# ---- block 1 ----
==> src/rtl/infer_seq_ctrl_if.sv <==
// ============================================================================
// Module   : infer_seq_ctrl_if
// Purpose  : Host, CNN-core and threshold-stage signals of the inference sequencer.
// Revision : 1.0
// ============================================================================
`default_nettype none

interface infer_seq_ctrl_if #(
  parameter int ACC_BITS = 26,
  parameter int CNT_BITS = 16
);
  logic                frame_req;
  logic                frame_ack;
  logic                cnn_start;
  logic                cnn_done;
  logic [ACC_BITS-1:0] cnn_sum;
  logic [ACC_BITS-1:0] cmp_sum;
  logic                cmp_valid;
  logic                res_valid;
  logic                res_is_one;
  logic                disp_hold;
  logic                busy;
  logic                timeout_err;
  logic [CNT_BITS-1:0] one_cnt;
  logic [CNT_BITS-1:0] zero_cnt;
  logic                clear;

  // Sequencer side
  modport master (
    input  frame_req, cnn_done, cnn_sum, res_valid, res_is_one, clear,
    output frame_ack, cnn_start, cmp_sum, cmp_valid, disp_hold, busy,
           timeout_err, one_cnt, zero_cnt
  );

  // Host / CNN core / threshold stage side
  modport slave (
    output frame_req, cnn_done, cnn_sum, res_valid, res_is_one, clear,
    input  frame_ack, cnn_start, cmp_sum, cmp_valid, disp_hold, busy,
           timeout_err, one_cnt, zero_cnt
  );
endinterface

`default_nettype wire

==> src/rtl/infer_seq_ctrl.sv <==
// ============================================================================
// Module   : infer_seq_ctrl
// Purpose  : Single-frame CNN inference sequencer with watchdog, display hold
//            and saturating one/zero tallies.
// Revision : 1.0
// ============================================================================
`default_nettype none

module infer_seq_ctrl #(
  parameter int ACC_BITS    = 26,
  parameter int TIMEOUT     = 1000000,
  parameter int HOLD_CYCLES = 50000000,
  parameter int CNT_BITS    = 16
) (
  input  logic              clk,
  input  logic              rst_n,
  infer_seq_ctrl_if.master  bus
);

  localparam int c_TMAX = (TIMEOUT > HOLD_CYCLES) ? TIMEOUT : HOLD_CYCLES;
  localparam int c_TW   = $clog2(c_TMAX + 1);
  localparam logic [c_TW-1:0] c_TO_LAST   = c_TW'(TIMEOUT - 1);
  localparam logic [c_TW-1:0] c_HOLD_LAST = c_TW'((HOLD_CYCLES > 0) ? HOLD_CYCLES - 1 : 0);
  localparam bit              c_HOLD_EN   = (HOLD_CYCLES > 0);

  typedef enum logic [2:0] {
    S_IDLE   = 3'd0,
    S_START  = 3'd1,
    S_WAIT   = 3'd2,
    S_CMP    = 3'd3,
    S_RESULT = 3'd4,
    S_HOLD   = 3'd5
  } state_t;

  state_t               r_state, w_state_nxt;
  logic [c_TW-1:0]      r_timer, w_timer_nxt;
  logic                 w_ack, w_capture, w_to_set, w_one_inc, w_zero_inc;

  logic                 r_frame_ack, r_cnn_start, r_cmp_valid, r_disp_hold, r_busy;
  logic                 r_timeout_err;
  logic [ACC_BITS-1:0]  r_cmp_sum;
  logic [CNT_BITS-1:0]  r_one_cnt, r_zero_cnt;

  always_ff @(posedge clk or negedge rst_n) begin
    if (!rst_n) begin
      r_state <= S_IDLE;
      r_timer <= '0;
    end else begin
      r_state <= w_state_nxt;
      r_timer <= w_timer_nxt;
    end
  end

  always_comb begin
    w_state_nxt = r_state;
    w_timer_nxt = r_timer;
    w_ack       = 1'b0;
    w_capture   = 1'b0;
    w_to_set    = 1'b0;
    w_one_inc   = 1'b0;
    w_zero_inc  = 1'b0;
    case (r_state)
      S_IDLE: begin
        if (bus.frame_req) begin
          w_ack       = 1'b1;
          w_state_nxt = S_START;
        end
      end
      S_START: begin
        w_timer_nxt = '0;
        w_state_nxt = S_WAIT;
      end
      S_WAIT: begin
        // cnn_done takes priority over an expiring watchdog in the same cycle
        if (bus.cnn_done) begin
          w_capture   = 1'b1;
          w_state_nxt = S_CMP;
        end else if (r_timer == c_TO_LAST) begin
          w_to_set    = 1'b1;
          w_state_nxt = S_IDLE;
        end else begin
          w_timer_nxt = r_timer + c_TW'(1);
        end
      end
      S_CMP: begin
        w_timer_nxt = '0;
        w_state_nxt = S_RESULT;
      end
      S_RESULT: begin
        if (bus.res_valid) begin
          w_one_inc   = bus.res_is_one;
          w_zero_inc  = !bus.res_is_one;
          w_timer_nxt = '0;
          w_state_nxt = c_HOLD_EN ? S_HOLD : S_IDLE;
        end else if (r_timer == c_TO_LAST) begin
          w_to_set    = 1'b1;
          w_state_nxt = S_IDLE;
        end else begin
          w_timer_nxt = r_timer + c_TW'(1);
        end
      end
      S_HOLD: begin
        if (r_timer == c_HOLD_LAST) begin
          w_state_nxt = S_IDLE;
        end else begin
          w_timer_nxt = r_timer + c_TW'(1);
        end
      end
      default: begin
        w_state_nxt = S_IDLE;
        w_timer_nxt = '0;
      end
    endcase
  end

  // Outputs are registered from the next state so each is high exactly while in its state
  always_ff @(posedge clk or negedge rst_n) begin
    if (!rst_n) begin
      r_frame_ack   <= 1'b0;
      r_cnn_start   <= 1'b0;
      r_cmp_valid   <= 1'b0;
      r_disp_hold   <= 1'b0;
      r_busy        <= 1'b0;
      r_cmp_sum     <= '0;
      r_timeout_err <= 1'b0;
      r_one_cnt     <= '0;
      r_zero_cnt    <= '0;
    end else begin
      r_frame_ack <= w_ack;
      r_cnn_start <= (w_state_nxt == S_START);
      r_cmp_valid <= (w_state_nxt == S_CMP);
      r_disp_hold <= (w_state_nxt == S_HOLD);
      r_busy      <= (w_state_nxt != S_IDLE);
      if (w_capture) begin
        r_cmp_sum <= bus.cnn_sum;
      end
      if (bus.clear) begin
        r_timeout_err <= 1'b0;
        r_one_cnt     <= '0;
        r_zero_cnt    <= '0;
      end else begin
        if (w_to_set) begin
          r_timeout_err <= 1'b1;
        end
        if (w_one_inc && !(&r_one_cnt)) begin
          r_one_cnt <= r_one_cnt + CNT_BITS'(1);
        end
        if (w_zero_inc && !(&r_zero_cnt)) begin
          r_zero_cnt <= r_zero_cnt + CNT_BITS'(1);
        end
      end
    end
  end

  assign bus.frame_ack   = r_frame_ack;
  assign bus.cnn_start   = r_cnn_start;
  assign bus.cmp_valid   = r_cmp_valid;
  assign bus.cmp_sum     = r_cmp_sum;
  assign bus.disp_hold   = r_disp_hold;
  assign bus.busy        = r_busy;
  assign bus.timeout_err = r_timeout_err;
  assign bus.one_cnt     = r_one_cnt;
  assign bus.zero_cnt    = r_zero_cnt;

endmodule

`default_nettype wire

==> src/flat_wrapper.sv <==
// flat-port wrapper written by rule: the top's interface ports become plain ports
module infer_seq_ctrl_flat 
#(
  parameter int ACC_BITS    = 26,
  parameter int TIMEOUT     = 1000000,
  parameter int HOLD_CYCLES = 50000000,
  parameter int CNT_BITS    = 16
)
  (clk, rst_n, bus_frame_req, bus_cnn_done, bus_cnn_sum, bus_res_valid, bus_res_is_one, bus_clear, bus_frame_ack, bus_cnn_start, bus_cmp_sum, bus_cmp_valid, bus_disp_hold, bus_busy, bus_timeout_err, bus_one_cnt, bus_zero_cnt);
  infer_seq_ctrl_if #(.ACC_BITS(ACC_BITS), .CNT_BITS(CNT_BITS)) bus_i ();
  input  logic clk;
  input  logic rst_n;
  input wire logic [$bits(bus_i.frame_req)-1:0] bus_frame_req;
  input wire logic [$bits(bus_i.cnn_done)-1:0] bus_cnn_done;
  input wire logic [$bits(bus_i.cnn_sum)-1:0] bus_cnn_sum;
  input wire logic [$bits(bus_i.res_valid)-1:0] bus_res_valid;
  input wire logic [$bits(bus_i.res_is_one)-1:0] bus_res_is_one;
  input wire logic [$bits(bus_i.clear)-1:0] bus_clear;
  output wire logic [$bits(bus_i.frame_ack)-1:0] bus_frame_ack;
  output wire logic [$bits(bus_i.cnn_start)-1:0] bus_cnn_start;
  output wire logic [$bits(bus_i.cmp_sum)-1:0] bus_cmp_sum;
  output wire logic [$bits(bus_i.cmp_valid)-1:0] bus_cmp_valid;
  output wire logic [$bits(bus_i.disp_hold)-1:0] bus_disp_hold;
  output wire logic [$bits(bus_i.busy)-1:0] bus_busy;
  output wire logic [$bits(bus_i.timeout_err)-1:0] bus_timeout_err;
  output wire logic [$bits(bus_i.one_cnt)-1:0] bus_one_cnt;
  output wire logic [$bits(bus_i.zero_cnt)-1:0] bus_zero_cnt;
  assign bus_i.frame_req = bus_frame_req;
  assign bus_i.cnn_done = bus_cnn_done;
  assign bus_i.cnn_sum = bus_cnn_sum;
  assign bus_i.res_valid = bus_res_valid;
  assign bus_i.res_is_one = bus_res_is_one;
  assign bus_i.clear = bus_clear;
  assign bus_frame_ack = bus_i.frame_ack;
  assign bus_cnn_start = bus_i.cnn_start;
  assign bus_cmp_sum = bus_i.cmp_sum;
  assign bus_cmp_valid = bus_i.cmp_valid;
  assign bus_disp_hold = bus_i.disp_hold;
  assign bus_busy = bus_i.busy;
  assign bus_timeout_err = bus_i.timeout_err;
  assign bus_one_cnt = bus_i.one_cnt;
  assign bus_zero_cnt = bus_i.zero_cnt;
  infer_seq_ctrl #(.ACC_BITS(ACC_BITS), .TIMEOUT(TIMEOUT), .HOLD_CYCLES(HOLD_CYCLES), .CNT_BITS(CNT_BITS)) u_core (.clk(clk), .rst_n(rst_n), .bus(bus_i));
endmodule
==> config.mk <==
export PLATFORM = sky130hd
export DESIGN_NAME = infer_seq_ctrl_flat
export DESIGN_NICKNAME = d
export VERILOG_FILES = /design/src/rtl/infer_seq_ctrl_if.sv /design/src/rtl/infer_seq_ctrl.sv /design/src/flat_wrapper.sv
export SDC_FILE = /design/constraint.sdc
export NUM_CORES = 1
export LEC_CHECK = 0
export CORE_ASPECT_RATIO = 0.5
export CORE_UTILIZATION = 50
export CTS_CLUSTER_SIZE = 20
export DETAILED_ROUTE_END_ITERATION = 16
export DONT_BUFFER_PORTS = 1
export GPL_ROUTABILITY_DRIVEN = 0
export PLACE_DENSITY_LB_ADDON = 0.25
export SLEW_MARGIN = 20
export SYNTH_ARGS = -nofsm -noshare
export SYNTH_HDL_FRONTEND = slang
export SYNTH_SLANG_ARGS = --single-unit
==> constraint.sdc <==
create_clock -name clk -period 4.3 [get_ports clk]
set_input_delay 1.29 -clock clk [delete_from_list [all_inputs] [get_ports clk]]
set_output_delay 1.29 -clock clk [all_outputs]
set_load 0.1 [all_outputs]
# ---- block 2 ----
[src/rtl/trig_gen_pkg.sv]
// Shared definitions for the trigger pulse-train generator.
package trig_gen_pkg;

  // Default width of the period, high-time, pulse-count and status counters.
  localparam int unsigned CNT_W_DEF = 32;

  // Generator FSM states.
  typedef enum logic [1:0] {
    ST_IDLE = 2'd0,
    ST_HIGH = 2'd1,
    ST_LOW  = 2'd2
  } state_e;

endpackage

[src/rtl/trig_phase_timer.sv]
// Loadable down-counter that measures the length of one HIGH or LOW phase.
// expired_c flags the last cycle of a phase (count = 1); the owner is expected
// to reload on that cycle. Without a load the count stops at zero.
module trig_phase_timer
  import trig_gen_pkg::*;
#(
  parameter int unsigned CNT_W = CNT_W_DEF
) (
  input  logic             clock,
  input  logic             reset_n,
  input  logic             load_i,
  input  logic [CNT_W-1:0] load_val_i,
  output logic [CNT_W-1:0] value_o,
  output logic             expired_c
);

  logic [CNT_W-1:0] value_q;
  logic [CNT_W-1:0] value_d;

  // Next count: load wins, otherwise decrement until zero.
  always_comb begin
    value_d = value_q;
    if (load_i) begin
      value_d = load_val_i;
    end else if (value_q != '0) begin
      value_d = value_q - CNT_W'(1);
    end
  end

  // Count register.
  always_ff @(posedge clock or negedge reset_n) begin
    if (!reset_n) begin
      value_q <= '0;
    end else begin
      value_q <= value_d;
    end
  end

  assign value_o   = value_q;
  assign expired_c = (value_q == CNT_W'(1));

endmodule

[src/rtl/trigger_pulse_generator.sv]
// Programmable trigger pulse-train generator. A start request in IDLE latches
// period / high time / pulse count and emits a burst of rectangular pulses on
// trigger_out. num_pulses = 0 runs until abort. All outputs are registered.
module trigger_pulse_generator
  import trig_gen_pkg::*;
#(
  parameter int unsigned CNT_W = CNT_W_DEF
) (
  input  logic             clock,
  input  logic             reset_n,
  input  logic             start,
  input  logic             abort,
  input  logic [CNT_W-1:0] period,
  input  logic [CNT_W-1:0] high_time,
  input  logic [CNT_W-1:0] num_pulses,
  output logic             trigger_out,
  output logic             busy,
  output logic             done,
  output logic             cfg_err,
  output logic [CNT_W-1:0] pulses_sent
);

  state_e           state_q, state_d;
  logic [CNT_W-1:0] period_q, period_d;
  logic [CNT_W-1:0] high_q, high_d;
  logic [CNT_W-1:0] num_q, num_d;
  logic [CNT_W-1:0] pulses_q, pulses_d;
  logic             trig_q, trig_d;
  logic             busy_q, busy_d;
  logic             done_q, done_d;
  logic             cfg_err_q, cfg_err_d;

  logic             tmr_load;
  logic [CNT_W-1:0] tmr_load_val;
  logic [CNT_W-1:0] tmr_value;
  logic             tmr_expired;
  logic             cfg_ok;
  logic             last_pulse;

  // Phase timer: reloaded on every HIGH/LOW entry.
  trig_phase_timer #(
    .CNT_W (CNT_W)
  ) u_phase_timer (
    .clock      (clock),
    .reset_n    (reset_n),
    .load_i     (tmr_load),
    .load_val_i (tmr_load_val),
    .value_o    (tmr_value),
    .expired_c  (tmr_expired)
  );

  // A valid config needs at least one high and one low cycle per pulse.
  assign cfg_ok     = (high_time != '0) && (high_time < period);
  assign last_pulse = (num_q != '0) && (pulses_q == num_q);

  // Next-state and registered-output logic.
  always_comb begin
    state_d      = state_q;
    period_d     = period_q;
    high_d       = high_q;
    num_d        = num_q;
    pulses_d     = pulses_q;
    trig_d       = 1'b0;
    done_d       = 1'b0;
    cfg_err_d    = 1'b0;
    tmr_load     = 1'b0;
    tmr_load_val = '0;

    case (state_q)
      ST_IDLE: begin
        if (start && !abort) begin
          if (cfg_ok) begin
            period_d     = period;
            high_d       = high_time;
            num_d        = num_pulses;
            pulses_d     = CNT_W'(1);
            trig_d       = 1'b1;
            tmr_load     = 1'b1;
            tmr_load_val = high_time;
            state_d      = ST_HIGH;
          end else begin
            cfg_err_d = 1'b1;
          end
        end
      end

      ST_HIGH: begin
        if (abort) begin
          state_d = ST_IDLE;
        end else if (tmr_expired) begin
          tmr_load     = 1'b1;
          tmr_load_val = period_q - high_q;
          state_d      = ST_LOW;
        end else begin
          trig_d = 1'b1;
        end
      end

      ST_LOW: begin
        if (abort) begin
          state_d = ST_IDLE;
        end else if (tmr_expired) begin
          if (last_pulse) begin
            done_d  = 1'b1;
            state_d = ST_IDLE;
          end else begin
            pulses_d     = pulses_q + CNT_W'(1);
            trig_d       = 1'b1;
            tmr_load     = 1'b1;
            tmr_load_val = high_q;
            state_d      = ST_HIGH;
          end
        end
      end

      default: begin
        state_d = ST_IDLE;
      end
    endcase

    busy_d = (state_d != ST_IDLE);
  end

  // State, latched config and output registers.
  always_ff @(posedge clock or negedge reset_n) begin
    if (!reset_n) begin
      state_q   <= ST_IDLE;
      period_q  <= '0;
      high_q    <= '0;
      num_q     <= '0;
      pulses_q  <= '0;
      trig_q    <= 1'b0;
      busy_q    <= 1'b0;
      done_q    <= 1'b0;
      cfg_err_q <= 1'b0;
    end else begin
      state_q   <= state_d;
      period_q  <= period_d;
      high_q    <= high_d;
      num_q     <= num_d;
      pulses_q  <= pulses_d;
      trig_q    <= trig_d;
      busy_q    <= busy_d;
      done_q    <= done_d;
      cfg_err_q <= cfg_err_d;
    end
  end

  assign trigger_out = trig_q;
  assign busy        = busy_q;
  assign done        = done_q;
  assign cfg_err     = cfg_err_q;
  assign pulses_sent = pulses_q;

  // The pulse output and the completion strobes are never seen together with
  // an inconsistent busy flag.
  a_trig_busy : assert property (@(posedge clock) disable iff (!reset_n)
    trig_q |-> busy_q);
  a_done_idle : assert property (@(posedge clock) disable iff (!reset_n)
    done_q |-> !busy_q);
  a_cfg_idle : assert property (@(posedge clock) disable iff (!reset_n)
    cfg_err_q |-> !busy_q);
  // An active phase always has time left on the phase timer.
  a_timer_live : assert property (@(posedge clock) disable iff (!reset_n)
    (state_q != ST_IDLE) |-> (tmr_value != '0));

endmodule

[config.mk]
export PLATFORM = sky130hd
export DESIGN_NAME = trigger_pulse_generator
export DESIGN_NICKNAME = d
export VERILOG_FILES = /design/src/rtl/trig_gen_pkg.sv /design/src/rtl/trig_phase_timer.sv /design/src/rtl/trigger_pulse_generator.sv
export SDC_FILE = /design/constraint.sdc
export NUM_CORES = 1
export LEC_CHECK = 0
export CELL_PAD_IN_SITES_DETAIL_PLACEMENT = 0
export CELL_PAD_IN_SITES_GLOBAL_PLACEMENT = 1
export CORE_ASPECT_RATIO = 0.9
export CORE_MARGIN = 1
export CORE_UTILIZATION = 38
export DETAILED_ROUTE_END_ITERATION = 12
export DONT_BUFFER_PORTS = 1
export PLACE_DENSITY_LB_ADDON = 0.25
export SYNTH_ARGS = -nofsm -noshare
export SYNTH_HDL_FRONTEND = slang
export SYNTH_SLANG_ARGS = --single-unit
[constraint.sdc]
create_clock -name clock -period 2.9 [get_ports clock]
set_clock_uncertainty 0.15 [all_clocks]
set_input_delay 0.29 -clock clock [delete_from_list [all_inputs] [get_ports clock]]
set_output_delay 0.29 -clock clock [all_outputs]
set_load 0.02 [all_outputs]
# ---- block 3 ----
$ cat src/rtl/axil_pkg.sv
// axil_pkg: response codes and address decode shared by the AXI-Lite register file.
package axil_pkg;
  localparam logic [1:0] RESP_OKAY   = 2'b00;
  localparam logic [1:0] RESP_SLVERR = 2'b10;
  typedef enum logic [1:0] {KIND_CTL, KIND_STS, KIND_ERR} kind_e;
  typedef struct packed {
    kind_e       kind;
    logic [31:0] index;
  } dec_t;
  // index is relative to the start of its own bank (ctl or sts)
  function automatic dec_t addr_decode(input logic [63:0] addr, input int shift,
                                       input int n_ctl, input int n_sts);
    logic [63:0] w;
    dec_t d;
    w = addr >> shift;
    d.kind = KIND_ERR;
    d.index = '0;
    if (w < 64'(n_ctl)) begin
      d.kind = KIND_CTL;
      d.index = w[31:0];
    end else if (w < 64'(n_ctl) + 64'(n_sts)) begin
      d.kind = KIND_STS;
      d.index = 32'(w - 64'(n_ctl));
    end
    return d;
  endfunction
endpackage

$ cat src/rtl/axil_hold.sv
// axil_hold: one-entry valid/ready holding register, emptied by the consumer's pop.
module axil_hold #(
  parameter int DW = 32
) (
  input  logic          clk,
  input  logic          rst_n,
  input  logic [DW-1:0] i_data,
  input  logic          i_valid,
  output logic          o_ready,
  output logic          o_full,
  output logic [DW-1:0] o_data,
  input  logic          i_pop
);
  logic          r_full;
  logic [DW-1:0] r_data;
  always_ff @(posedge clk or negedge rst_n) begin
    if (!rst_n) begin
      r_full <= 1'b0;
      r_data <= '0;
    end else if (i_valid && !r_full) begin
      r_full <= 1'b1;
      r_data <= i_data;
    end else if (i_pop) begin
      r_full <= 1'b0;
    end
  end
  assign o_ready = !r_full;
  assign o_full  = r_full;
  assign o_data  = r_data;
endmodule

$ cat src/rtl/axil_regfile.sv
// axil_regfile: AXI4-Lite control/status register file with byte strobes,
// error responses, self-clearing pulse registers and per-register write strobes.
module axil_regfile
  import axil_pkg::*;
#(
  parameter int               CFGAW       = 32,
  parameter int               CFGDW       = 32,
  parameter int               REGW        = 32,
  parameter int               N_CTL       = 16,
  parameter int               N_STS       = 16,
  parameter int               SIGN_EXTEND = 1,
  parameter logic [REGW-1:0]  CTL_RESET   = '0,
  parameter logic [N_CTL-1:0] PULSE_MASK  = '0
) (
  input  logic                                      clk,
  input  logic                                      rst_n,
  input  logic [CFGAW-1:0]                          s_axil_awaddr,
  input  logic                                      s_axil_awvalid,
  output logic                                      s_axil_awready,
  input  logic [CFGDW-1:0]                          s_axil_wdata,
  input  logic [CFGDW/8-1:0]                        s_axil_wstrb,
  input  logic                                      s_axil_wvalid,
  output logic                                      s_axil_wready,
  output logic [1:0]                                s_axil_bresp,
  output logic                                      s_axil_bvalid,
  input  logic                                      s_axil_bready,
  input  logic [CFGAW-1:0]                          s_axil_araddr,
  input  logic                                      s_axil_arvalid,
  output logic                                      s_axil_arready,
  output logic [CFGDW-1:0]                          s_axil_rdata,
  output logic [1:0]                                s_axil_rresp,
  output logic                                      s_axil_rvalid,
  input  logic                                      s_axil_rready,
  output logic [N_CTL-1:0][REGW-1:0]                ctl_regs,
  output logic [N_CTL-1:0]                          ctl_wstb,
  input  logic [(N_STS > 0 ? N_STS : 1)-1:0][REGW-1:0] sts_regs
);
  localparam int NB = CFGDW / 8;
  localparam int SB = $clog2(NB);

  logic [N_CTL-1:0][REGW-1:0] r_ctl;
  logic [N_CTL-1:0]           r_wstb;
  logic                       r_bvalid, r_rvalid;
  logic [1:0]                 r_bresp, r_rresp;
  logic [CFGDW-1:0]           r_rdata;

  logic             w_aw_full, w_w_full, w_commit, w_ar_hs;
  logic [CFGAW-1:0] w_aw_addr;
  logic [CFGDW-1:0] w_w_data, w_mask;
  logic [NB-1:0]    w_w_strb;
  logic [N_CTL-1:0] w_hit;
  logic [REGW-1:0]  w_rd_val;
  dec_t             w_wdec, w_rdec;

  function automatic logic [CFGDW-1:0] extend(input logic [REGW-1:0] v);
    return (SIGN_EXTEND != 0) ? CFGDW'($signed(v)) : CFGDW'(v);
  endfunction

  axil_hold #(.DW(CFGAW)) u_aw (
    .clk(clk), .rst_n(rst_n),
    .i_data(s_axil_awaddr), .i_valid(s_axil_awvalid), .o_ready(s_axil_awready),
    .o_full(w_aw_full), .o_data(w_aw_addr), .i_pop(w_commit)
  );

  axil_hold #(.DW(CFGDW + NB)) u_w (
    .clk(clk), .rst_n(rst_n),
    .i_data({s_axil_wdata, s_axil_wstrb}), .i_valid(s_axil_wvalid), .o_ready(s_axil_wready),
    .o_full(w_w_full), .o_data({w_w_data, w_w_strb}), .i_pop(w_commit)
  );

  assign w_commit = w_aw_full && w_w_full && (!r_bvalid || s_axil_bready);
  assign w_wdec   = addr_decode(64'(w_aw_addr), SB, N_CTL, N_STS);
  assign w_rdec   = addr_decode(64'(s_axil_araddr), SB, N_CTL, N_STS);

  always_comb begin
    w_mask = '0;
    for (int b = 0; b < NB; b++) w_mask[b*8 +: 8] = {8{w_w_strb[b]}};
  end

  always_comb begin
    w_hit = '0;
    for (int i = 0; i < N_CTL; i++)
      w_hit[i] = w_commit && w_wdec.kind == KIND_CTL && w_wdec.index == 32'(i);
  end

  // Pulse registers fall back to zero on any cycle they are not being written.
  always_ff @(posedge clk or negedge rst_n) begin
    if (!rst_n) begin
      for (int i = 0; i < N_CTL; i++) r_ctl[i] <= CTL_RESET;
      r_wstb <= '0;
    end else begin
      r_wstb <= w_hit;
      for (int i = 0; i < N_CTL; i++)
        if (w_hit[i])
          r_ctl[i] <= (r_ctl[i] & ~w_mask[REGW-1:0]) | (w_w_data[REGW-1:0] & w_mask[REGW-1:0]);
        else if (PULSE_MASK[i])
          r_ctl[i] <= '0;
    end
  end

  always_ff @(posedge clk or negedge rst_n) begin
    if (!rst_n) begin
      r_bvalid <= 1'b0;
      r_bresp  <= RESP_OKAY;
    end else if (w_commit) begin
      r_bvalid <= 1'b1;
      r_bresp  <= w_wdec.kind == KIND_CTL ? RESP_OKAY : RESP_SLVERR;
    end else if (s_axil_bready) begin
      r_bvalid <= 1'b0;
    end
  end

  always_comb begin
    w_rd_val = '0;
    for (int i = 0; i < N_CTL; i++)
      if (w_rdec.kind == KIND_CTL && w_rdec.index == 32'(i)) w_rd_val = r_ctl[i];
    for (int i = 0; i < N_STS; i++)
      if (w_rdec.kind == KIND_STS && w_rdec.index == 32'(i)) w_rd_val = sts_regs[i];
  end

  assign s_axil_arready = !r_rvalid || s_axil_rready;
  assign w_ar_hs        = s_axil_arvalid && s_axil_arready;

  always_ff @(posedge clk or negedge rst_n) begin
    if (!rst_n) begin
      r_rvalid <= 1'b0;
      r_rdata  <= '0;
      r_rresp  <= RESP_OKAY;
    end else if (w_ar_hs) begin
      r_rvalid <= 1'b1;
      r_rdata  <= extend(w_rd_val);
      r_rresp  <= w_rdec.kind == KIND_ERR ? RESP_SLVERR : RESP_OKAY;
    end else if (s_axil_rready) begin
      r_rvalid <= 1'b0;
    end
  end

  assign s_axil_bvalid = r_bvalid;
  assign s_axil_bresp  = r_bresp;
  assign s_axil_rvalid = r_rvalid;
  assign s_axil_rdata  = r_rdata;
  assign s_axil_rresp  = r_rresp;
  assign ctl_regs      = r_ctl;
  assign ctl_wstb      = r_wstb;
endmodule

$ cat config.mk
export PLATFORM = sky130hd
export DESIGN_NAME = axil_regfile
export DESIGN_NICKNAME = d
export VERILOG_FILES = /design/src/rtl/axil_pkg.sv /design/src/rtl/axil_hold.sv /design/src/rtl/axil_regfile.sv
export SDC_FILE = /design/constraint.sdc
export NUM_CORES = 1
export LEC_CHECK = 0
export CORE_AREA = 5 5 461 463
export CTS_CLUSTER_DIAMETER = 40
export DETAILED_ROUTE_END_ITERATION = 10
export DIE_AREA = 0 0 466 468
export HOLD_SLACK_MARGIN = 0.12
export SYNTH_ARGS = -nofsm -noshare
export SYNTH_HDL_FRONTEND = slang
export SYNTH_SLANG_ARGS = --single-unit
$ cat constraint.sdc
create_clock -name clk -period 7.05 [get_ports clk]
set_clock_uncertainty 0.15 [all_clocks]
set_input_delay 1.41 -clock clk [delete_from_list [all_inputs] [get_ports clk]]
set_output_delay 1.41 -clock clk [all_outputs]
set_load 0.05 [all_outputs]

==> layout pictures side by side <==
Clock network drawn from the DEF.
(a)
Scale bar: 50 µm.
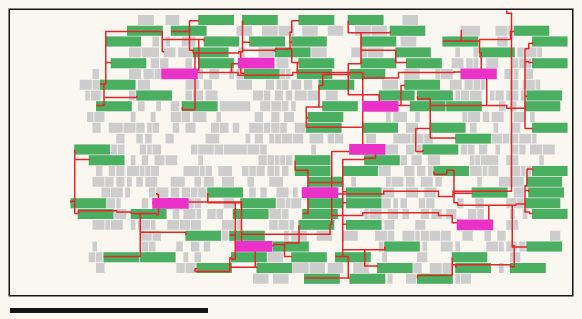
(b)
Scale bar: 100 µm.
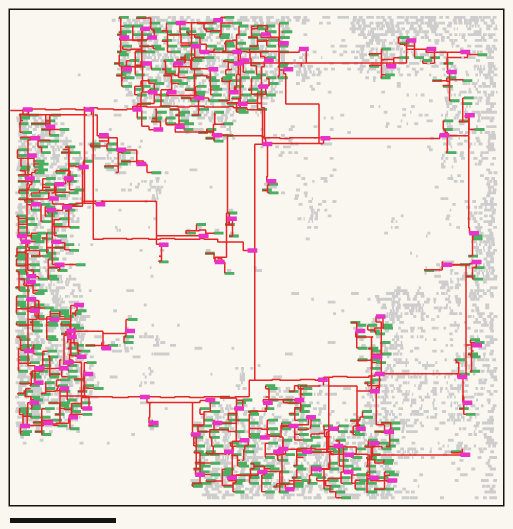
(c)
Scale bar: 50 µm.
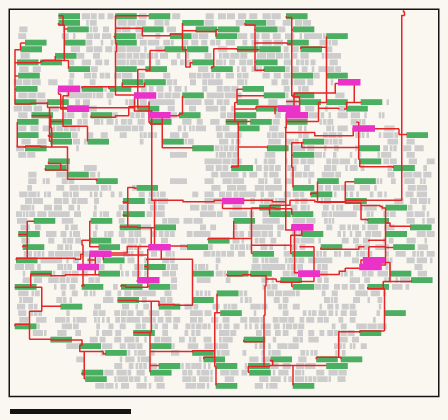
block 2 -> (c)
block 3 -> (b)
block 1 -> (a)

### Floorplan with the power grid, block 2

Scale bar: 50 µm. Pins as bars on the die edge. Tap cells in gray.
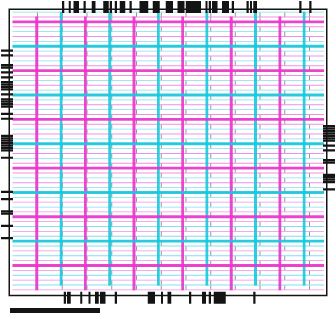
- magenta: VSS
- cyan: VDD
- signal pins: 136
- tap cells: 354
- met5 straps: 11
- met4 straps: 12

### Clock wiring as the flow saved it, block 2

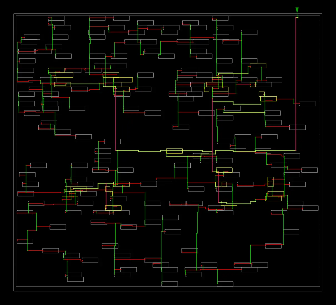
CTS Buf Count: 17
Clock Power: 2.36 mW

==> results.sh, block 2 <==
# source this file to load flow results
export IMPL_cts_path_max_buffers=2
export IMPL_failed_checks="negative hold slack, negative setup slack"
export IMPL_async_flop_share_pct=100
export IMPL_drc=0
export IMPL_final_hold_viol_count=166
export IMPL_cp_top_family="simple AND/OR/NAND/NOR gates"
export IMPL_hold_worst_slack_ps=-587
export IMPL_grt_pass1_vias=9362
export IMPL_ant_nets=0
export IMPL_setup_viol=62
export IMPL_setup_ws_ps=-258
export IMPL_syn_area_um2=10400
export IMPL_clkbuf_count=19
export IMPL_outcome="finished, violations left"
export IMPL_seq_area_share_pct=28.8
export IMPL_io_buffers=0
-- block 2: state kept, by name, indices dropped and copies added (netlist names) --
| name | cells |
|---|---|
| cfg_err | 1 |
| pulses_sent | 32 |
| num_q | 32 |
| u_phase_timer.value_o | 32 |
| busy | 1 |
| high_q | 32 |
| trigger_out | 1 |
| period_q | 32 |
| done | 1 |
| state_q | 2 |
-- block 2: where the power goes --
group          leakage [nW]  total (mW)  switching, mW  internal, mW
sequential             2.07        3.37          0.479          2.89
combinational          4.19        4.81           2.34          2.47
clock                 0.273        2.36           1.06          1.30
### Floorplan with the power grid, block 1

Scale bar: 50 µm. Pins as bars on the die edge. Tap cells in gray.
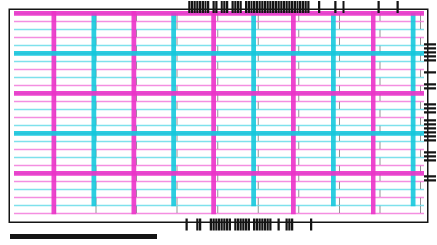
- cyan: VDD
- magenta: VSS
- met4 straps: 10
- tap cells: 135
- signal pins: 97
- met5 straps: 5
- met1 rails: 26

==> results.sh, block 1 <==
# source this file to load flow results
export IMPL_outcome="finished clean"
export IMPL_cp_endpoint="u_core.r_timer[25]"
export IMPL_clk_latency_ps=340
export IMPL_wl_met1_um=5080
export IMPL_rsz0062_at_grt="no"
export IMPL_worstPathCellList="or4b_1 -> or4_4 -> o21ba_1 -> a21oi_1 -> buf_4 -> o41ai_1"
export IMPL_die_area_um2=10200
export IMPL_drive_gt1_share_pct=7.14
export IMPL_routedWlPerCell_um=17.2
export IMPL_drt_initial_drc_count=234
export IMPL_buf_share_pct=1.84
export IMPL_r2r_end="u_core.r_timer[25]"
export IMPL_flops=93
export IMPL_seq_area_share_pct=43.9
export IMPL_register_area_um2=2330
export IMPL_grt_usage_pct=22.3
export IMPL_comb_area_share_pct=45.3
export IMPL_max_freq_ghz=0.344
export IMPL_final_clk_cell_share_pct=5.17
export IMPL_critical_path_cell_count=6
export IMPL_cts_hold_buf=0
export IMPL_grt_util_met2_pct=33.1
export IMPL_grt_ovfl_total=0
export IMPL_total_power_mw=3.53
export IMPL_setup_viol=0
export IMPL_met3_usage_pct=5.48
export IMPL_critPathCaptureType="flop"
export IMPL_ios=97
block 1: where the power goes:
part | total, mW | switching, mW | internal, mW
registers | 2.21 | 1.19 | 1.01
clock network | 0.734 | 0.328 | 0.406
logic | 0.592 | 0.351 | 0.241
block 1: kinds of logic (layout without fill, tap and decap cells):
family          count (synthesis)  count (layout)  synth area share [%]
simple gates                  197             197                  22.2
compound gates                105             105                  14.5
flops                          93              93                  47.6
buf+inv                        40              36                  3.41
xor+xnor                       28              28                  5.02
mux                            28              28                  6.43
fa+ha+maj                       3               3                 0.769
### Clock wiring as the flow saved it, block 3

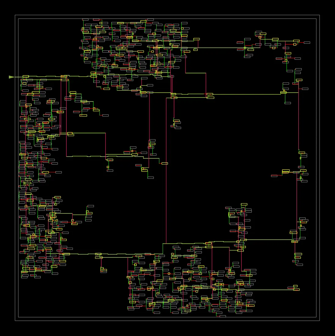
clock buffers: 148
Clock Power: 6.53 mW

==> results.sh, block 3 <==
# source this file to load flow results
export IMPL_outcome="finished clean"
export IMPL_dp_cells=7069
export IMPL_power_group_top="the clock network"
export IMPL_nNonClkInverters=17
export IMPL_worstHoldPathType="reg -> reg"
export IMPL_tritoncts="done"
export IMPL_synthCells=3095
export IMPL_layout_top_cell="clkdlybuf4s50_1"
export IMPL_register_area_um2=15800
export IMPL_comb_area_share_pct=31.0
export IMPL_top_area_cell="dfrtp_1"
export IMPL_final_util_pct=26.5
export IMPL_adder_share_pct=0.0745
export IMPL_max_freq_ghz=0.172
export IMPL_antennaDiodeCount=44
export IMPL_avgViaCountPerCell=4.96
export IMPL_nFillCells=21925
export IMPL_ios=1188
export IMPL_grt_ovfl_total=0
export IMPL_drv_cap=0
export IMPL_sequentialPower_mw=4.65
export IMPL_rows=168
export IMPL_drv_slew=0
export IMPL_met3_usage_pct=8.58
export IMPL_die_h_um=468
export IMPL_cts_path_max_buffers=3
export IMPL_min_path_cells=2
export IMPL_largestClassByArea="multi-input combinational cells"
export IMPL_edf_count=0
export IMPL_drt_initial_drc_count=4028
export IMPL_buf_share_pct=25.3
block 3: layer usage:
layer / up-vias / wire length, µm
li1: 14687 / -
met1: 18614 / 108000
met2: 2536 / 130000
met3: 614 / 28800
met4: 32 / 16700
met5: - / 208
block 3: critical path, stage by stage:
cell and delay, ps:
clkdlybuf4s50_1 550, nor4_4 710, and4_1 780, nand2_2 250
buf_12 240, or3_1 490, a311oi_1 430, o311ai_0 260
buf_4 210, a32oi_1 530, o221ai_2 170, a21oi_2 160

# ---- block 4 ----
`config.mk`:
```
export PLATFORM = sky130hd
export DESIGN_NAME = opcode_decoder
export DESIGN_NICKNAME = d
export VERILOG_FILES = /design/src/rtl/opcode_decoder.sv
export SDC_FILE = /design/constraint.sdc
export NUM_CORES = 1
export LEC_CHECK = 0
export ABC_AREA = 1
export CORE_MARGIN = 2
export CORE_UTILIZATION = 40
export DETAILED_ROUTE_END_ITERATION = 6
export PLACE_DENSITY = 0.78
export SETUP_SLACK_MARGIN = 0.3
export SLEW_MARGIN = 20
export SYNTH_ARGS = -nofsm -noshare
export SYNTH_HDL_FRONTEND = slang
export SYNTH_SLANG_ARGS = --single-unit
export TNS_END_PERCENT = 10
```
`constraint.sdc`:
```
create_clock -name clk -period 0.8 [get_ports clk]
set_input_delay 0.12 -clock clk [delete_from_list [all_inputs] [get_ports clk]]
set_output_delay 0.12 -clock clk [all_outputs]
set_load 0.05 [all_outputs]
```
`src/rtl/opcode_decoder.sv`:
```
// Purpose: registered i281 instruction decoder, upper instruction byte -> 27 control lines (23 one-hot, 3 group, VALID).
// Latency: one core cycle, output is a flop with no combinational path from opcode_in/dec_en.
// Backpressure: none, a new byte is accepted every cycle. Optional macro OPCODE_DEC_HOLD_EN keeps the output on dec_en=0.
module opcode_decoder (
    input  logic        clk,
    input  logic        rst,
    input  logic [7:0]  opcode_in,
    input  logic        dec_en,
    output logic [26:0] opcode_out
);

    logic [3:0]  op;
    logic [1:0]  sub;
    logic [22:0] lines_d;
    logic [26:0] opcode_d;
    logic [26:0] opcode_q;

    // rX (opcode_in[3:2]) is never used. sub only qualifies INPUT, SHIFT and branch opcodes.
    assign op  = opcode_in[7:4];
    assign sub = opcode_in[1:0];

    // One-hot instruction line from the opcode. Every one of the 256 codes maps to exactly one line.
    always_comb begin
        lines_d = '0;
        case (op)
            4'h0: lines_d[0] = 1'b1;
            4'h1: begin
                case (sub)
                    2'b00:   lines_d[1] = 1'b1;
                    2'b01:   lines_d[2] = 1'b1;
                    2'b10:   lines_d[3] = 1'b1;
                    default: lines_d[4] = 1'b1;
                endcase
            end
            4'h2: lines_d[5]  = 1'b1;
            4'h3: lines_d[6]  = 1'b1;
            4'h4: lines_d[7]  = 1'b1;
            4'h5: lines_d[8]  = 1'b1;
            4'h6: lines_d[9]  = 1'b1;
            4'h7: lines_d[10] = 1'b1;
            4'h8: lines_d[11] = 1'b1;
            4'h9: lines_d[12] = 1'b1;
            4'hA: lines_d[13] = 1'b1;
            4'hB: lines_d[14] = 1'b1;
            4'hC: begin
                // Only bit 0 selects the shift direction. Bit 1 is don't-care.
                if (sub[0]) lines_d[16] = 1'b1;
                else        lines_d[15] = 1'b1;
            end
            4'hD: lines_d[17] = 1'b1;
            4'hE: lines_d[18] = 1'b1;
            default: begin
                case (sub)
                    2'b00:   lines_d[19] = 1'b1;
                    2'b01:   lines_d[20] = 1'b1;
                    2'b10:   lines_d[21] = 1'b1;
                    default: lines_d[22] = 1'b1;
                endcase
            end
        endcase
    end

    // Next output: lines plus group flags and VALID on a decode, otherwise cleared or held.
    always_comb begin
        opcode_d = '0;
        if (dec_en) begin
            opcode_d[22:0] = lines_d;
            opcode_d[23]   = |lines_d[4:1];
            opcode_d[24]   = |lines_d[16:15];
            opcode_d[25]   = |lines_d[22:19];
            opcode_d[26]   = 1'b1;
        end else begin
`ifdef OPCODE_DEC_HOLD_EN
            opcode_d = opcode_q;
`else
            opcode_d = '0;
`endif
        end
    end

    // Output register. Reset clears it immediately and discards any pending decode.
    always_ff @(posedge clk or posedge rst) begin
        if (rst) begin
            opcode_q <= '0;
        end else begin
            opcode_q <= opcode_d;
        end
    end

    assign opcode_out = opcode_q;

endmodule

```
# ---- block 5 ----
<file path="src/rtl/demo_sequencer.sv">
// rtl/demo_sequencer.sv - frame timeline sequencer with pause/step/loop/jump; optional DEMO_SEQ_BLANK_EN
module demo_sequencer #(
    parameter int PART_BITS    = 3,
    parameter int FRAME_BITS   = 7,
    parameter int BLANK_FRAMES = 2
) (
    input  logic                  clk,
    input  logic                  rst_n,
    input  logic                  frame_tick,
    input  logic                  pause,
    input  logic                  step,
    input  logic                  loop_en,
    input  logic                  jump_req,
    input  logic [PART_BITS-1:0]  jump_part,
    output logic                  jump_ack,
    output logic [PART_BITS-1:0]  part,
    output logic [FRAME_BITS-1:0] frame,
    output logic                  part_start,
    output logic                  blank,
    output logic                  beat_1_3,
    output logic [4:0]            envelope,
    output logic                  running
);

    localparam logic [1:0] ST_RUN  = 2'd0;
    localparam logic [1:0] ST_HOLD = 2'd1;
`ifdef DEMO_SEQ_BLANK_EN
    localparam logic [1:0] ST_BLANK = 2'd2;
`endif

    logic [1:0]            state_q, state_d;
    logic [PART_BITS-1:0]  part_q, part_d;
    logic [FRAME_BITS-1:0] frame_q, frame_d;
    logic                  jump_ack_q, jump_ack_d;
    logic                  part_start_q, part_start_d;
    logic                  step_pending_q, step_pending_d;
    logic                  do_adv;
    logic                  adv_wrap;
    logic [PART_BITS-1:0]  adv_part;
`ifdef DEMO_SEQ_BLANK_EN
    logic                  blank_q, blank_d;
    logic [3:0]            blank_cnt_q, blank_cnt_d;
`else
    logic                  unused_blank_cfg;
    assign unused_blank_cfg = |BLANK_FRAMES[3:0];
`endif

    assign adv_wrap = (frame_q == {FRAME_BITS{1'b1}});
    assign adv_part = loop_en ? part_q : part_q + 1'b1;

    always_comb begin
        state_d        = state_q;
        part_d         = part_q;
        frame_d        = frame_q;
        jump_ack_d     = 1'b0;
        part_start_d   = 1'b0;
        step_pending_d = step_pending_q;
        do_adv         = 1'b0;
`ifdef DEMO_SEQ_BLANK_EN
        blank_d        = blank_q;
        blank_cnt_d    = blank_cnt_q;
`endif
        if (!frame_tick) begin
            // Step requests only latch while held; any other state discards them
            if (state_q == ST_HOLD) begin
                if (step) step_pending_d = 1'b1;
            end else begin
                step_pending_d = 1'b0;
            end
        end else if (jump_req) begin
            part_d       = jump_part;
            frame_d      = '0;
            part_start_d = 1'b1;
            jump_ack_d   = 1'b1;
            state_d      = pause ? ST_HOLD : ST_RUN;
`ifdef DEMO_SEQ_BLANK_EN
            blank_d      = 1'b0;
            blank_cnt_d  = '0;
`endif
        end else begin
            case (state_q)
                ST_RUN: begin
                    if (pause) state_d = ST_HOLD;
                    else       do_adv  = 1'b1;
                end
                ST_HOLD: begin
                    if (!pause) begin
                        state_d = ST_RUN;
                        do_adv  = 1'b1;
                    end else if (step_pending_q || step) begin
                        do_adv         = 1'b1;
                        step_pending_d = 1'b0;
                    end
                end
`ifdef DEMO_SEQ_BLANK_EN
                ST_BLANK: begin
                    if (blank_cnt_q == 4'd0) begin
                        state_d = pause ? ST_HOLD : ST_RUN;
                        blank_d = 1'b0;
                    end else begin
                        blank_cnt_d = blank_cnt_q - 4'd1;
                    end
                end
`endif
                default: state_d = ST_RUN;
            endcase
            if (do_adv) begin
                frame_d = frame_q + 1'b1;
                if (adv_wrap) begin
                    part_d       = adv_part;
                    part_start_d = 1'b1;
`ifdef DEMO_SEQ_BLANK_EN
                    if (!loop_en) begin
                        state_d     = ST_BLANK;
                        blank_d     = 1'b1;
                        blank_cnt_d = 4'(BLANK_FRAMES - 1);
                    end
`endif
                end
            end
        end
    end

    always_ff @(posedge clk) begin
        if (!rst_n) begin
            state_q        <= ST_RUN;
            part_q         <= '0;
            frame_q        <= '0;
            jump_ack_q     <= 1'b0;
            part_start_q   <= 1'b0;
            step_pending_q <= 1'b0;
`ifdef DEMO_SEQ_BLANK_EN
            blank_q        <= 1'b0;
            blank_cnt_q    <= '0;
`endif
        end else begin
            state_q        <= state_d;
            part_q         <= part_d;
            frame_q        <= frame_d;
            jump_ack_q     <= jump_ack_d;
            part_start_q   <= part_start_d;
            step_pending_q <= step_pending_d;
`ifdef DEMO_SEQ_BLANK_EN
            blank_q        <= blank_d;
            blank_cnt_q    <= blank_cnt_d;
`endif
        end
    end

    assign part       = part_q;
    assign frame      = frame_q;
    assign jump_ack   = jump_ack_q;
    assign part_start = part_start_q;
`ifdef DEMO_SEQ_BLANK_EN
    assign blank      = blank_q;
`else
    assign blank      = 1'b0;
`endif
    assign beat_1_3   = (frame_q[5:4] == 2'b10);
    assign envelope   = 5'd31 - {frame_q[3:0], 1'b0};
    assign running    = (state_q == ST_RUN);

endmodule

</file>
<file path="config.mk">
export PLATFORM = sky130hd
export DESIGN_NAME = demo_sequencer
export DESIGN_NICKNAME = d
export VERILOG_FILES = /design/src/rtl/demo_sequencer.sv
export SDC_FILE = /design/constraint.sdc
export NUM_CORES = 1
export LEC_CHECK = 0
export ABC_CLOCK_PERIOD_IN_PS = 2000
export CAP_MARGIN = 20
export CELL_PAD_IN_SITES_DETAIL_PLACEMENT = 0
export CELL_PAD_IN_SITES_GLOBAL_PLACEMENT = 1
export CORE_AREA = 4 4 48 50
export CTS_CLUSTER_SIZE = 25
export DETAILED_ROUTE_END_ITERATION = 16
export DIE_AREA = 0 0 52 54
export DONT_BUFFER_PORTS = 1
export PLACE_DENSITY_LB_ADDON = 0.1
export SLEW_MARGIN = 10
export SYNTH_ARGS = -nofsm -noshare
export SYNTH_HDL_FRONTEND = slang
export SYNTH_SLANG_ARGS = --single-unit
</file>
<file path="constraint.sdc">
create_clock -name clk -period 2 [get_ports clk]
set_clock_uncertainty 0.15 [all_clocks]
set_input_delay 0.4 -clock clk [delete_from_list [all_inputs] [get_ports clk]]
set_output_delay 0.4 -clock clk [all_outputs]
set_load 0.02 [all_outputs]
</file>
# ---- block 6 ----
**config.mk**
```make
export PLATFORM = sky130hd
export DESIGN_NAME = game_speed_clock_flat
export DESIGN_NICKNAME = d
export VERILOG_FILES = /design/src/rtl/game_pkg.sv /design/src/rtl/game_speed_clock_if.sv /design/src/rtl/idle_prescaler.sv /design/src/rtl/game_speed_clock.sv /design/src/flat_wrapper.sv
export SDC_FILE = /design/constraint.sdc
export NUM_CORES = 1
export LEC_CHECK = 0
export CAP_MARGIN = 20
export CORE_MARGIN = 2
export CORE_UTILIZATION = 23
export DETAILED_ROUTE_END_ITERATION = 7
export SYNTH_ARGS = -nofsm -noshare
export SYNTH_HDL_FRONTEND = slang
export SYNTH_SLANG_ARGS = --single-unit
```
**constraint.sdc**
```tcl
create_clock -name clk -period 2.8 [get_ports clk]
set_clock_uncertainty 0.2 [all_clocks]
set_input_delay 0.28 -clock clk [delete_from_list [all_inputs] [get_ports clk]]
set_output_delay 0.28 -clock clk [all_outputs]
set_load 0.005 [all_outputs]
```
**src/rtl/game_pkg.sv**
```systemverilog
// Shared definitions for the game blocks: game state encoding and default
// timing constants for the speed clock.
package game_pkg;

  typedef enum logic [1:0] {
    GS_INIT  = 2'd0,
    GS_START = 2'd1,
    GS_END   = 2'd2,
    GS_RESET = 2'd3
  } game_state_e;

  localparam int DEF_CNT_W             = 28;
  localparam int DEF_DIV_INIT          = 150000;
  localparam int DEF_DIV_MIN           = 118000;
  localparam int DEF_DIV_STEP          = 4000;
  localparam int DEF_TOGGLES_PER_LEVEL = 3500;
  localparam int DEF_LVL_W             = 8;
  localparam int DEF_IDLE_W            = 23;

  // Counter width for 0..n-1, never narrower than one bit.
  function automatic int clog2_min1(input int n);
    return (n > 1) ? $clog2(n) : 1;
  endfunction

endpackage

```
**src/rtl/game_speed_clock_if.sv**
```systemverilog
// Control/status bundle between the game controller (master) and the speed
// clock (slave).
interface game_speed_clock_if import game_pkg::*; #(
  parameter int CNT_W = DEF_CNT_W,
  parameter int LVL_W = DEF_LVL_W
);
  game_state_e        game_state;
  logic               pause;
  logic               clk_div;
  logic               tick;
  logic [LVL_W-1:0]   level;
  logic [CNT_W-1:0]   cur_div;
  logic               speed_max;

  modport master (
    output game_state, pause,
    input  clk_div, tick, level, cur_div, speed_max
  );

  modport slave (
    input  game_state, pause,
    output clk_div, tick, level, cur_div, speed_max
  );
endinterface

```
**src/rtl/idle_prescaler.sv**
```systemverilog
// Free-running prescaler; its MSB is the slow clock shown outside of play.
module idle_prescaler #(
  parameter int IDLE_W = game_pkg::DEF_IDLE_W
) (
  input  logic clk,
  input  logic rst_n,
  output logic idle_clk
);
  logic [IDLE_W-1:0] cnt_q, cnt_d;

  always_comb cnt_d = cnt_q + 1'b1;

  always_ff @(posedge clk or negedge rst_n) begin
    if (!rst_n) cnt_q <= '0;
    else        cnt_q <= cnt_d;
  end

  assign idle_clk = cnt_q[IDLE_W-1];
endmodule

```
**src/rtl/game_speed_clock.sv**
```systemverilog
// Game tempo generator: divides clk by a divider that shrinks every
// TOGGLES_PER_LEVEL toggles, down to DIV_MIN, while counting levels.
module game_speed_clock import game_pkg::*; #(
  parameter int CNT_W             = DEF_CNT_W,
  parameter int DIV_INIT          = DEF_DIV_INIT,
  parameter int DIV_MIN           = DEF_DIV_MIN,
  parameter int DIV_STEP          = DEF_DIV_STEP,
  parameter int TOGGLES_PER_LEVEL = DEF_TOGGLES_PER_LEVEL,
  parameter int LVL_W             = DEF_LVL_W,
  parameter int IDLE_W            = DEF_IDLE_W
) (
  input  logic              clk,
  input  logic              rst_n,
  game_speed_clock_if.slave bus
);
  localparam int TOG_W = clog2_min1(TOGGLES_PER_LEVEL);
  localparam logic [CNT_W-1:0] DIV_INIT_C = CNT_W'(DIV_INIT);
  localparam logic [CNT_W-1:0] DIV_MIN_C  = CNT_W'(DIV_MIN);
  localparam logic [CNT_W-1:0] DIV_STEP_C = CNT_W'(DIV_STEP);
  // One bit wider so DIV_MIN+DIV_STEP near the top of the range cannot wrap.
  localparam logic [CNT_W:0]   STEP_THR   = (CNT_W+1)'(DIV_MIN) + (CNT_W+1)'(DIV_STEP);
  localparam logic [TOG_W-1:0] TOG_LAST   = TOG_W'(TOGGLES_PER_LEVEL - 1);

  if (!(DIV_MIN <= DIV_INIT && longint'(DIV_INIT) < (longint'(1) << CNT_W) &&
        DIV_STEP >= 1 && TOGGLES_PER_LEVEL >= 1)) begin : g_param_err
    $error("game_speed_clock: illegal divider/toggle parameters");
  end

  logic [CNT_W-1:0] counter_q, counter_d;
  logic [TOG_W-1:0] tog_q, tog_d;
  logic [CNT_W-1:0] cur_div_q, cur_div_d;
  logic [LVL_W-1:0] level_q, level_d;
  logic             clk_div_q, clk_div_d;
  logic             tick_q, tick_d;
  logic             idle_clk;

  idle_prescaler #(.IDLE_W(IDLE_W)) u_idle (
    .clk      (clk),
    .rst_n    (rst_n),
    .idle_clk (idle_clk)
  );

  always_comb begin
    counter_d = counter_q;
    tog_d     = tog_q;
    cur_div_d = cur_div_q;
    level_d   = level_q;
    clk_div_d = clk_div_q;
    tick_d    = 1'b0;
    case (bus.game_state)
      GS_START: begin
        if (!bus.pause) begin
          if (counter_q < cur_div_q) begin
            counter_d = counter_q + 1'b1;
          end else begin
            counter_d = '0;
            clk_div_d = ~clk_div_q;
            tick_d    = 1'b1;
            if (tog_q == TOG_LAST) begin
              tog_d     = '0;
              cur_div_d = ({1'b0, cur_div_q} >= STEP_THR) ? cur_div_q - DIV_STEP_C : DIV_MIN_C;
              if (level_q != '1) level_d = level_q + 1'b1;
            end else begin
              tog_d = tog_q + 1'b1;
            end
          end
        end
      end
      GS_END: clk_div_d = idle_clk;
      default: begin
        clk_div_d = idle_clk;
        counter_d = '0;
        tog_d     = '0;
        cur_div_d = DIV_INIT_C;
        level_d   = '0;
      end
    endcase
  end

  always_ff @(posedge clk or negedge rst_n) begin
    if (!rst_n) begin
      counter_q <= '0;
      tog_q     <= '0;
      cur_div_q <= DIV_INIT_C;
      level_q   <= '0;
      clk_div_q <= 1'b1;
      tick_q    <= 1'b0;
    end else begin
      counter_q <= counter_d;
      tog_q     <= tog_d;
      cur_div_q <= cur_div_d;
      level_q   <= level_d;
      clk_div_q <= clk_div_d;
      tick_q    <= tick_d;
    end
  end

  assign bus.clk_div   = clk_div_q;
  assign bus.tick      = tick_q;
  assign bus.level     = level_q;
  assign bus.cur_div   = cur_div_q;
  assign bus.speed_max = (cur_div_q == DIV_MIN_C);
endmodule

```
**src/flat_wrapper.sv**
```systemverilog
// flat-port wrapper written by rule: the top's interface ports become plain ports
module game_speed_clock_flat import game_pkg::*;
#(
  parameter int CNT_W             = DEF_CNT_W,
  parameter int DIV_INIT          = DEF_DIV_INIT,
  parameter int DIV_MIN           = DEF_DIV_MIN,
  parameter int DIV_STEP          = DEF_DIV_STEP,
  parameter int TOGGLES_PER_LEVEL = DEF_TOGGLES_PER_LEVEL,
  parameter int LVL_W             = DEF_LVL_W,
  parameter int IDLE_W            = DEF_IDLE_W
)
  (clk, rst_n, bus_game_state, bus_pause, bus_clk_div, bus_tick, bus_level, bus_cur_div, bus_speed_max);
  game_speed_clock_if #(.CNT_W(CNT_W), .LVL_W(LVL_W)) bus_i ();
  input  logic clk;
  input  logic rst_n;
  input wire logic [$bits(bus_i.game_state)-1:0] bus_game_state;
  input wire logic [$bits(bus_i.pause)-1:0] bus_pause;
  output wire logic [$bits(bus_i.clk_div)-1:0] bus_clk_div;
  output wire logic [$bits(bus_i.tick)-1:0] bus_tick;
  output wire logic [$bits(bus_i.level)-1:0] bus_level;
  output wire logic [$bits(bus_i.cur_div)-1:0] bus_cur_div;
  output wire logic [$bits(bus_i.speed_max)-1:0] bus_speed_max;
  assign bus_i.game_state = bus_game_state;
  assign bus_i.pause = bus_pause;
  assign bus_clk_div = bus_i.clk_div;
  assign bus_tick = bus_i.tick;
  assign bus_level = bus_i.level;
  assign bus_cur_div = bus_i.cur_div;
  assign bus_speed_max = bus_i.speed_max;
  game_speed_clock #(.CNT_W(CNT_W), .DIV_INIT(DIV_INIT), .DIV_MIN(DIV_MIN), .DIV_STEP(DIV_STEP), .TOGGLES_PER_LEVEL(TOGGLES_PER_LEVEL), .LVL_W(LVL_W), .IDLE_W(IDLE_W)) u_core (.clk(clk), .rst_n(rst_n), .bus(bus_i));
endmodule
```
# ---- block 7 ----
File: config.mk
export PLATFORM = sky130hd
export DESIGN_NAME = seq_detect_multi
export DESIGN_NICKNAME = d
export VERILOG_FILES = /design/src/rtl/seq_detect_multi.sv
export SDC_FILE = /design/constraint.sdc
export NUM_CORES = 1
export LEC_CHECK = 0
export CORE_UTILIZATION = 25
export CTS_BUF_LIST = sky130_fd_sc_hd__clkbuf_4
export CTS_CLUSTER_DIAMETER = 50
export DETAILED_ROUTE_END_ITERATION = 10
export PLACE_DENSITY = 0.53
export RECOVER_POWER = 25
export REMOVE_ABC_BUFFERS = 1
export SLEW_MARGIN = 25
export SYNTH_ARGS = -nofsm -noshare
export SYNTH_HDL_FRONTEND = slang
export SYNTH_SLANG_ARGS = --single-unit
File: constraint.sdc
create_clock -name clk -period 6 [get_ports clk]
set_input_delay 0.6 -clock clk [delete_from_list [all_inputs] [get_ports clk]]
set_output_delay 0.6 -clock clk [all_outputs]
set_load 0.1 [all_outputs]
File: src/rtl/seq_detect_multi.sv
// Multi-pattern byte-sequence detector for the UART receive path.
// Ports: clk, rst_n, op_data/op_flag byte stream, det_clr, seq_pattern/seq_led/seq_en
// pattern table, led_out, match_flag, match_id, timeout_flag.
module seq_detect_multi #(
  parameter int DATA_W = 8,
  parameter int SEQ_LEN = 4,
  parameter int NUM_SEQ = 2,
  parameter int LED_W = 4,
  parameter logic [LED_W-1:0] LED_RST = {LED_W{1'b1}},
  parameter int TIMEOUT_CYC = 0,
  parameter int ID_W = (NUM_SEQ > 1) ? $clog2(NUM_SEQ) : 1
) (
  input  logic                              clk,
  input  logic                              rst_n,
  input  logic [DATA_W-1:0]                 op_data,
  input  logic                              op_flag,
  input  logic                              det_clr,
  input  logic [NUM_SEQ*SEQ_LEN*DATA_W-1:0] seq_pattern,
  input  logic [NUM_SEQ*LED_W-1:0]          seq_led,
  input  logic [NUM_SEQ-1:0]                seq_en,
  output logic [LED_W-1:0]                  led_out,
  output logic                              match_flag,
  output logic [ID_W-1:0]                   match_id,
  output logic                              timeout_flag
);

  localparam int CW = $clog2(SEQ_LEN + 1);
  localparam int IW = (TIMEOUT_CYC > 0) ? $clog2(TIMEOUT_CYC + 1) : 1;
  localparam int PW = SEQ_LEN * DATA_W;
  localparam logic [CW-1:0] CNT_FULL = CW'(SEQ_LEN);
  localparam logic [IW-1:0] IDLE_MAX = IW'(TIMEOUT_CYC);

  // Element 0 is the oldest byte, so it lines up with pattern byte k=0.
  typedef logic [SEQ_LEN-1:0][DATA_W-1:0] win_t;

  win_t              win_q, win_d, win_nxt;
  logic [CW-1:0]     cnt_q, cnt_d, cnt_nxt;
  logic [IW-1:0]     idle_q, idle_d, idle_inc;
  logic [LED_W-1:0]  led_q, led_d, win_led;
  logic              match_flag_q, match_flag_d;
  logic [ID_W-1:0]   match_id_q, match_id_d, win_id;
  logic              timeout_q, timeout_d;
  logic [NUM_SEQ-1:0] hit;
  logic              any_hit;

  always_comb begin
    win_nxt = win_q;
    for (int k = 0; k < SEQ_LEN - 1; k++) begin
      win_nxt[k] = win_q[k+1];
    end
    win_nxt[SEQ_LEN-1] = op_data;
    cnt_nxt = (cnt_q == CNT_FULL) ? cnt_q : cnt_q + 1'b1;
  end

  always_comb begin
    hit = '0;
    for (int i = 0; i < NUM_SEQ; i++) begin
      hit[i] = seq_en[i] && (cnt_nxt == CNT_FULL)
               && (win_nxt == seq_pattern[i*PW +: PW]);
    end
  end

  // Scan downward so the lowest hitting index is the one that sticks.
  always_comb begin
    any_hit = |hit;
    win_id  = '0;
    win_led = '0;
    for (int i = NUM_SEQ - 1; i >= 0; i--) begin
      if (hit[i]) begin
        win_id  = ID_W'(i);
        win_led = seq_led[i*LED_W +: LED_W];
      end
    end
  end

  always_comb begin
    win_d        = win_q;
    cnt_d        = cnt_q;
    idle_d       = idle_q;
    idle_inc     = idle_q + 1'b1;
    led_d        = led_q;
    match_flag_d = 1'b0;
    match_id_d   = match_id_q;
    timeout_d    = 1'b0;
    if (det_clr) begin
      cnt_d  = '0;
      idle_d = '0;
    end else if (op_flag) begin
      win_d  = win_nxt;
      cnt_d  = cnt_nxt;
      idle_d = '0;
      if (any_hit) begin
        match_flag_d = 1'b1;
        match_id_d   = win_id;
        led_d        = win_led;
      end
    end else if ((TIMEOUT_CYC > 0) && (idle_q != IDLE_MAX)) begin
      idle_d = idle_inc;
      // Fires only on the step that reaches the limit; once saturated
      // the counter stays put until the next byte.
      if ((idle_inc == IDLE_MAX) && (cnt_q != '0)) begin
        cnt_d     = '0;
        timeout_d = 1'b1;
      end
    end
  end

  always_ff @(posedge clk or negedge rst_n) begin
    if (!rst_n) begin
      win_q        <= '0;
      cnt_q        <= '0;
      idle_q       <= '0;
      led_q        <= LED_RST;
      match_flag_q <= 1'b0;
      match_id_q   <= '0;
      timeout_q    <= 1'b0;
    end else begin
      win_q        <= win_d;
      cnt_q        <= cnt_d;
      idle_q       <= idle_d;
      led_q        <= led_d;
      match_flag_q <= match_flag_d;
      match_id_q   <= match_id_d;
      timeout_q    <= timeout_d;
    end
  end

  assign led_out      = led_q;
  assign match_flag   = match_flag_q;
  assign match_id     = match_id_q;
  assign timeout_flag = timeout_q;

endmodule

# ---- block 8 ----
--- src/rtl/counter_ctrl_pkg.sv ---
// Shared types for the counter job sequencer.
package counter_ctrl_pkg;

  typedef enum logic [1:0] {
    IDLE   = 2'd0,
    CLEAR  = 2'd1,
    RUN    = 2'd2,
    FINISH = 2'd3
  } ctrl_state_t;

endpackage

--- src/rtl/counter_ctrl.sv ---
// Command-driven sequencer for an external up/down counter: runs one job of
// cmd_steps enabled cycles, then reports the counter value with a done pulse.
module counter_ctrl
  import counter_ctrl_pkg::*;
#(
  parameter int   N        = 8,
  parameter logic UP_LEVEL = 1'b1
) (
  input  logic         clk,
  input  logic         rst,
  input  logic         cmd_valid,
  output logic         cmd_ready,
  input  logic         cmd_dir,
  input  logic         cmd_clr,
  input  logic [N-1:0] cmd_steps,
  input  logic         pause,
  input  logic         abort,
  input  logic [N-1:0] cnt_q,
  output logic         cnt_rst,
  output logic         cnt_en,
  output logic         cnt_up_down,
  output logic         busy,
  output logic         done,
  output logic         aborted,
  output logic [N-1:0] result
);

  ctrl_state_t  state;
  ctrl_state_t  state_next;
  logic         dir_q;
  logic         abort_q;
  logic [N-1:0] remaining;
  logic         accept;
  logic         run_en;

  assign cmd_ready   = (state == IDLE) && !rst;
  assign accept      = cmd_valid && cmd_ready;
  assign busy        = (state != IDLE);
  assign cnt_rst     = rst || (state == CLEAR);
  assign cnt_up_down = dir_q ? UP_LEVEL : ~UP_LEVEL;
  // Enable is combinational so pause/abort/rst drop it in the same cycle.
  assign cnt_en      = run_en && !rst;

  // NOTE: sequential state uses non-blocking assignments so every register
  // samples the pre-edge values of its neighbours.
  always_ff @(posedge clk) begin
    if (rst) begin
      state <= IDLE;
    end else begin
      state <= state_next;
    end
  end

  // NOTE: every output of this block gets a default first, so no path
  // through the case leaves a variable unassigned and infers a latch.
  always_comb begin
    state_next = state;
    run_en     = 1'b0;
    unique case (state)
      IDLE: begin
        if (accept) begin
          if (cmd_clr)             state_next = CLEAR;
          else if (cmd_steps != '0) state_next = RUN;
          else                     state_next = FINISH;
        end
      end
      CLEAR: begin
        if (abort || remaining == '0) state_next = FINISH;
        else                          state_next = RUN;
      end
      RUN: begin
        run_en = !pause && !abort;
        if (abort)                                state_next = FINISH;
        else if (run_en && remaining == N'(1))    state_next = FINISH;
      end
      FINISH: begin
        state_next = IDLE;
      end
      default: state_next = IDLE;
    endcase
  end

  always_ff @(posedge clk) begin
    if (rst) begin
      dir_q     <= 1'b0;
      abort_q   <= 1'b0;
      remaining <= '0;
      done      <= 1'b0;
      aborted   <= 1'b0;
      result    <= '0;
    end else begin
      done <= 1'b0;
      if (accept) begin
        dir_q     <= cmd_dir;
        remaining <= cmd_steps;
        abort_q   <= 1'b0;
      end
      if ((state == CLEAR || state == RUN) && abort) begin
        abort_q <= 1'b1;
      end
      if (cnt_en) begin
        remaining <= remaining - N'(1);
      end
      if (state == FINISH) begin
        done    <= 1'b1;
        aborted <= abort_q;
        result  <= cnt_q;
      end
    end
  end

endmodule

--- config.mk ---
export PLATFORM = sky130hd
export DESIGN_NAME = counter_ctrl
export DESIGN_NICKNAME = d
export VERILOG_FILES = /design/src/rtl/counter_ctrl_pkg.sv /design/src/rtl/counter_ctrl.sv
export SDC_FILE = /design/constraint.sdc
export NUM_CORES = 1
export LEC_CHECK = 0
export CORE_MARGIN = 2
export CORE_UTILIZATION = 40
export CTS_CLUSTER_SIZE = 40
export DETAILED_ROUTE_END_ITERATION = 10
export PLACE_DENSITY_LB_ADDON = 0.2
export SETUP_SLACK_MARGIN = 0.05
export SLEW_MARGIN = 20
export SYNTH_ARGS = -nofsm -noshare
export SYNTH_HDL_FRONTEND = slang
export SYNTH_SLANG_ARGS = --single-unit
--- constraint.sdc ---
create_clock -name clk -period 1.9 [get_ports clk]
set_input_delay 0.285 -clock clk [delete_from_list [all_inputs] [get_ports clk]]
set_output_delay 0.285 -clock clk [all_outputs]
set_load 0.1 [all_outputs]
### Routed metal, one color a layer, block 7

Scale bar: 20 µm. Only two layers are drawn.
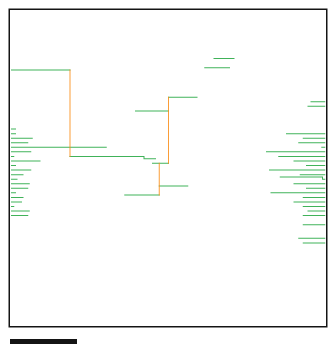
- green: M3 (wire length 399 µm)
- orange: M4 (wire length 55.1 µm)

==> results.sh, block 7 <==
# source this file to load flow results
export IMPL_outcome="finished, violations left"
export IMPL_failed_checks="max-capacitance violations, max-slew violations"
export IMPL_instances_no_fill=433
export IMPL_combPwrFrac_pct=30.7
export IMPL_synth_cells_most_frequent="nand2_1, xor2_1, dfrtp_1"
export IMPL_async_flop_share_pct=100
export IMPL_final_util_pct=38.8
export IMPL_io_buffers=91
export IMPL_drc=0
export IMPL_critPathCaptureType="flop"
export IMPL_logic_area_um2=1260
export IMPL_grt_pass1_wl_um=9850
export IMPL_grt_max_degree=34
export IMPL_largestClassByArea="multi-input combinational cells"
export IMPL_synthCells=235
export IMPL_ys_seq_elements=33
export IMPL_final_clk_cell_share_pct=1.52
export IMPL_stdcell_area_um2=3200
export IMPL_antennaDiodeCount=0
export IMPL_sequentialPower_mw=0.285
export IMPL_power_frac_clock_pct=20.6
export IMPL_grt_ovfl_total=0
export IMPL_power_group_top="registers"
export IMPL_ios=93
export IMPL_top_area_share_pct=34.0
export IMPL_antenna_found_initial=0
export IMPL_pg_clk_mw=0.121
export IMPL_post_cts_buffers=0
export IMPL_crit_start="op_data[4]"
export IMPL_critical_path_cell_count=7
export IMPL_peakVddDrop_mv=0.0620
export IMPL_seqPwrFrac_pct=48.6
export IMPL_top_layer="met4"
export IMPL_syn2layout_area_growth_pct=50.0
export IMPL_ant_nets=0
export IMPL_fin_crit_sh_pct=43.5
export IMPL_die_h_um=94.4
export IMPL_top_area_cell="dfrtp_1"
export IMPL_warning_count=26
export IMPL_internal_power_mw=0.395
export IMPL_vias=1884
export IMPL_hpwl_um=5070
export IMPL_flop_cell="dfrtp_1"
export IMPL_nNetsFinal=416
export IMPL_mux_area_share_pct=0.469
export IMPL_synth_xor_area_share_pct=26.7
export IMPL_final_hold_viol_count=0
export IMPL_hold_start="match_id"
export IMPL_die_area_um2=8910
export IMPL_drv_slew=34
export IMPL_total_power_mw=0.587
export IMPL_grt_usage_pct=15.0
export IMPL_ff2ff_setup_slack_ps=3430
export IMPL_drv_cap=1
export IMPL_fp_dieW_um=94.4
export IMPL_cp_endpoint="led_out[1]"
-- block 7: cell usage in the layout, fill, tap and decap left out, types with 2 or more instances in the layout --
cell type	n
xnor2_1	3
ha_1	2
nor3b_1	4
nor3_1	3
nor4_1	14
dfstp_2	4
clkbuf_4	6
a21oi_1	2
nand4_1	3
dfrtp_1	29
clkdlybuf4s50_1	90
xor2_1	62
inv_1	3
nand2_1	74
nor4_4	2
nand3_1	2
a221o_1	4
nor2_1	5
-- block 7: state kept, by name (all words and copies together), names as in the netlist --
signal / cells
cnt_q: 3
win_nxt: 24
led_out: 4
match_id: 1
match_flag: 1
### Placement by cell class, block 4

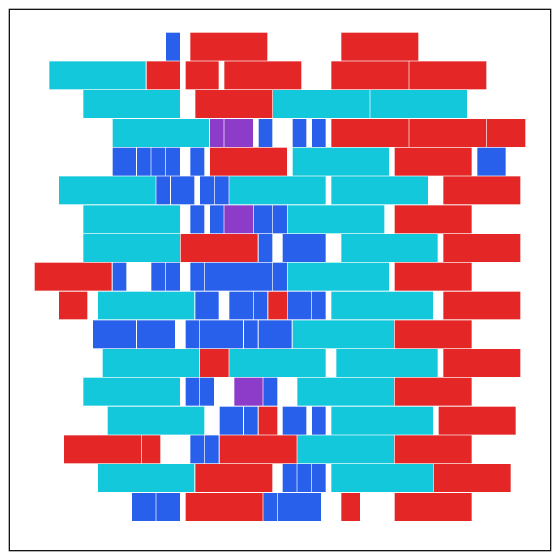
- purple: clock drivers and dummy loads (cells 4)
- cyan: registers (cells 27)
- red: remaining buffers and delay cells (cells 37)
- blue: remaining logic cells (cells 53)

==> results.sh, block 4 <==
# source this file to load flow results
export IMPL_outcome="finished, violations left"
export IMPL_failed_checks="negative setup slack"
export IMPL_post_cts_buffers=0
export IMPL_flops=27
export IMPL_drv_slew=0
export IMPL_ys_seq_share_pct=76.3
export IMPL_postSynthAreaPerCell_um2=11.1
export IMPL_grt_pass1_wl_um=3460
export IMPL_cp_start_kind="flop"
export IMPL_max_slew_worst_pin_slew_ps=209
export IMPL_simple_gate_area_share_pct=18.6
export IMPL_largestClassByArea="flip-flops and latches"
export IMPL_critical_path_max_stage_delay_ps=440
export IMPL_max_freq_ghz=0.973
export IMPL_largest_reg_flops=27
export IMPL_dr_pass1_iters=4
export IMPL_htree_levels=1
export IMPL_p_sw_mw=0.568
export IMPL_cp_top_family="flip-flops"
export IMPL_critical_path_cell_count=1
export IMPL_ys_seq_elements=27
export IMPL_wirelength_um=2190
export IMPL_rows=17
export IMPL_fp_dieW_um=51.1
export IMPL_taps=28
export IMPL_cts_root_buf="clkbuf_4"
export IMPL_top_layer="met4"
export IMPL_worstPathCellList="buf_12"
export IMPL_die_area_um2=2610
export IMPL_antenna_found_initial=0
export IMPL_final_cell_mix="buf_12, dfrtp_1, nor2_1"
export IMPL_crit_start="opcode_out[19]"
export IMPL_ios=38
export IMPL_routedWlPerCell_um=14.7
export IMPL_setup_viol=27
export IMPL_warning_count=32
export IMPL_clkbuf_count=4
export IMPL_synth_distinct_cells=8
export IMPL_n_all_buffers=37
export IMPL_logic_area_um2=233
export IMPL_grt_util_met2_pct=32.0
export IMPL_met2_wirelength_um=1150
export IMPL_edf_count=0
export IMPL_p_leak_nw=0.792
export IMPL_slowest_stage="dfrtp_1"
export IMPL_power_density_nw_per_um2=1380
export IMPL_grt_pass1_vias=723
export IMPL_setup_ws_ps=-228
export IMPL_syn2layout_area_growth_pct=86.2
export IMPL_synthCells=80
export IMPL_wl_met1_um=896
export IMPL_adder_share_pct=0
export IMPL_comb_area_share_pct=14.1
export IMPL_grt_max_degree=28
export IMPL_synthAoiAreaFrac_pct=0
export IMPL_yosysMostFrequentCell="dfrtp_1"
export IMPL_place_congestion=0.765
export IMPL_top_logic_kind="simple AND/OR/NAND/NOR gates"
export IMPL_power_group_top="registers"
export IMPL_pg_clk_mw=0.547
export IMPL_buf_share_pct=37.8
export IMPL_hpwl_um=1600
export IMPL_syn_area_um2=886
export IMPL_worst_path_max_fanout=1
export IMPL_cp_arrival_ps=910
export IMPL_ant_nets=0
==> block 4: stage by stage <==
| stage | utilization, % | hold slack [ps] | worst slack, ps | instance area, µm² |
|---|---|---|---|---|
| finish | 76.8 | 19.0 | -228 | 1650 |
| global route | 76.8 | 1.43 | -266 | 1650 |
| CTS | 76.0 | 12.7 | -234 | 1630 |
| detailed placement | 73.6 | 546 | -439 | 1580 |
| global placement | 73.6 | 504 | -414 | 1580 |
| floorplan | - | 16.7 | 94.1 | 897 |
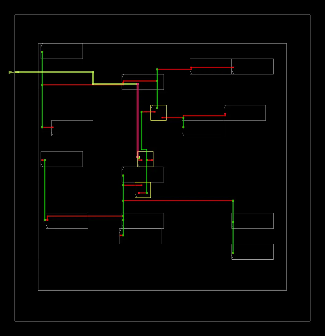
*Clock wiring as the flow saved it, block 5*
Insertion Delay late pin: 270 ps
clock buffers: 3
CTS Buf Count: 3
flip-flops: 14
# clock sinks: 14

==> results.sh, block 5 <==
# source this file to load flow results
export IMPL_antennaDiodeCount=0
export IMPL_register_area_um2=280
export IMPL_fin_crit_sh_pct=85.4
export IMPL_logic_gates=63
export IMPL_cts_hold_buf=0
export IMPL_peakVddDrop_mv=0.274
export IMPL_synth_cells_most_frequent="dfxtp_1, nand2_1, nor2_1"
export IMPL_final_clk_cell_share_pct=2.75
export IMPL_dp_slack_ps=336
export IMPL_worstReg2RegStart="frame[0]"
export IMPL_die_area_um2=2810
export IMPL_p_comb_mw=0.0502
export IMPL_placed_area_um2=797
export IMPL_hpwl_um=1210
export IMPL_worst_path_max_fanout=4
export IMPL_combPwrFrac_pct=10.0
export IMPL_drv_slew=0
export IMPL_seqPwrFrac_pct=59.1
export IMPL_grt_pass1_vias=568
export IMPL_synth_xor_area_share_pct=3.49
export IMPL_hold_worst_slack_ps=93.1
export IMPL_ctsResizeCount=0
export IMPL_syn_nets=100
export IMPL_power_frac_clock_pct=30.9
export IMPL_cp_start_kind="flop"
export IMPL_fin_tns_setup_ps=0
export IMPL_warning_count=26
export IMPL_final_hold_viol_count=0
export IMPL_avgViaCountPerCell=5.14
export IMPL_nFillCells=199
export IMPL_drc=0
export IMPL_yosysCellCount=88
export IMPL_buf_share_pct=5.50
export IMPL_hold_start="rst_n"
export IMPL_outcome="finished clean"
export IMPL_drive_gt1_share_pct=13.2
export IMPL_grt_ovfl_total=0
export IMPL_final_util_pct=43.1
export IMPL_ys_warn_count=0
export IMPL_syn_area_um2=752
export IMPL_worst_hold_path_endpoint="frame[1]"
export IMPL_core_um2=1900
export IMPL_htree_levels=1
export IMPL_n_all_buffers=6
block 5: layer usage:
layer / GRT usage (%) / vias to the layer above / share of wire (%)
li1: - / 312 / -
met1: 17.6 / 276 / 48
met2: 19.2 / 16 / 44
met3: 3.88 / 2 / 6.8
met4: 5.24 / 0 / 0.75
met5: 0 / - / 0
block 5: worst max-delay path: stages (launching register included):
cell     delay [ps]
dfxtp_1         350
buf_4           170
nor2b_1         370
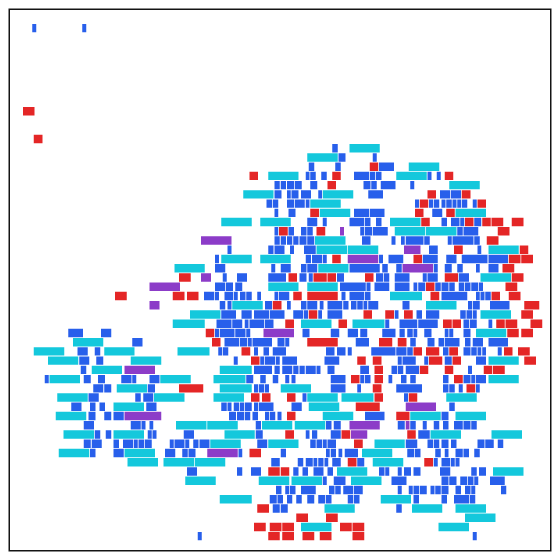
*Placement by cell class, block 6*
- purple: clock drivers and dummy loads (cells 16)
- red: remaining buffers and delay cells (cells 121)
- cyan: registers (cells 97)
- blue: remaining logic cells (cells 484)

### Floorplan with the power grid, block 6

Scale bar: 50 µm. Pins as bars on the die edge. Tap cells in gray.
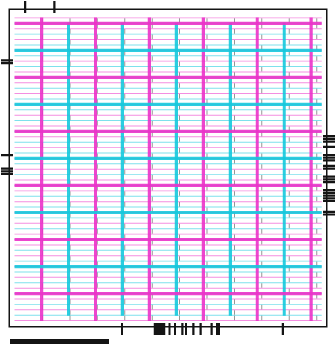
- cyan: VDD
- magenta: VSS
- met1 rails: 57
- tap cells: 319

==> results.sh, block 6 <==
# source this file to load flow results
export IMPL_outcome="finished, violations left"
export IMPL_failed_checks="negative setup slack"
export IMPL_flops=97
export IMPL_ctsResizeCount=7
export IMPL_regMostFlops="u_core.counter_q"
export IMPL_setup_ws_ps=-2.19
export IMPL_worstPathCellList="inv_2 -> ha_4 -> nand4_1 -> nor4_4 -> o211ai_1 -> and4_4 -> a211oi_4 -> buf_6 -> nand3_4 -> o31ai_2"
export IMPL_logic_gates=456
export IMPL_relSlewSlack_pct=61.6
export IMPL_critical_path_max_stage_delay_ps=540
export IMPL_ant_nets=0
export IMPL_top_logic_kind="simple AND/OR/NAND/NOR gates"
export IMPL_internal_power_mw=2.63
export IMPL_edf_count=0
export IMPL_grt_pass1_wl_um=24300
export IMPL_syn_area_um2=5530
export IMPL_power_frac_clock_pct=34.7
export IMPL_largest_reg_flops=28
export IMPL_die_area_um2=25300
export IMPL_flop_cell="dfrtp_1"
export IMPL_mux_area_share_pct=0
export IMPL_post_cts_buffers=5
export IMPL_tritoncts="done"
export IMPL_dp_slack_ps=-115
export IMPL_slowest_stage="dfstp_2"
export IMPL_setup_viol=1
export IMPL_met1_usage_pct=16.2
export IMPL_register_area_um2=2440
export IMPL_layout_top_cell="dfrtp_1"
export IMPL_drv_slew=0
export IMPL_rsz0062_at_grt="yes"
export IMPL_die_h_um=159
export IMPL_avgViaCountPerCell=4.72
export IMPL_vias=4891
export IMPL_met2_wirelength_um=6810
export IMPL_p_comb_mw=0.946
export IMPL_top_area_cell="dfrtp_1"
export IMPL_cp_arrival_ps=2870
export IMPL_yosysMostFrequentCell="dfrtp_1"
export IMPL_buf_share_pct=14.7
export IMPL_drv_cap=0
export IMPL_taps=319
export IMPL_peakVddDrop_mv=0.258
export IMPL_fin_crit_ps=2800
export IMPL_final_cell_mix="dfrtp_1, buf_4, nor2_1"
export IMPL_combPwrFrac_pct=25.2
export IMPL_synthTopCellsByArea="dfrtp_1, ha_1, o21ai_0, nand3_1, dfstp_2"
export IMPL_htree_levels=3
export IMPL_ff2ff_setup_slack_ps=-2
export IMPL_drt_initial_drc_count=342
export IMPL_worst_endpoint_required_ps=2870
export IMPL_switching_share_pct=29.9
export IMPL_final_clk_cell_share_pct=4.15
export IMPL_total_power_mw=3.75
export IMPL_core_um2=23500
export IMPL_fp_dieW_um=159
export IMPL_grt_usage_pct=11.8
export IMPL_grt_pass1_vias=4637
block 6: stage by stage:
| stage | hold slack, ps | instance area, µm² | std cells | util (%) |
|---|---|---|---|---|
| floorplan | -216 | 5540 | 607 | - |
| global placement | 120 | 6730 | 1008 | 28.6 |
| global route | 284 | 7410 | 1037 | 31.5 |
| detailed placement | 126 | 6730 | 1008 | 28.6 |
| finish | 265 | 7410 | 1037 | 31.5 |
| CTS | 278 | 7110 | 1030 | 30.2 |
### Clock wiring as the flow saved it, block 8

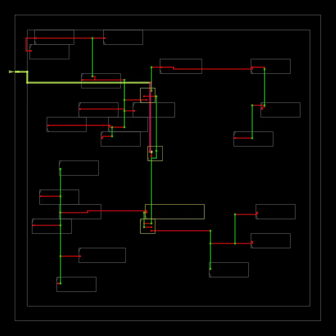
flip-flops: 22
# clock sinks: 22
clock buffers: 3
Clock Power: 0.363 mW

==> results.sh, block 8 <==
# source this file to load flow results
export IMPL_worstHoldPathType="reg -> reg"
export IMPL_rsz0062_at_grt="yes"
export IMPL_setup_viol=4
export IMPL_outcome="finished, violations left"
export IMPL_grt_util_met2_pct=37.8
export IMPL_die_h_um=57.2
export IMPL_drive_gt1_share_pct=35.7
export IMPL_seqPwrFrac_pct=27.4
export IMPL_syn_nets=167
export IMPL_syn_area_um2=1130
export IMPL_cts_root_buf="clkbuf_4"
export IMPL_crit_start="state[0]"
export IMPL_worst_endpoint_required_ps=1620
export IMPL_grt_ovfl_total=0
export IMPL_setup_ws_ps=-98.0
export IMPL_cts_buffers=3
export IMPL_ios=38
export IMPL_async_flop_share_pct=0
export IMPL_wirelength_um=3440
export IMPL_dr_pass1_iters=4
export IMPL_combPwrFrac_pct=56.6
export IMPL_synth_cells_most_frequent="nor2_1, dfxtp_1, nand2_1"
export IMPL_cp_arrival_ps=1710
export IMPL_final_util_pct=70.0
export IMPL_hold_start="dir_q"
export IMPL_switching_share_pct=43.4
export IMPL_instances_no_fill=230
export IMPL_cts_path_max_buffers=2
export IMPL_register_area_um2=448
export IMPL_critical_path_max_stage_delay_ps=530
export IMPL_relSlewSlack_pct=64.0
export IMPL_mux_area_share_pct=7.96
export IMPL_grt_pass1_wl_um=5250
export IMPL_internal_power_mw=1.29
export IMPL_cp_endpoint="cnt_en"
export IMPL_cp_top_family="simple AND/OR/NAND/NOR gates"
export IMPL_placed_area_um2=1750
export IMPL_grt_busiest_layer="met2"
export IMPL_yosysMostFrequentCell="nor2_1"
export IMPL_final_hold_viol_count=0
export IMPL_worst_path_max_fanout=2
export IMPL_wl_met3_um=182
export IMPL_post_cts_buffers=5
export IMPL_core_um2=2730
export IMPL_tritoncts="done"
export IMPL_failed_checks="negative setup slack"
-- block 8: power by group through the flow --
stage	sequential [mW]	combinational (mW)	clock [mW]
after global routing	0.633	1.36	0.389
final	0.623	1.29	0.363
after CTS	0.619	1.21	0.372
after floorplan	0.801	0.609	0
after global placement	0.627	1.14	0
after detailed placement	0.632	1.16	0
-- block 8: layout make-up --
class / instances / area share, %
multi-input combinational: 102 / 37.8
timing repair buffer: 63 / 31.2
sequential: 22 / 23.4
inverter: 8 / 2.75
tap: 31 / 2.03
clock inverter: 1 / 1.57
clock buffer: 3 / 1.18

# ---- block 9 ----
### Floorplan with the power grid, block 9

Scale bar: 20 µm. Pins as bars on the die edge. Tap cells in gray.
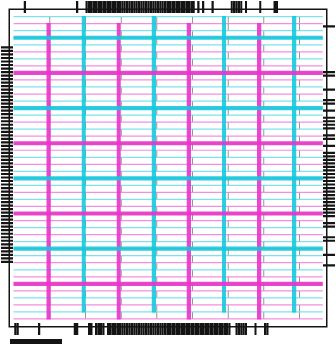

$ cat src/rtl/mips_fetch_stage.sv
// Instruction-fetch stage: owns the PC, fetches over a req/gnt/rvalid handshake
// with one request outstanding, and fills the IF/ID slot consumed by decode.
module mips_fetch_stage #(
    parameter logic [31:0] RESET_PC  = 32'h0000_0000,
    parameter logic [31:0] NOP_INSTR = 32'h0000_0000
) (
    input  logic        clk,
    input  logic        rst,
    input  logic        stall,
    input  logic        redirect_valid,
    input  logic [31:0] redirect_pc,
    output logic        imem_req,
    output logic [31:0] imem_addr,
    input  logic        imem_gnt,
    input  logic        imem_rvalid,
    input  logic [31:0] imem_rdata,
    output logic        if_valid,
    output logic [31:0] if_pc,
    output logic [31:0] if_pc_plus4,
    output logic [31:0] if_instr,
    output logic [31:0] fetch_count
);

    typedef enum logic [1:0] {StIdle, StReq, StWait} state_e;

    state_e      state_q, state_d;
    logic [31:0] pc_q, pc_d;
    logic        discard_q, discard_d;
    logic        slot_valid_q, slot_valid_d;
    logic [31:0] slot_pc_q, slot_pc_d;
    logic [31:0] slot_pc4_q, slot_pc4_d;
    logic [31:0] slot_instr_q, slot_instr_d;
    logic [31:0] count_q, count_d;
    logic        load;
    logic        unused_redirect_lsb;

    assign unused_redirect_lsb = ^redirect_pc[1:0];

    always_comb begin
        state_d      = state_q;
        pc_d         = pc_q;
        discard_d    = discard_q;
        slot_valid_d = slot_valid_q;
        slot_pc_d    = slot_pc_q;
        slot_pc4_d   = slot_pc4_q;
        slot_instr_d = slot_instr_q;
        count_d      = count_q;
        imem_req     = 1'b0;
        imem_addr    = pc_q;
        load         = 1'b0;

        // Decode takes the slot this cycle; a same-cycle load below overrides.
        if (slot_valid_q && !stall) begin
            slot_valid_d = 1'b0;
            slot_instr_d = NOP_INSTR;
        end

        unique case (state_q)
            StIdle: state_d = StReq;
            StReq: begin
                imem_req = !(slot_valid_q && stall);
                if (imem_req && imem_gnt) begin
                    state_d   = StWait;
                    // Old-PC request is now in flight; its word must be dropped.
                    discard_d = redirect_valid;
                end
            end
            StWait: begin
                if (imem_rvalid) begin
                    state_d   = StReq;
                    discard_d = 1'b0;
                    load      = !discard_q && !redirect_valid;
                end else if (redirect_valid) begin
                    discard_d = 1'b1;
                end
            end
            default: state_d = StIdle;
        endcase

        if (load) begin
            slot_valid_d = 1'b1;
            slot_pc_d    = pc_q;
            slot_pc4_d   = pc_q + 32'd4;
            slot_instr_d = imem_rdata;
            pc_d         = pc_q + 32'd4;
            count_d      = count_q + 32'd1;
        end

        if (redirect_valid) begin
            pc_d         = {redirect_pc[31:2], 2'b00};
            slot_valid_d = 1'b0;
            slot_instr_d = NOP_INSTR;
        end
    end

    always_ff @(posedge clk) begin
        if (rst) begin
            state_q      <= StIdle;
            pc_q         <= RESET_PC;
            discard_q    <= 1'b0;
            slot_valid_q <= 1'b0;
            slot_pc_q    <= 32'h0;
            slot_pc4_q   <= 32'h0;
            slot_instr_q <= NOP_INSTR;
            count_q      <= 32'h0;
        end else begin
            state_q      <= state_d;
            pc_q         <= pc_d;
            discard_q    <= discard_d;
            slot_valid_q <= slot_valid_d;
            slot_pc_q    <= slot_pc_d;
            slot_pc4_q   <= slot_pc4_d;
            slot_instr_q <= slot_instr_d;
            count_q      <= count_d;
        end
    end

    assign if_valid    = slot_valid_q;
    assign if_pc       = slot_pc_q;
    assign if_pc_plus4 = slot_pc4_q;
    assign if_instr    = slot_instr_q;
    assign fetch_count = count_q;

endmodule

$ cat config.mk
export PLATFORM = sky130hd
export DESIGN_NAME = mips_fetch_stage
export DESIGN_NICKNAME = d
export VERILOG_FILES = /design/src/rtl/mips_fetch_stage.sv
export SDC_FILE = /design/constraint.sdc
export NUM_CORES = 1
export LEC_CHECK = 0
export ABC_AREA = 1
export CORE_UTILIZATION = 50
export DETAILED_ROUTE_END_ITERATION = 8
export PLACE_DENSITY = 0.92
export SETUP_SLACK_MARGIN = 0.4
export SLEW_MARGIN = 20
export SYNTH_ARGS = -nofsm -noshare
export SYNTH_HDL_FRONTEND = slang
export SYNTH_SLANG_ARGS = --single-unit
$ cat constraint.sdc
create_clock -name clk -period 4.43 [get_ports clk]
set_input_delay 1.329 -clock clk [delete_from_list [all_inputs] [get_ports clk]]
set_output_delay 1.329 -clock clk [all_outputs]
set_load 0.01 [all_outputs]
# ---- block 10 ----
`src/rtl/fxp_divider_param_pkg.sv`:
```
// Shared types and sizing helpers for the iterative fixed-point divider.
// Iteration count grows by one guard step when ROUND_EN is defined.
package fxp_div_pkg;

    typedef enum logic [1:0] {
        IDLE = 2'd0,
        CALC = 2'd1,
        DONE = 2'd2
    } state_e;

    function automatic int iter_count(input int width, input int frac);
`ifdef ROUND_EN
        return width + frac + 1;
`else
        return width + frac;
`endif
    endfunction

    function automatic logic [63:0] umax(input int width);
        return (64'd1 << width) - 64'd1;
    endfunction

    function automatic logic [63:0] smax(input int width);
        return (64'd1 << (width - 1)) - 64'd1;
    endfunction

    function automatic logic [63:0] smin(input int width);
        return 64'd1 << (width - 1);
    endfunction

endpackage

```
`src/rtl/fxp_divider_param_if.sv`:
```
// Divider request/result bundle: operands and start in, quotient, flags and status out.
// No backpressure: start is simply ignored by the slave unless it is idle.
interface fxp_div_if #(parameter int WIDTH = 10);
    logic [WIDTH-1:0] a_in;
    logic [WIDTH-1:0] b_in;
    logic             sgn;
    logic             start;
    logic [WIDTH-1:0] q_out;
    logic             dvz;
    logic             ovf;
    logic             busy;
    logic             valid;

    modport master (output a_in, b_in, sgn, start,
                    input  q_out, dvz, ovf, busy, valid);
    modport slave  (input  a_in, b_in, sgn, start,
                    output q_out, dvz, ovf, busy, valid);
endinterface

```
`src/rtl/fxp_divider_param_div_step.sv`:
```
// One combinational restoring-division step: shift in a dividend bit, try the subtract.
// Zero latency, no handshake.
module div_step #(
    parameter int WIDTH = 10
) (
    input  logic [WIDTH-1:0] rem_i,
    input  logic [WIDTH-1:0] div_i,
    input  logic             bit_i,
    output logic [WIDTH-1:0] rem_o,
    output logic             q_o
);
    logic [WIDTH:0] shifted;

    always_comb begin
        shifted = {rem_i, bit_i};
        q_o     = (shifted >= {1'b0, div_i});
        // Remainder always stays below the divisor, so the low WIDTH bits are exact.
        rem_o   = q_o ? (shifted[WIDTH-1:0] - div_i) : shifted[WIDTH-1:0];
    end
endmodule

```
`src/rtl/fxp_divider_param.sv`:
```
// Iterative Q(WIDTH-FRAC).FRAC divider, one quotient bit per clock; optional ROUND_EN rounding.
// valid pulses WIDTH+FRAC(+1) cycles after start (next cycle on b==0); start ignored unless idle.
module fxp_divider_param
    import fxp_div_pkg::*;
#(
    parameter int WIDTH = 10,
    parameter int FRAC  = 4
) (
    input  logic      clk,
    input  logic      sclr,
    fxp_div_if.slave  bus
);
    localparam int N  = iter_count(WIDTH, FRAC);
    localparam int MW = WIDTH + FRAC + 1;
    localparam int CW = $clog2(N);

    localparam logic [1:0] ST_IDLE = IDLE;
    localparam logic [1:0] ST_CALC = CALC;
    localparam logic [1:0] ST_DONE = DONE;

    logic [1:0]       state_q, state_d;
    logic [CW-1:0]    cnt_q, cnt_d;
    logic [WIDTH-1:0] rem_q, rem_d;
    logic [WIDTH-1:0] bmag_q, bmag_d;
    logic [N-1:0]     dvd_q, dvd_d;
    logic [N-2:0]     quo_q, quo_d;
    logic             sgn_q, sgn_d;
    logic             neg_q, neg_d;
    logic [WIDTH-1:0] q_q, q_d;
    logic             dvz_q, dvz_d;
    logic             ovf_q, ovf_d;
    logic             busy_q, busy_d;
    logic             valid_q, valid_d;

    logic [WIDTH-1:0] a_mag, b_mag;
    logic [WIDTH-1:0] step_rem;
    logic             step_q;
    logic [N-1:0]     q_raw;
    logic [MW-1:0]    mag;
    logic             ovf_c;
    logic [WIDTH-1:0] q_res;
    logic [WIDTH-1:0] q_sat;

    div_step #(.WIDTH(WIDTH)) u_step (
        .rem_i (rem_q),
        .div_i (bmag_q),
        .bit_i (dvd_q[N-1]),
        .rem_o (step_rem),
        .q_o   (step_q)
    );

    always_comb begin
        a_mag = (bus.sgn && bus.a_in[WIDTH-1]) ? -bus.a_in : bus.a_in;
        b_mag = (bus.sgn && bus.b_in[WIDTH-1]) ? -bus.b_in : bus.b_in;
        q_raw = {quo_q, step_q};
`ifdef ROUND_EN
        // Guard bit adds half an LSB on the magnitude; carry may reach the overflow range.
        mag = MW'(q_raw[N-1:1]) + MW'(q_raw[0]);
`else
        mag = MW'(q_raw);
`endif
        if (!sgn_q)
            ovf_c = |mag[MW-1:WIDTH];
        else if (neg_q)
            ovf_c = (mag > MW'(smin(WIDTH)));
        else
            ovf_c = (mag > MW'(smax(WIDTH)));
        q_res = neg_q ? -mag[WIDTH-1:0] : mag[WIDTH-1:0];
        if (!sgn_q)
            q_sat = WIDTH'(umax(WIDTH));
        else
            q_sat = neg_q ? WIDTH'(smin(WIDTH)) : WIDTH'(smax(WIDTH));
    end

    always_comb begin
        state_d = state_q;
        cnt_d   = cnt_q;
        rem_d   = rem_q;
        bmag_d  = bmag_q;
        dvd_d   = dvd_q;
        quo_d   = quo_q;
        sgn_d   = sgn_q;
        neg_d   = neg_q;
        q_d     = q_q;
        dvz_d   = dvz_q;
        ovf_d   = ovf_q;
        busy_d  = busy_q;
        valid_d = 1'b0;
        case (state_q)
            ST_IDLE: begin
                if (bus.start) begin
                    sgn_d  = bus.sgn;
                    neg_d  = bus.sgn & (bus.a_in[WIDTH-1] ^ bus.b_in[WIDTH-1]);
                    bmag_d = b_mag;
                    rem_d  = '0;
                    dvd_d  = N'(a_mag) << (N - WIDTH);
                    quo_d  = '0;
                    cnt_d  = '0;
                    if (bus.b_in == '0) begin
                        state_d = ST_DONE;
                        valid_d = 1'b1;
                        dvz_d   = 1'b1;
                        ovf_d   = 1'b0;
                        if (!bus.sgn)
                            q_d = WIDTH'(umax(WIDTH));
                        else
                            q_d = bus.a_in[WIDTH-1] ? WIDTH'(smin(WIDTH)) : WIDTH'(smax(WIDTH));
                    end else begin
                        state_d = ST_CALC;
                        busy_d  = 1'b1;
                    end
                end
            end
            ST_CALC: begin
                rem_d = step_rem;
                dvd_d = dvd_q << 1;
                quo_d = q_raw[N-2:0];
                cnt_d = cnt_q + CW'(1);
                if (cnt_q == CW'(N - 1)) begin
                    state_d = ST_DONE;
                    busy_d  = 1'b0;
                    valid_d = 1'b1;
                    dvz_d   = 1'b0;
                    ovf_d   = ovf_c;
                    q_d     = ovf_c ? q_sat : q_res;
                end
            end
            ST_DONE: state_d = ST_IDLE;
            default: state_d = ST_IDLE;
        endcase
    end

    always_ff @(posedge clk) begin
        if (sclr) begin
            state_q <= ST_IDLE;
            cnt_q   <= '0;
            rem_q   <= '0;
            bmag_q  <= '0;
            dvd_q   <= '0;
            quo_q   <= '0;
            sgn_q   <= 1'b0;
            neg_q   <= 1'b0;
            q_q     <= '0;
            dvz_q   <= 1'b0;
            ovf_q   <= 1'b0;
            busy_q  <= 1'b0;
            valid_q <= 1'b0;
        end else begin
            state_q <= state_d;
            cnt_q   <= cnt_d;
            rem_q   <= rem_d;
            bmag_q  <= bmag_d;
            dvd_q   <= dvd_d;
            quo_q   <= quo_d;
            sgn_q   <= sgn_d;
            neg_q   <= neg_d;
            q_q     <= q_d;
            dvz_q   <= dvz_d;
            ovf_q   <= ovf_d;
            busy_q  <= busy_d;
            valid_q <= valid_d;
        end
    end

    assign bus.q_out = q_q;
    assign bus.dvz   = dvz_q;
    assign bus.ovf   = ovf_q;
    assign bus.busy  = busy_q;
    assign bus.valid = valid_q;

endmodule

```
`src/flat_wrapper.sv`:
```
// flat-port wrapper written by rule: the top's interface ports become plain ports
module fxp_divider_param_flat import fxp_div_pkg::*;
#(
    parameter int WIDTH = 10,
    parameter int FRAC  = 4
)
  (clk, sclr, bus_a_in, bus_b_in, bus_sgn, bus_start, bus_q_out, bus_dvz, bus_ovf, bus_busy, bus_valid);
  fxp_div_if #(.WIDTH(WIDTH)) bus_i ();
  input  logic clk;
  input  logic sclr;
  input wire logic [$bits(bus_i.a_in)-1:0] bus_a_in;
  input wire logic [$bits(bus_i.b_in)-1:0] bus_b_in;
  input wire logic [$bits(bus_i.sgn)-1:0] bus_sgn;
  input wire logic [$bits(bus_i.start)-1:0] bus_start;
  output wire logic [$bits(bus_i.q_out)-1:0] bus_q_out;
  output wire logic [$bits(bus_i.dvz)-1:0] bus_dvz;
  output wire logic [$bits(bus_i.ovf)-1:0] bus_ovf;
  output wire logic [$bits(bus_i.busy)-1:0] bus_busy;
  output wire logic [$bits(bus_i.valid)-1:0] bus_valid;
  assign bus_i.a_in = bus_a_in;
  assign bus_i.b_in = bus_b_in;
  assign bus_i.sgn = bus_sgn;
  assign bus_i.start = bus_start;
  assign bus_q_out = bus_i.q_out;
  assign bus_dvz = bus_i.dvz;
  assign bus_ovf = bus_i.ovf;
  assign bus_busy = bus_i.busy;
  assign bus_valid = bus_i.valid;
  fxp_divider_param #(.WIDTH(WIDTH), .FRAC(FRAC)) u_core (.clk(clk), .sclr(sclr), .bus(bus_i));
endmodule
```
`config.mk`:
```
export PLATFORM = sky130hd
export DESIGN_NAME = fxp_divider_param_flat
export DESIGN_NICKNAME = d
export VERILOG_FILES = /design/src/rtl/fxp_divider_param_pkg.sv /design/src/rtl/fxp_divider_param_if.sv /design/src/rtl/fxp_divider_param_div_step.sv /design/src/rtl/fxp_divider_param.sv /design/src/flat_wrapper.sv
export SDC_FILE = /design/constraint.sdc
export NUM_CORES = 1
export LEC_CHECK = 0
export CAP_MARGIN = 20
export CORE_ASPECT_RATIO = 0.6
export CORE_MARGIN = 2
export CORE_UTILIZATION = 52
export CTS_CLUSTER_SIZE = 24
export DETAILED_ROUTE_END_ITERATION = 10
export PLACE_DENSITY = 0.77
export SKIP_LAST_GASP = 1
export SYNTH_ARGS = -nofsm -noshare
export SYNTH_HDL_FRONTEND = slang
export SYNTH_HIERARCHICAL = 1
export SYNTH_SLANG_ARGS = --single-unit
```
`constraint.sdc`:
```
create_clock -name clk -period 3.1 [get_ports clk]
set_input_delay 0.465 -clock clk [delete_from_list [all_inputs] [get_ports clk]]
set_output_delay 0.465 -clock clk [all_outputs]
set_load 0.02 [all_outputs]
```
# ---- block 11 ----
## src/rtl/udp_rx.sv

```systemverilog
// UDP receive stage: parses the 8-byte UDP header from the IPv4 payload stream,
// filters and length-checks the datagram, and forwards user data with last-byte marking.
module udp_rx #(
  parameter bit          PORT_FILTER_EN = 1'b0,
  parameter logic [15:0] FILTER_PORT    = 16'h0000
) (
  input  logic        clk,
  input  logic        reset,
  input  logic        ip_rx_start,
  input  logic        ip_rx_hdr_is_valid,
  input  logic [7:0]  ip_rx_protocol,
  input  logic [15:0] ip_rx_data_length,
  input  logic [31:0] ip_rx_src_ip,
  input  logic [7:0]  ip_rx_data_in,
  input  logic        ip_rx_data_in_valid,
  input  logic        ip_rx_data_in_last,
  output logic        udp_rx_start,
  output logic [31:0] udp_rx_src_ip,
  output logic [15:0] udp_rx_src_port,
  output logic [15:0] udp_rx_dst_port,
  output logic [15:0] udp_rx_data_length,
  output logic [7:0]  udp_rx_data_out,
  output logic        udp_rx_data_out_valid,
  output logic        udp_rx_data_out_last,
  output logic        udp_rx_err
);

  typedef enum logic [1:0] {IDLE, HDR, DATA, DROP} state_t;

  state_t      state_reg, state_next;
  logic [2:0]  hdr_cnt_reg;
  logic [47:0] hdr_sr_reg;
  logic [15:0] rem_reg;
  logic [15:0] ip_len_reg;
  logic [31:0] src_ip_reg;

  logic        start_reg, err_reg, out_valid_reg, out_last_reg;
  logic [31:0] src_ip_out_reg;
  logic [15:0] src_port_reg, dst_port_reg, data_length_reg;
  logic [7:0]  data_out_reg;

  logic        start_next, err_next, beat_next, beat_last_next;
  logic        accept, in_last, hdr_byte, hdr_pass;
  logic [15:0] udp_len;

  assign accept   = ip_rx_start && ip_rx_hdr_is_valid && (ip_rx_protocol == 8'h11);
  assign in_last  = ip_rx_data_in_valid && ip_rx_data_in_last;
  assign hdr_byte = ip_rx_data_in_valid && ((state_reg == HDR) || ((state_reg == IDLE) && accept));
  // Only bytes 0-5 are kept; the checksum is never inspected.
  assign udp_len  = hdr_sr_reg[15:0];
  assign hdr_pass = (udp_len >= 16'd8) && (udp_len <= ip_len_reg) &&
                    (!PORT_FILTER_EN || (hdr_sr_reg[31:16] == FILTER_PORT));

  always_ff @(posedge clk or negedge reset) begin
    if (!reset) state_reg <= IDLE;
    else        state_reg <= state_next;
  end

  always_comb begin
    state_next = state_reg;
    case (state_reg)
      IDLE: if (ip_rx_start) state_next = in_last ? IDLE : (accept ? HDR : DROP);
      HDR: begin
        if (hdr_byte) begin
          if (in_last)
            state_next = IDLE;
          else if (hdr_cnt_reg == 3'd7)
            state_next = (hdr_pass && (udp_len != 16'd8)) ? DATA : DROP;
        end
      end
      DATA: begin
        if (ip_rx_data_in_valid) begin
          if (in_last)                 state_next = IDLE;
          else if (rem_reg == 16'd1)   state_next = DROP;
        end
      end
      DROP:    if (in_last) state_next = IDLE;
      default: state_next = IDLE;
    endcase
  end

  always_comb begin
    start_next     = 1'b0;
    err_next       = 1'b0;
    beat_next      = 1'b0;
    beat_last_next = 1'b0;
    case (state_reg)
      IDLE: err_next = accept && in_last;
      HDR: begin
        if (hdr_byte) begin
          if (hdr_cnt_reg != 3'd7) begin
            err_next = in_last;
          end else begin
            start_next = hdr_pass;
            err_next   = !hdr_pass || (in_last && (udp_len != 16'd8));
          end
        end
      end
      DATA: begin
        if (ip_rx_data_in_valid) begin
          beat_next      = 1'b1;
          beat_last_next = in_last || (rem_reg == 16'd1);
          err_next       = in_last && (rem_reg != 16'd1);
        end
      end
      default: ;
    endcase
  end

  always_ff @(posedge clk or negedge reset) begin
    if (!reset) begin
      hdr_cnt_reg     <= '0;
      hdr_sr_reg      <= '0;
      rem_reg         <= '0;
      ip_len_reg      <= '0;
      src_ip_reg      <= '0;
      start_reg       <= 1'b0;
      err_reg         <= 1'b0;
      out_valid_reg   <= 1'b0;
      out_last_reg    <= 1'b0;
      src_ip_out_reg  <= '0;
      src_port_reg    <= '0;
      dst_port_reg    <= '0;
      data_length_reg <= '0;
      data_out_reg    <= '0;
    end else begin
      start_reg     <= start_next;
      err_reg       <= err_next;
      out_valid_reg <= beat_next;
      out_last_reg  <= beat_last_next;
      if ((state_reg == IDLE) && accept) begin
        src_ip_reg <= ip_rx_src_ip;
        ip_len_reg <= ip_rx_data_length;
      end
      // Counter is cleared whenever we leave HDR so byte 0 may arrive with the start pulse.
      hdr_cnt_reg <= (state_next == HDR) ? hdr_cnt_reg + {2'b00, hdr_byte} : 3'd0;
      if (hdr_byte && (hdr_cnt_reg < 3'd6))
        hdr_sr_reg <= {hdr_sr_reg[39:0], ip_rx_data_in};
      if (start_next) begin
        src_ip_out_reg  <= src_ip_reg;
        src_port_reg    <= hdr_sr_reg[47:32];
        dst_port_reg    <= hdr_sr_reg[31:16];
        data_length_reg <= udp_len - 16'd8;
        rem_reg         <= udp_len - 16'd8;
      end else if (beat_next) begin
        rem_reg <= rem_reg - 16'd1;
      end
      if (beat_next)
        data_out_reg <= ip_rx_data_in;
    end
  end

  assign udp_rx_start          = start_reg;
  assign udp_rx_src_ip         = src_ip_out_reg;
  assign udp_rx_src_port       = src_port_reg;
  assign udp_rx_dst_port       = dst_port_reg;
  assign udp_rx_data_length    = data_length_reg;
  assign udp_rx_data_out       = data_out_reg;
  assign udp_rx_data_out_valid = out_valid_reg;
  assign udp_rx_data_out_last  = out_last_reg;
  assign udp_rx_err            = err_reg;

endmodule

```

## config.mk

```make
export PLATFORM = sky130hd
export DESIGN_NAME = udp_rx
export DESIGN_NICKNAME = d
export VERILOG_FILES = /design/src/rtl/udp_rx.sv
export SDC_FILE = /design/constraint.sdc
export NUM_CORES = 1
export LEC_CHECK = 0
export CAP_MARGIN = 10
export CORE_MARGIN = 2
export CORE_UTILIZATION = 40
export CTS_CLUSTER_DIAMETER = 40
export CTS_CLUSTER_SIZE = 14
export DETAILED_ROUTE_END_ITERATION = 10
export GPL_TIMING_DRIVEN = 1
export SLEW_MARGIN = 25
export SYNTH_ARGS = -nofsm -noshare
export SYNTH_HDL_FRONTEND = slang
export SYNTH_SLANG_ARGS = --single-unit
```

## constraint.sdc

```tcl
create_clock -name clk -period 3.4 [get_ports clk]
set_input_delay 1.02 -clock clk [delete_from_list [all_inputs] [get_ports clk]]
set_output_delay 1.02 -clock clk [all_outputs]
set_load 0.02 [all_outputs]
```

# ---- block 12 ----
==> src/rtl/if_stage.sv <==
// Instruction fetch stage: latches the PC, issues one memory read,
// and holds the fetched word until decode takes it.
module if_stage #(
  parameter int ADDR_W = 8,
  parameter int DATA_W = 32
) (
  input  logic              clk,
  input  logic              reset,
  input  logic [ADDR_W-1:0] pc_in,
  output logic              pc_stall,
  output logic              imem_req,
  output logic [ADDR_W-1:0] imem_addr,
  input  logic              imem_ack,
  input  logic [DATA_W-1:0] imem_rdata,
  output logic              inst_valid,
  input  logic              inst_ready,
  output logic [DATA_W-1:0] inst_out,
  output logic [ADDR_W-1:0] inst_pc,
  input  logic              flush,
  output logic [15:0]       fetch_count
);

  typedef enum logic [1:0] {
    IDLE,
    REQ,
    HOLD
  } state_t;

  state_t state;
  state_t state_nxt;
  logic [ADDR_W-1:0] addr_q;
  logic capture;
  logic accept;

  always_comb begin
    state_nxt = state;
    unique case (state)
      IDLE:    state_nxt = REQ;
      REQ:     if (imem_ack) state_nxt = HOLD;
      HOLD:    if (inst_ready) state_nxt = IDLE;
      default: state_nxt = IDLE;
    endcase
    if (flush) state_nxt = IDLE;
  end

  // flush suppresses both a late ack and a decode handshake
  assign capture = (state == REQ) && imem_ack && !flush;
  assign accept  = (state == HOLD) && inst_ready && !flush;

  assign pc_stall   = (state != IDLE);
  assign imem_req   = (state == REQ);
  assign inst_valid = (state == HOLD);
  assign imem_addr  = addr_q;

  always_ff @(posedge clk) begin
    if (reset) begin
      state       <= IDLE;
      addr_q      <= '0;
      inst_out    <= '0;
      inst_pc     <= '0;
      fetch_count <= '0;
    end else begin
      state <= state_nxt;
      if (state == IDLE) addr_q <= pc_in;
      if (capture) begin
        inst_out <= imem_rdata;
        inst_pc  <= addr_q;
      end
      if (accept) fetch_count <= fetch_count + 16'd1;
    end
  end

endmodule

==> config.mk <==
export PLATFORM = sky130hd
export DESIGN_NAME = if_stage
export DESIGN_NICKNAME = d
export VERILOG_FILES = /design/src/rtl/if_stage.sv
export SDC_FILE = /design/constraint.sdc
export NUM_CORES = 1
export LEC_CHECK = 0
export CORE_MARGIN = 2
export CORE_UTILIZATION = 43
export CTS_BUF_LIST = sky130_fd_sc_hd__clkbuf_4
export DETAILED_ROUTE_END_ITERATION = 16
export PLACE_DENSITY = 0.93
export SKIP_LAST_GASP = 1
export SLEW_MARGIN = 20
export SYNTH_ARGS = -nofsm -noshare
export SYNTH_HDL_FRONTEND = slang
export SYNTH_SLANG_ARGS = --single-unit
==> constraint.sdc <==
create_clock -name clk -period 2.26 [get_ports clk]
set_clock_uncertainty 0.05 [all_clocks]
set_input_delay 0.452 -clock clk [delete_from_list [all_inputs] [get_ports clk]]
set_output_delay 0.452 -clock clk [all_outputs]
set_load 0.02 [all_outputs]
### Clock network drawn from the DEF, block 12

Scale bar: 20 µm.
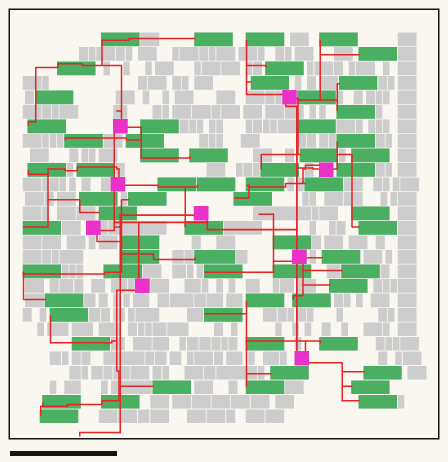
- red: clock wires (length 749 µm)
- green: flip-flops (count 66)
- magenta: clock-net drivers (count 9)
- flops lie: spread over the die
Insertion Delay late pin: 380 ps
Clock Power: 0.854 mW
clock network power share: 37.1%

==> results.sh, block 12 <==
# source this file to load flow results
export IMPL_hold_start="reset"
export IMPL_met3_usage_pct=6.07
export IMPL_largestClassByArea="flip-flops and latches"
export IMPL_synth_xor_area_share_pct=3.50
export IMPL_power_density_nw_per_um2=594
export IMPL_warning_count=26
export IMPL_peakVddDrop_mv=0.587
export IMPL_internal_power_mw=1.77
export IMPL_max_freq_ghz=0.468
export IMPL_ys_area_um2=2500
export IMPL_layout_top_cell="clkdlybuf4s50_1"
export IMPL_fp_util_pct=44.9
export IMPL_rsz0062_at_grt="no"
export IMPL_worst_path_max_fanout=7
export IMPL_instances_no_fill=496
export IMPL_avgViaCountPerCell=4.96
export IMPL_p_sw_mw=0.526
export IMPL_htree_levels=3
export IMPL_max_slew_worst_pin_slew_ps=358
export IMPL_cp_arrival_ps=1630
export IMPL_worst_hold_path_endpoint="fetch_count[11]"
export IMPL_io_buffers=111
export IMPL_outcome="finished clean"
export IMPL_slowest_stage="clkdlybuf4s50_1"
export IMPL_hpwl_um=4910
export IMPL_critPathCaptureType="output port"
export IMPL_dp_cells=480
export IMPL_seq_area_share_pct=34.2
export IMPL_routedWlPerCell_um=13.7
export IMPL_combPwrFrac_pct=10.6
export IMPL_drv_cap=0
export IMPL_switching_share_pct=22.9
export IMPL_ff2ff_setup_slack_ps=550
export IMPL_ys_seq_elements=66
export IMPL_grt_pass1_wl_um=10700
export IMPL_dr_pass1_iters=4
export IMPL_adder_share_pct=0.500
export IMPL_top_layer="met4"
## block 12: through the flow
| step | power [mW] | instance area (µm²) | hold WS (ps) |
|---|---|---|---|
| 2_1_floorplan | 1.32 | 2500 | 465 |
| 3_3_place_gp | 1.47 | 3710 | 390 |
| 3_5_place_dp | 1.47 | 3710 | 395 |
| 4_1_cts | 2.34 | 3870 | 266 |
| 5_1_grt | 2.41 | 3870 | 282 |
| 6_report | 2.30 | 3870 | 306 |
## block 12: sequential cells by signal, summed over array words and instances (netlist names)
| signal | flops |
|---|---|
| fetch_count | 16 |
| imem_addr | 8 |
| inst_out | 32 |
| inst_pc | 8 |
| state | 2 |
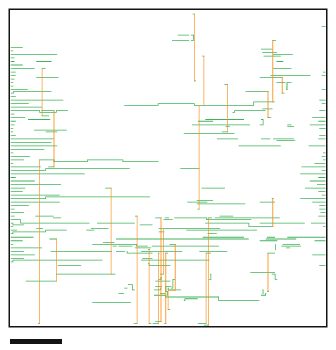
*Routed metal, one color a layer, block 9*
Scale bar: 20 µm. Only two layers are drawn.
- orange: M4 (wire length 601 µm)
- green: M3 (wire length 1830 µm)

### Clock network drawn from the DEF, block 9

Scale bar: 20 µm.
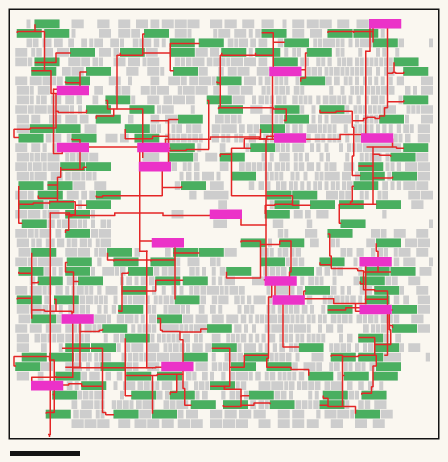
- magenta: clock-net drivers (count 17)
- green: flip-flops (count 158)
- red: clock wires (length 1970 µm)
- routed clock nets: 18
clock skew: 8.61 ps
Clock Power: 1.40 mW
Insertion Delay late pin: 430 ps
clock network power share: 44.8%

Notes on 'Floorplan with the power grid' of block 9 above:
- cyan: VDD
- magenta: VSS
- tap cells: 180
- rows: 43
- met5 straps: 8
- met4 straps: 8
die height: 122 µm
CORE AREA: 14000 µm²
VDD IR max: 0.305 mV
Die Wd: 122 µm

==> results.sh, block 9 <==
# source this file to load flow results
export IMPL_outcome="finished clean"
export IMPL_avgViaCountPerCell=5.46
export IMPL_wirelength_um=22300
export IMPL_synthTopCellsByArea="dfxtp_1, nand2_1, a21oi_1, nor2_1, o21ai_0"
export IMPL_final_hold_viol_count=0
export IMPL_clk_pin_slew_ps=60
export IMPL_grt_usage_pct=30.4
export IMPL_met3_usage_pct=8.18
export IMPL_stdcell_area_um2=10100
export IMPL_synth_distinct_cells=37
export IMPL_top_area_share_pct=43.7
export IMPL_nNetsFinal=1318
export IMPL_layout_top_cell="nand2_1"
export IMPL_edf_count=0
export IMPL_setup_ws_ps=612
export IMPL_max_freq_ghz=0.262
export IMPL_place_congestion=0.980
export IMPL_dp_cells=1407
export IMPL_synthCells=1047
export IMPL_worstPathCellList="clkdlybuf4s50_1 -> a21oi_1 -> clkdlybuf4s50_1"
export IMPL_grt_ovfl_total=0
export IMPL_cts_hold_buf=0
export IMPL_hold_worst_slack_ps=465
export IMPL_slowest_stage="clkdlybuf4s50_1"
export IMPL_cp_arrival_ps=2490
export IMPL_register_area_um2=3160
export IMPL_ant_nets=0
export IMPL_cts_root_buf="clkbuf_16"
export IMPL_min_path_cells=2
export IMPL_ctsResizeCount=0
export IMPL_yosysMostFrequentCell="nand2_1"
export IMPL_hpwl_um=15100
export IMPL_vias=7841
export IMPL_adder_share_pct=0.346
export IMPL_final_util_pct=71.9
export IMPL_antenna_found_initial=0
export IMPL_ff2ff_setup_slack_ps=2230
export IMPL_routedWlPerCell_um=15.5
export IMPL_met2_wirelength_um=10700
export IMPL_hold_start="if_pc_plus4[18]"
export IMPL_clkbuf_count=24
export IMPL_cp_buffers_inverters=2
export IMPL_grt_max_degree=71
export IMPL_instances_no_fill=1437
export IMPL_relSlewSlack_pct=32.7
export IMPL_flop_cell="dfxtp_1"
export IMPL_top_layer="met4"
export IMPL_syn2layout_area_growth_pct=39.2
export IMPL_cts_sinks=158
export IMPL_ios=232
export IMPL_rsz0062_at_grt="no"
export IMPL_cts_buffers=17
export IMPL_async_flop_share_pct=0
export IMPL_cts_path_max_buffers=2
export IMPL_crit_start="stall"
export IMPL_ys_seq_elements=158
export IMPL_seq_area_share_pct=31.4
export IMPL_fp_util_pct=51.7
-- block 9: registers in the layout (all words and copies together) (netlist names) --
signal       count
if_valid         1
imem_addr       30
if_pc_plus4     30
if_pc           30
fetch_count     32
discard_q        1
state_q          2
if_instr        32
-- block 9: power breakdown --
part / switching, mW / total (mW) / internal [mW]
Combinational: 0.128 / 0.250 / 0.122
Clock: 0.574 / 1.40 / 0.823
Sequential: 0.0281 / 1.47 / 1.45
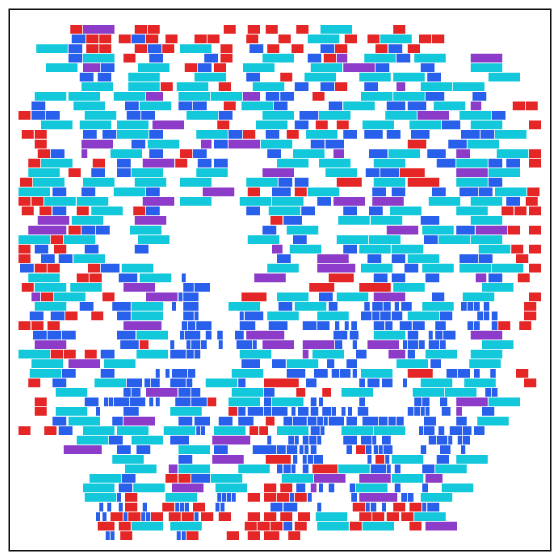
*Placement by cell class, block 11*
- cyan: registers (cells 209)
- blue: remaining logic cells (cells 416)
- red: remaining buffers and delay cells (cells 183)
- purple: clock drivers and dummy loads (cells 63)

==> results.sh, block 11 <==
# source this file to load flow results
export IMPL_core_um2=21900
export IMPL_nNetsFinal=936
export IMPL_worstPathCellList="clkdlybuf4s50_1 -> or4b_1 -> or4_4 -> o21a_1 -> nor3b_2 -> a21boi_4 -> buf_12 -> clkbuf_16 -> mux2_2"
export IMPL_n_all_buffers=183
export IMPL_hold_worst_slack_ps=471
export IMPL_synth_xor_area_share_pct=2.44
export IMPL_power_group_top="the clock network"
export IMPL_ios=162
export IMPL_pg_clk_mw=3.87
export IMPL_clk_pin_slew_ps=60
export IMPL_layout_top_cell="dfrtp_1"
export IMPL_fin_tns_setup_ps=0
export IMPL_register_area_um2=5230
export IMPL_syn2layout_area_growth_pct=38.4
export IMPL_total_power_mw=9.19
export IMPL_nNonClkInverters=27
export IMPL_largest_reg_flops=48
export IMPL_comb_area_share_pct=28.0
export IMPL_async_flop_share_pct=100
export IMPL_synth_distinct_cells=49
export IMPL_syn_area_um2=8970
export IMPL_flop_cell="dfrtp_1"
export IMPL_ys_seq_share_pct=58.3
export IMPL_dp_slack_ps=-495
export IMPL_routedWlPerCell_um=17.9
export IMPL_drive_gt1_share_pct=29.6
export IMPL_final_util_pct=56.7
export IMPL_cp_buffers_inverters=3
export IMPL_power_density_nw_per_um2=740
export IMPL_hold_start="udp_rx_data_out[3]"
export IMPL_synthTopCellsByArea="dfrtp_1, mux2_2, mux2_4, ha_1, xnor2_1"
export IMPL_peakVddDrop_mv=0.643
export IMPL_stdcell_area_um2=12400
export IMPL_r2r_cells=8
export IMPL_syn_nets=743
export IMPL_setup_viol=0
export IMPL_worst_hold_path_endpoint="udp_rx_data_out[3]"
export IMPL_io_buffers=161
export IMPL_r2r_end="udp_rx_data_length[1]"
export IMPL_drc=0
export IMPL_fin_crit_sh_pct=98.9
export IMPL_avgViaCountPerCell=5.03
export IMPL_postSynthAreaPerCell_um2=13.8
export IMPL_synthAoiAreaFrac_pct=3.99
export IMPL_finClkSkew_ps=14.6
export IMPL_ys_seq_elements=209
export IMPL_fin_crit_ps=3360
export IMPL_hpwl_um=14000
export IMPL_outcome="finished clean"
export IMPL_adder_share_pct=2.93
export IMPL_yosysCellCount=652
export IMPL_largestClassByArea="flip-flops and latches"
export IMPL_worst_path_max_fanout=10
export IMPL_wirelength_um=20600
export IMPL_dr_pass1_iters=4
export IMPL_cts_buffers=35
[block 11: routing by layer]
| metal | track usage, % | part of all wire [%] | vias to the layer above | wire (µm) |
|---|---|---|---|---|
| met5 | 0 | 0 | - | 0 |
| met4 | 6.07 | 2.5 | 0 | 518 |
| met3 | 4.14 | 5.2 | 41 | 1070 |
| met2 | 29.4 | 49 | 160 | 10200 |
| met1 | 22.1 | 43 | 2902 | 8890 |
| li1 | - | - | 2684 | - |
[block 11: repair_timing]
action | CTS | global route
endpoints found under the setup margin | 0 | 40
hold buffers | 0 | 0
resized | 0 | 6
setup buffers | 0 | 2
### Floorplan with the power grid, block 10

Scale bar: 20 µm. Pins as bars on the die edge. Tap cells in gray.
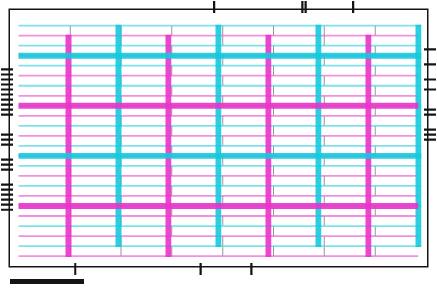
- cyan: VDD
- magenta: VSS
- met1 rails: 24
- met5 straps: 4
- tap cells: 87
- met4 straps: 8

==> results.sh, block 10 <==
# source this file to load flow results
export IMPL_fin_crit_sh_pct=95.9
export IMPL_ys_seq_elements=65
export IMPL_worst_path_max_fanout=5
export IMPL_routedWlPerCell_um=16.2
export IMPL_worstReg2RegStart="u_core/rem_q[1]"
export IMPL_cp_buffers_inverters=3
export IMPL_buf_share_pct=12.2
export IMPL_top_area_cell="dfxtp_1"
export IMPL_synth_cells_most_frequent="dfxtp_1, nand2_1, a21oi_1"
export IMPL_top_layer="met4"
export IMPL_p_sw_mw=0.985
export IMPL_power_group_top="combinational cells"
export IMPL_flop_cell="dfxtp_1"
export IMPL_worst_endpoint_required_ps=3310
export IMPL_htree_levels=3
export IMPL_failed_checks="design-rule violations"
export IMPL_cts_sinks=65
export IMPL_core_um2=6790
export IMPL_post_cts_buffers=1
export IMPL_drc=1
export IMPL_clkbuf_count=12
export IMPL_io_buffers=37
export IMPL_cp_endpoint="u_core/bus.q_out[7]"
export IMPL_grt_max_degree=36
export IMPL_simple_gate_area_share_pct=22.0
export IMPL_worstPathCellList="ha_4 -> a21oi_2 -> nand2_2 -> a211oi_4 -> o21a_4 -> inv_4 -> inv_2 -> ha_4 -> nand3b_1 -> o41ai_4 -> a21oi_2 -> a221oi_4 -> buf_6 -> a211oi_1"
export IMPL_dr_pass1_iters=8
export IMPL_place_congestion=0.864
export IMPL_synth_distinct_cells=57
export IMPL_drive_gt1_share_pct=16.8
export IMPL_placed_area_um2=4200
export IMPL_outcome="finished, violations left"
export IMPL_fp_dieW_um=113
export IMPL_fin_tns_setup_ps=0
export IMPL_setup_viol=0
export IMPL_max_freq_ghz=0.336
export IMPL_wl_met3_um=712
export IMPL_ys_warn_count=6
export IMPL_cts_root_buf="clkbuf_16"
export IMPL_switching_share_pct=31.5
export IMPL_combPwrFrac_pct=37.3
export IMPL_avgViaCountPerCell=5.89
export IMPL_ys_seq_share_pct=35.0
export IMPL_nNonClkInverters=22
export IMPL_yosysMostFrequentCell="dfxtp_1"
export IMPL_syn_nets=500
-- block 10: worst reg2reg max path, cell delays in order (launching register included) --
cell and delay, ps:
dfxtp_1 410, ha_4 250, a21oi_2 160, nand2_2 110, a211oi_4 280, o21a_4 190
inv_4 50, inv_2 60, ha_4 130, nand3b_1 120, o41ai_4 370, a21oi_2 140
a221oi_4 360, buf_6 160, a211oi_1 70
-- block 10: routing by layer --
metal / vias up / global-route usage [%]
met5: - / 0
met4: 0 / 6.91
met3: 13 / 5.59
met2: 160 / 36.5
met1: 1633 / 36.3
li1: 1727 / -

==> screenshots <==
Clock wiring as the flow saved it.
Plate I
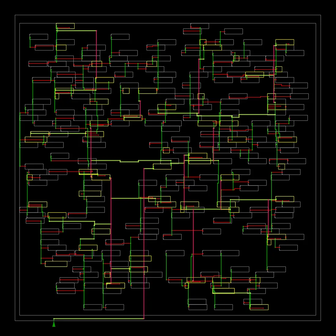
Plate II
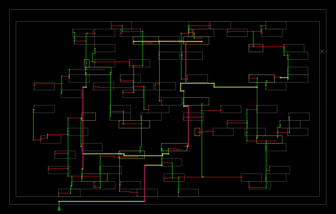
Plate III
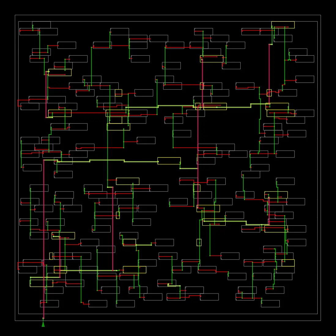
Plate IV
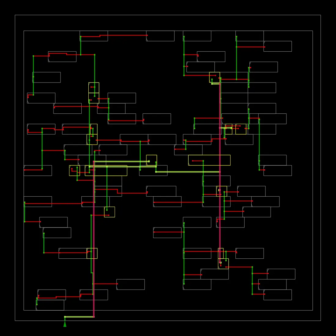
- most sequential cells: Plate I
- most clock buffers: Plate I
Plate II: block 10
Plate III: block 9
Plate IV: block 12
Plate I: block 11



==> gallery <==
Routed metal, one color a layer.
shot_01.png
Scale bar: 50 µm. Only two layers are drawn.
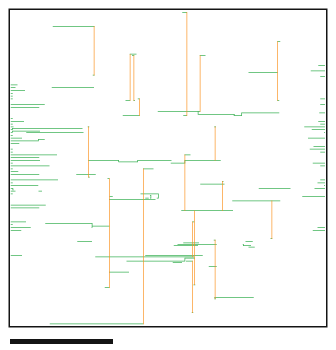
shot_02.png
Scale bar: 20 µm. Only two layers are drawn.
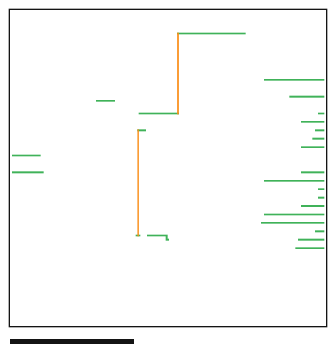
shot_03.png
Scale bar: 50 µm. Only two layers are drawn.
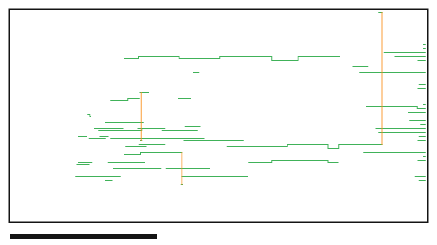
shot_04.png
Scale bar: 20 µm. Only two layers are drawn.
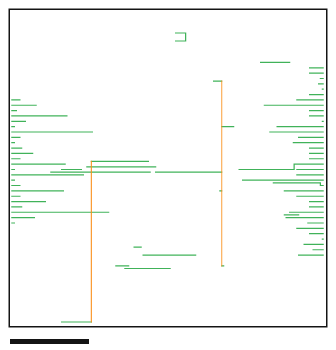
shot_05.png
Scale bar: 50 µm. Only two layers are drawn.
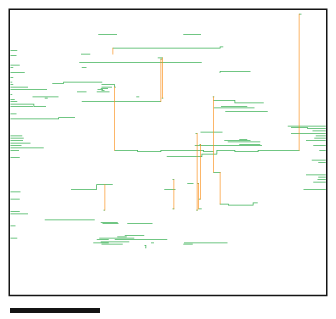
shot_06.png
Scale bar: 20 µm. Only two layers are drawn.
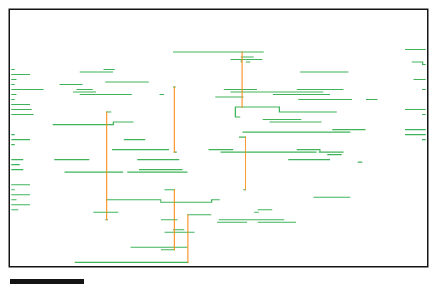
shot_01.png -> block 11
shot_06.png -> block 10
shot_02.png -> block 4
shot_03.png -> block 1
shot_05.png -> block 2
shot_04.png -> block 12
The one with the largest die is shot_05.png.
The one with the least wire is shot_02.png.


==> screenshots <==
Clock wiring as the flow saved it.
panel A
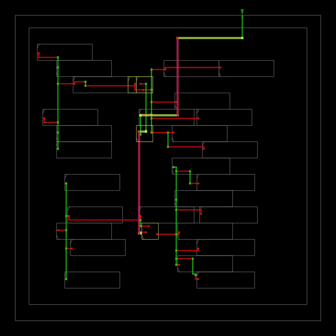
panel B
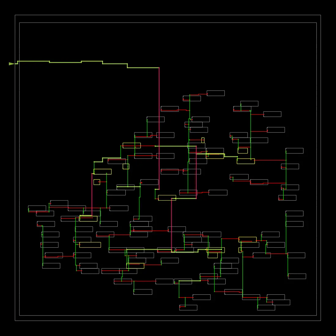
panel C
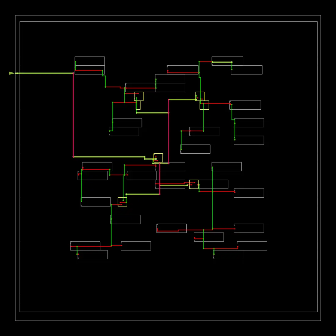
- most sequential cells: panel B
panel A: block 4
panel C: block 7
panel B: block 6

Power is estimated from default activity; no workload was simulated.
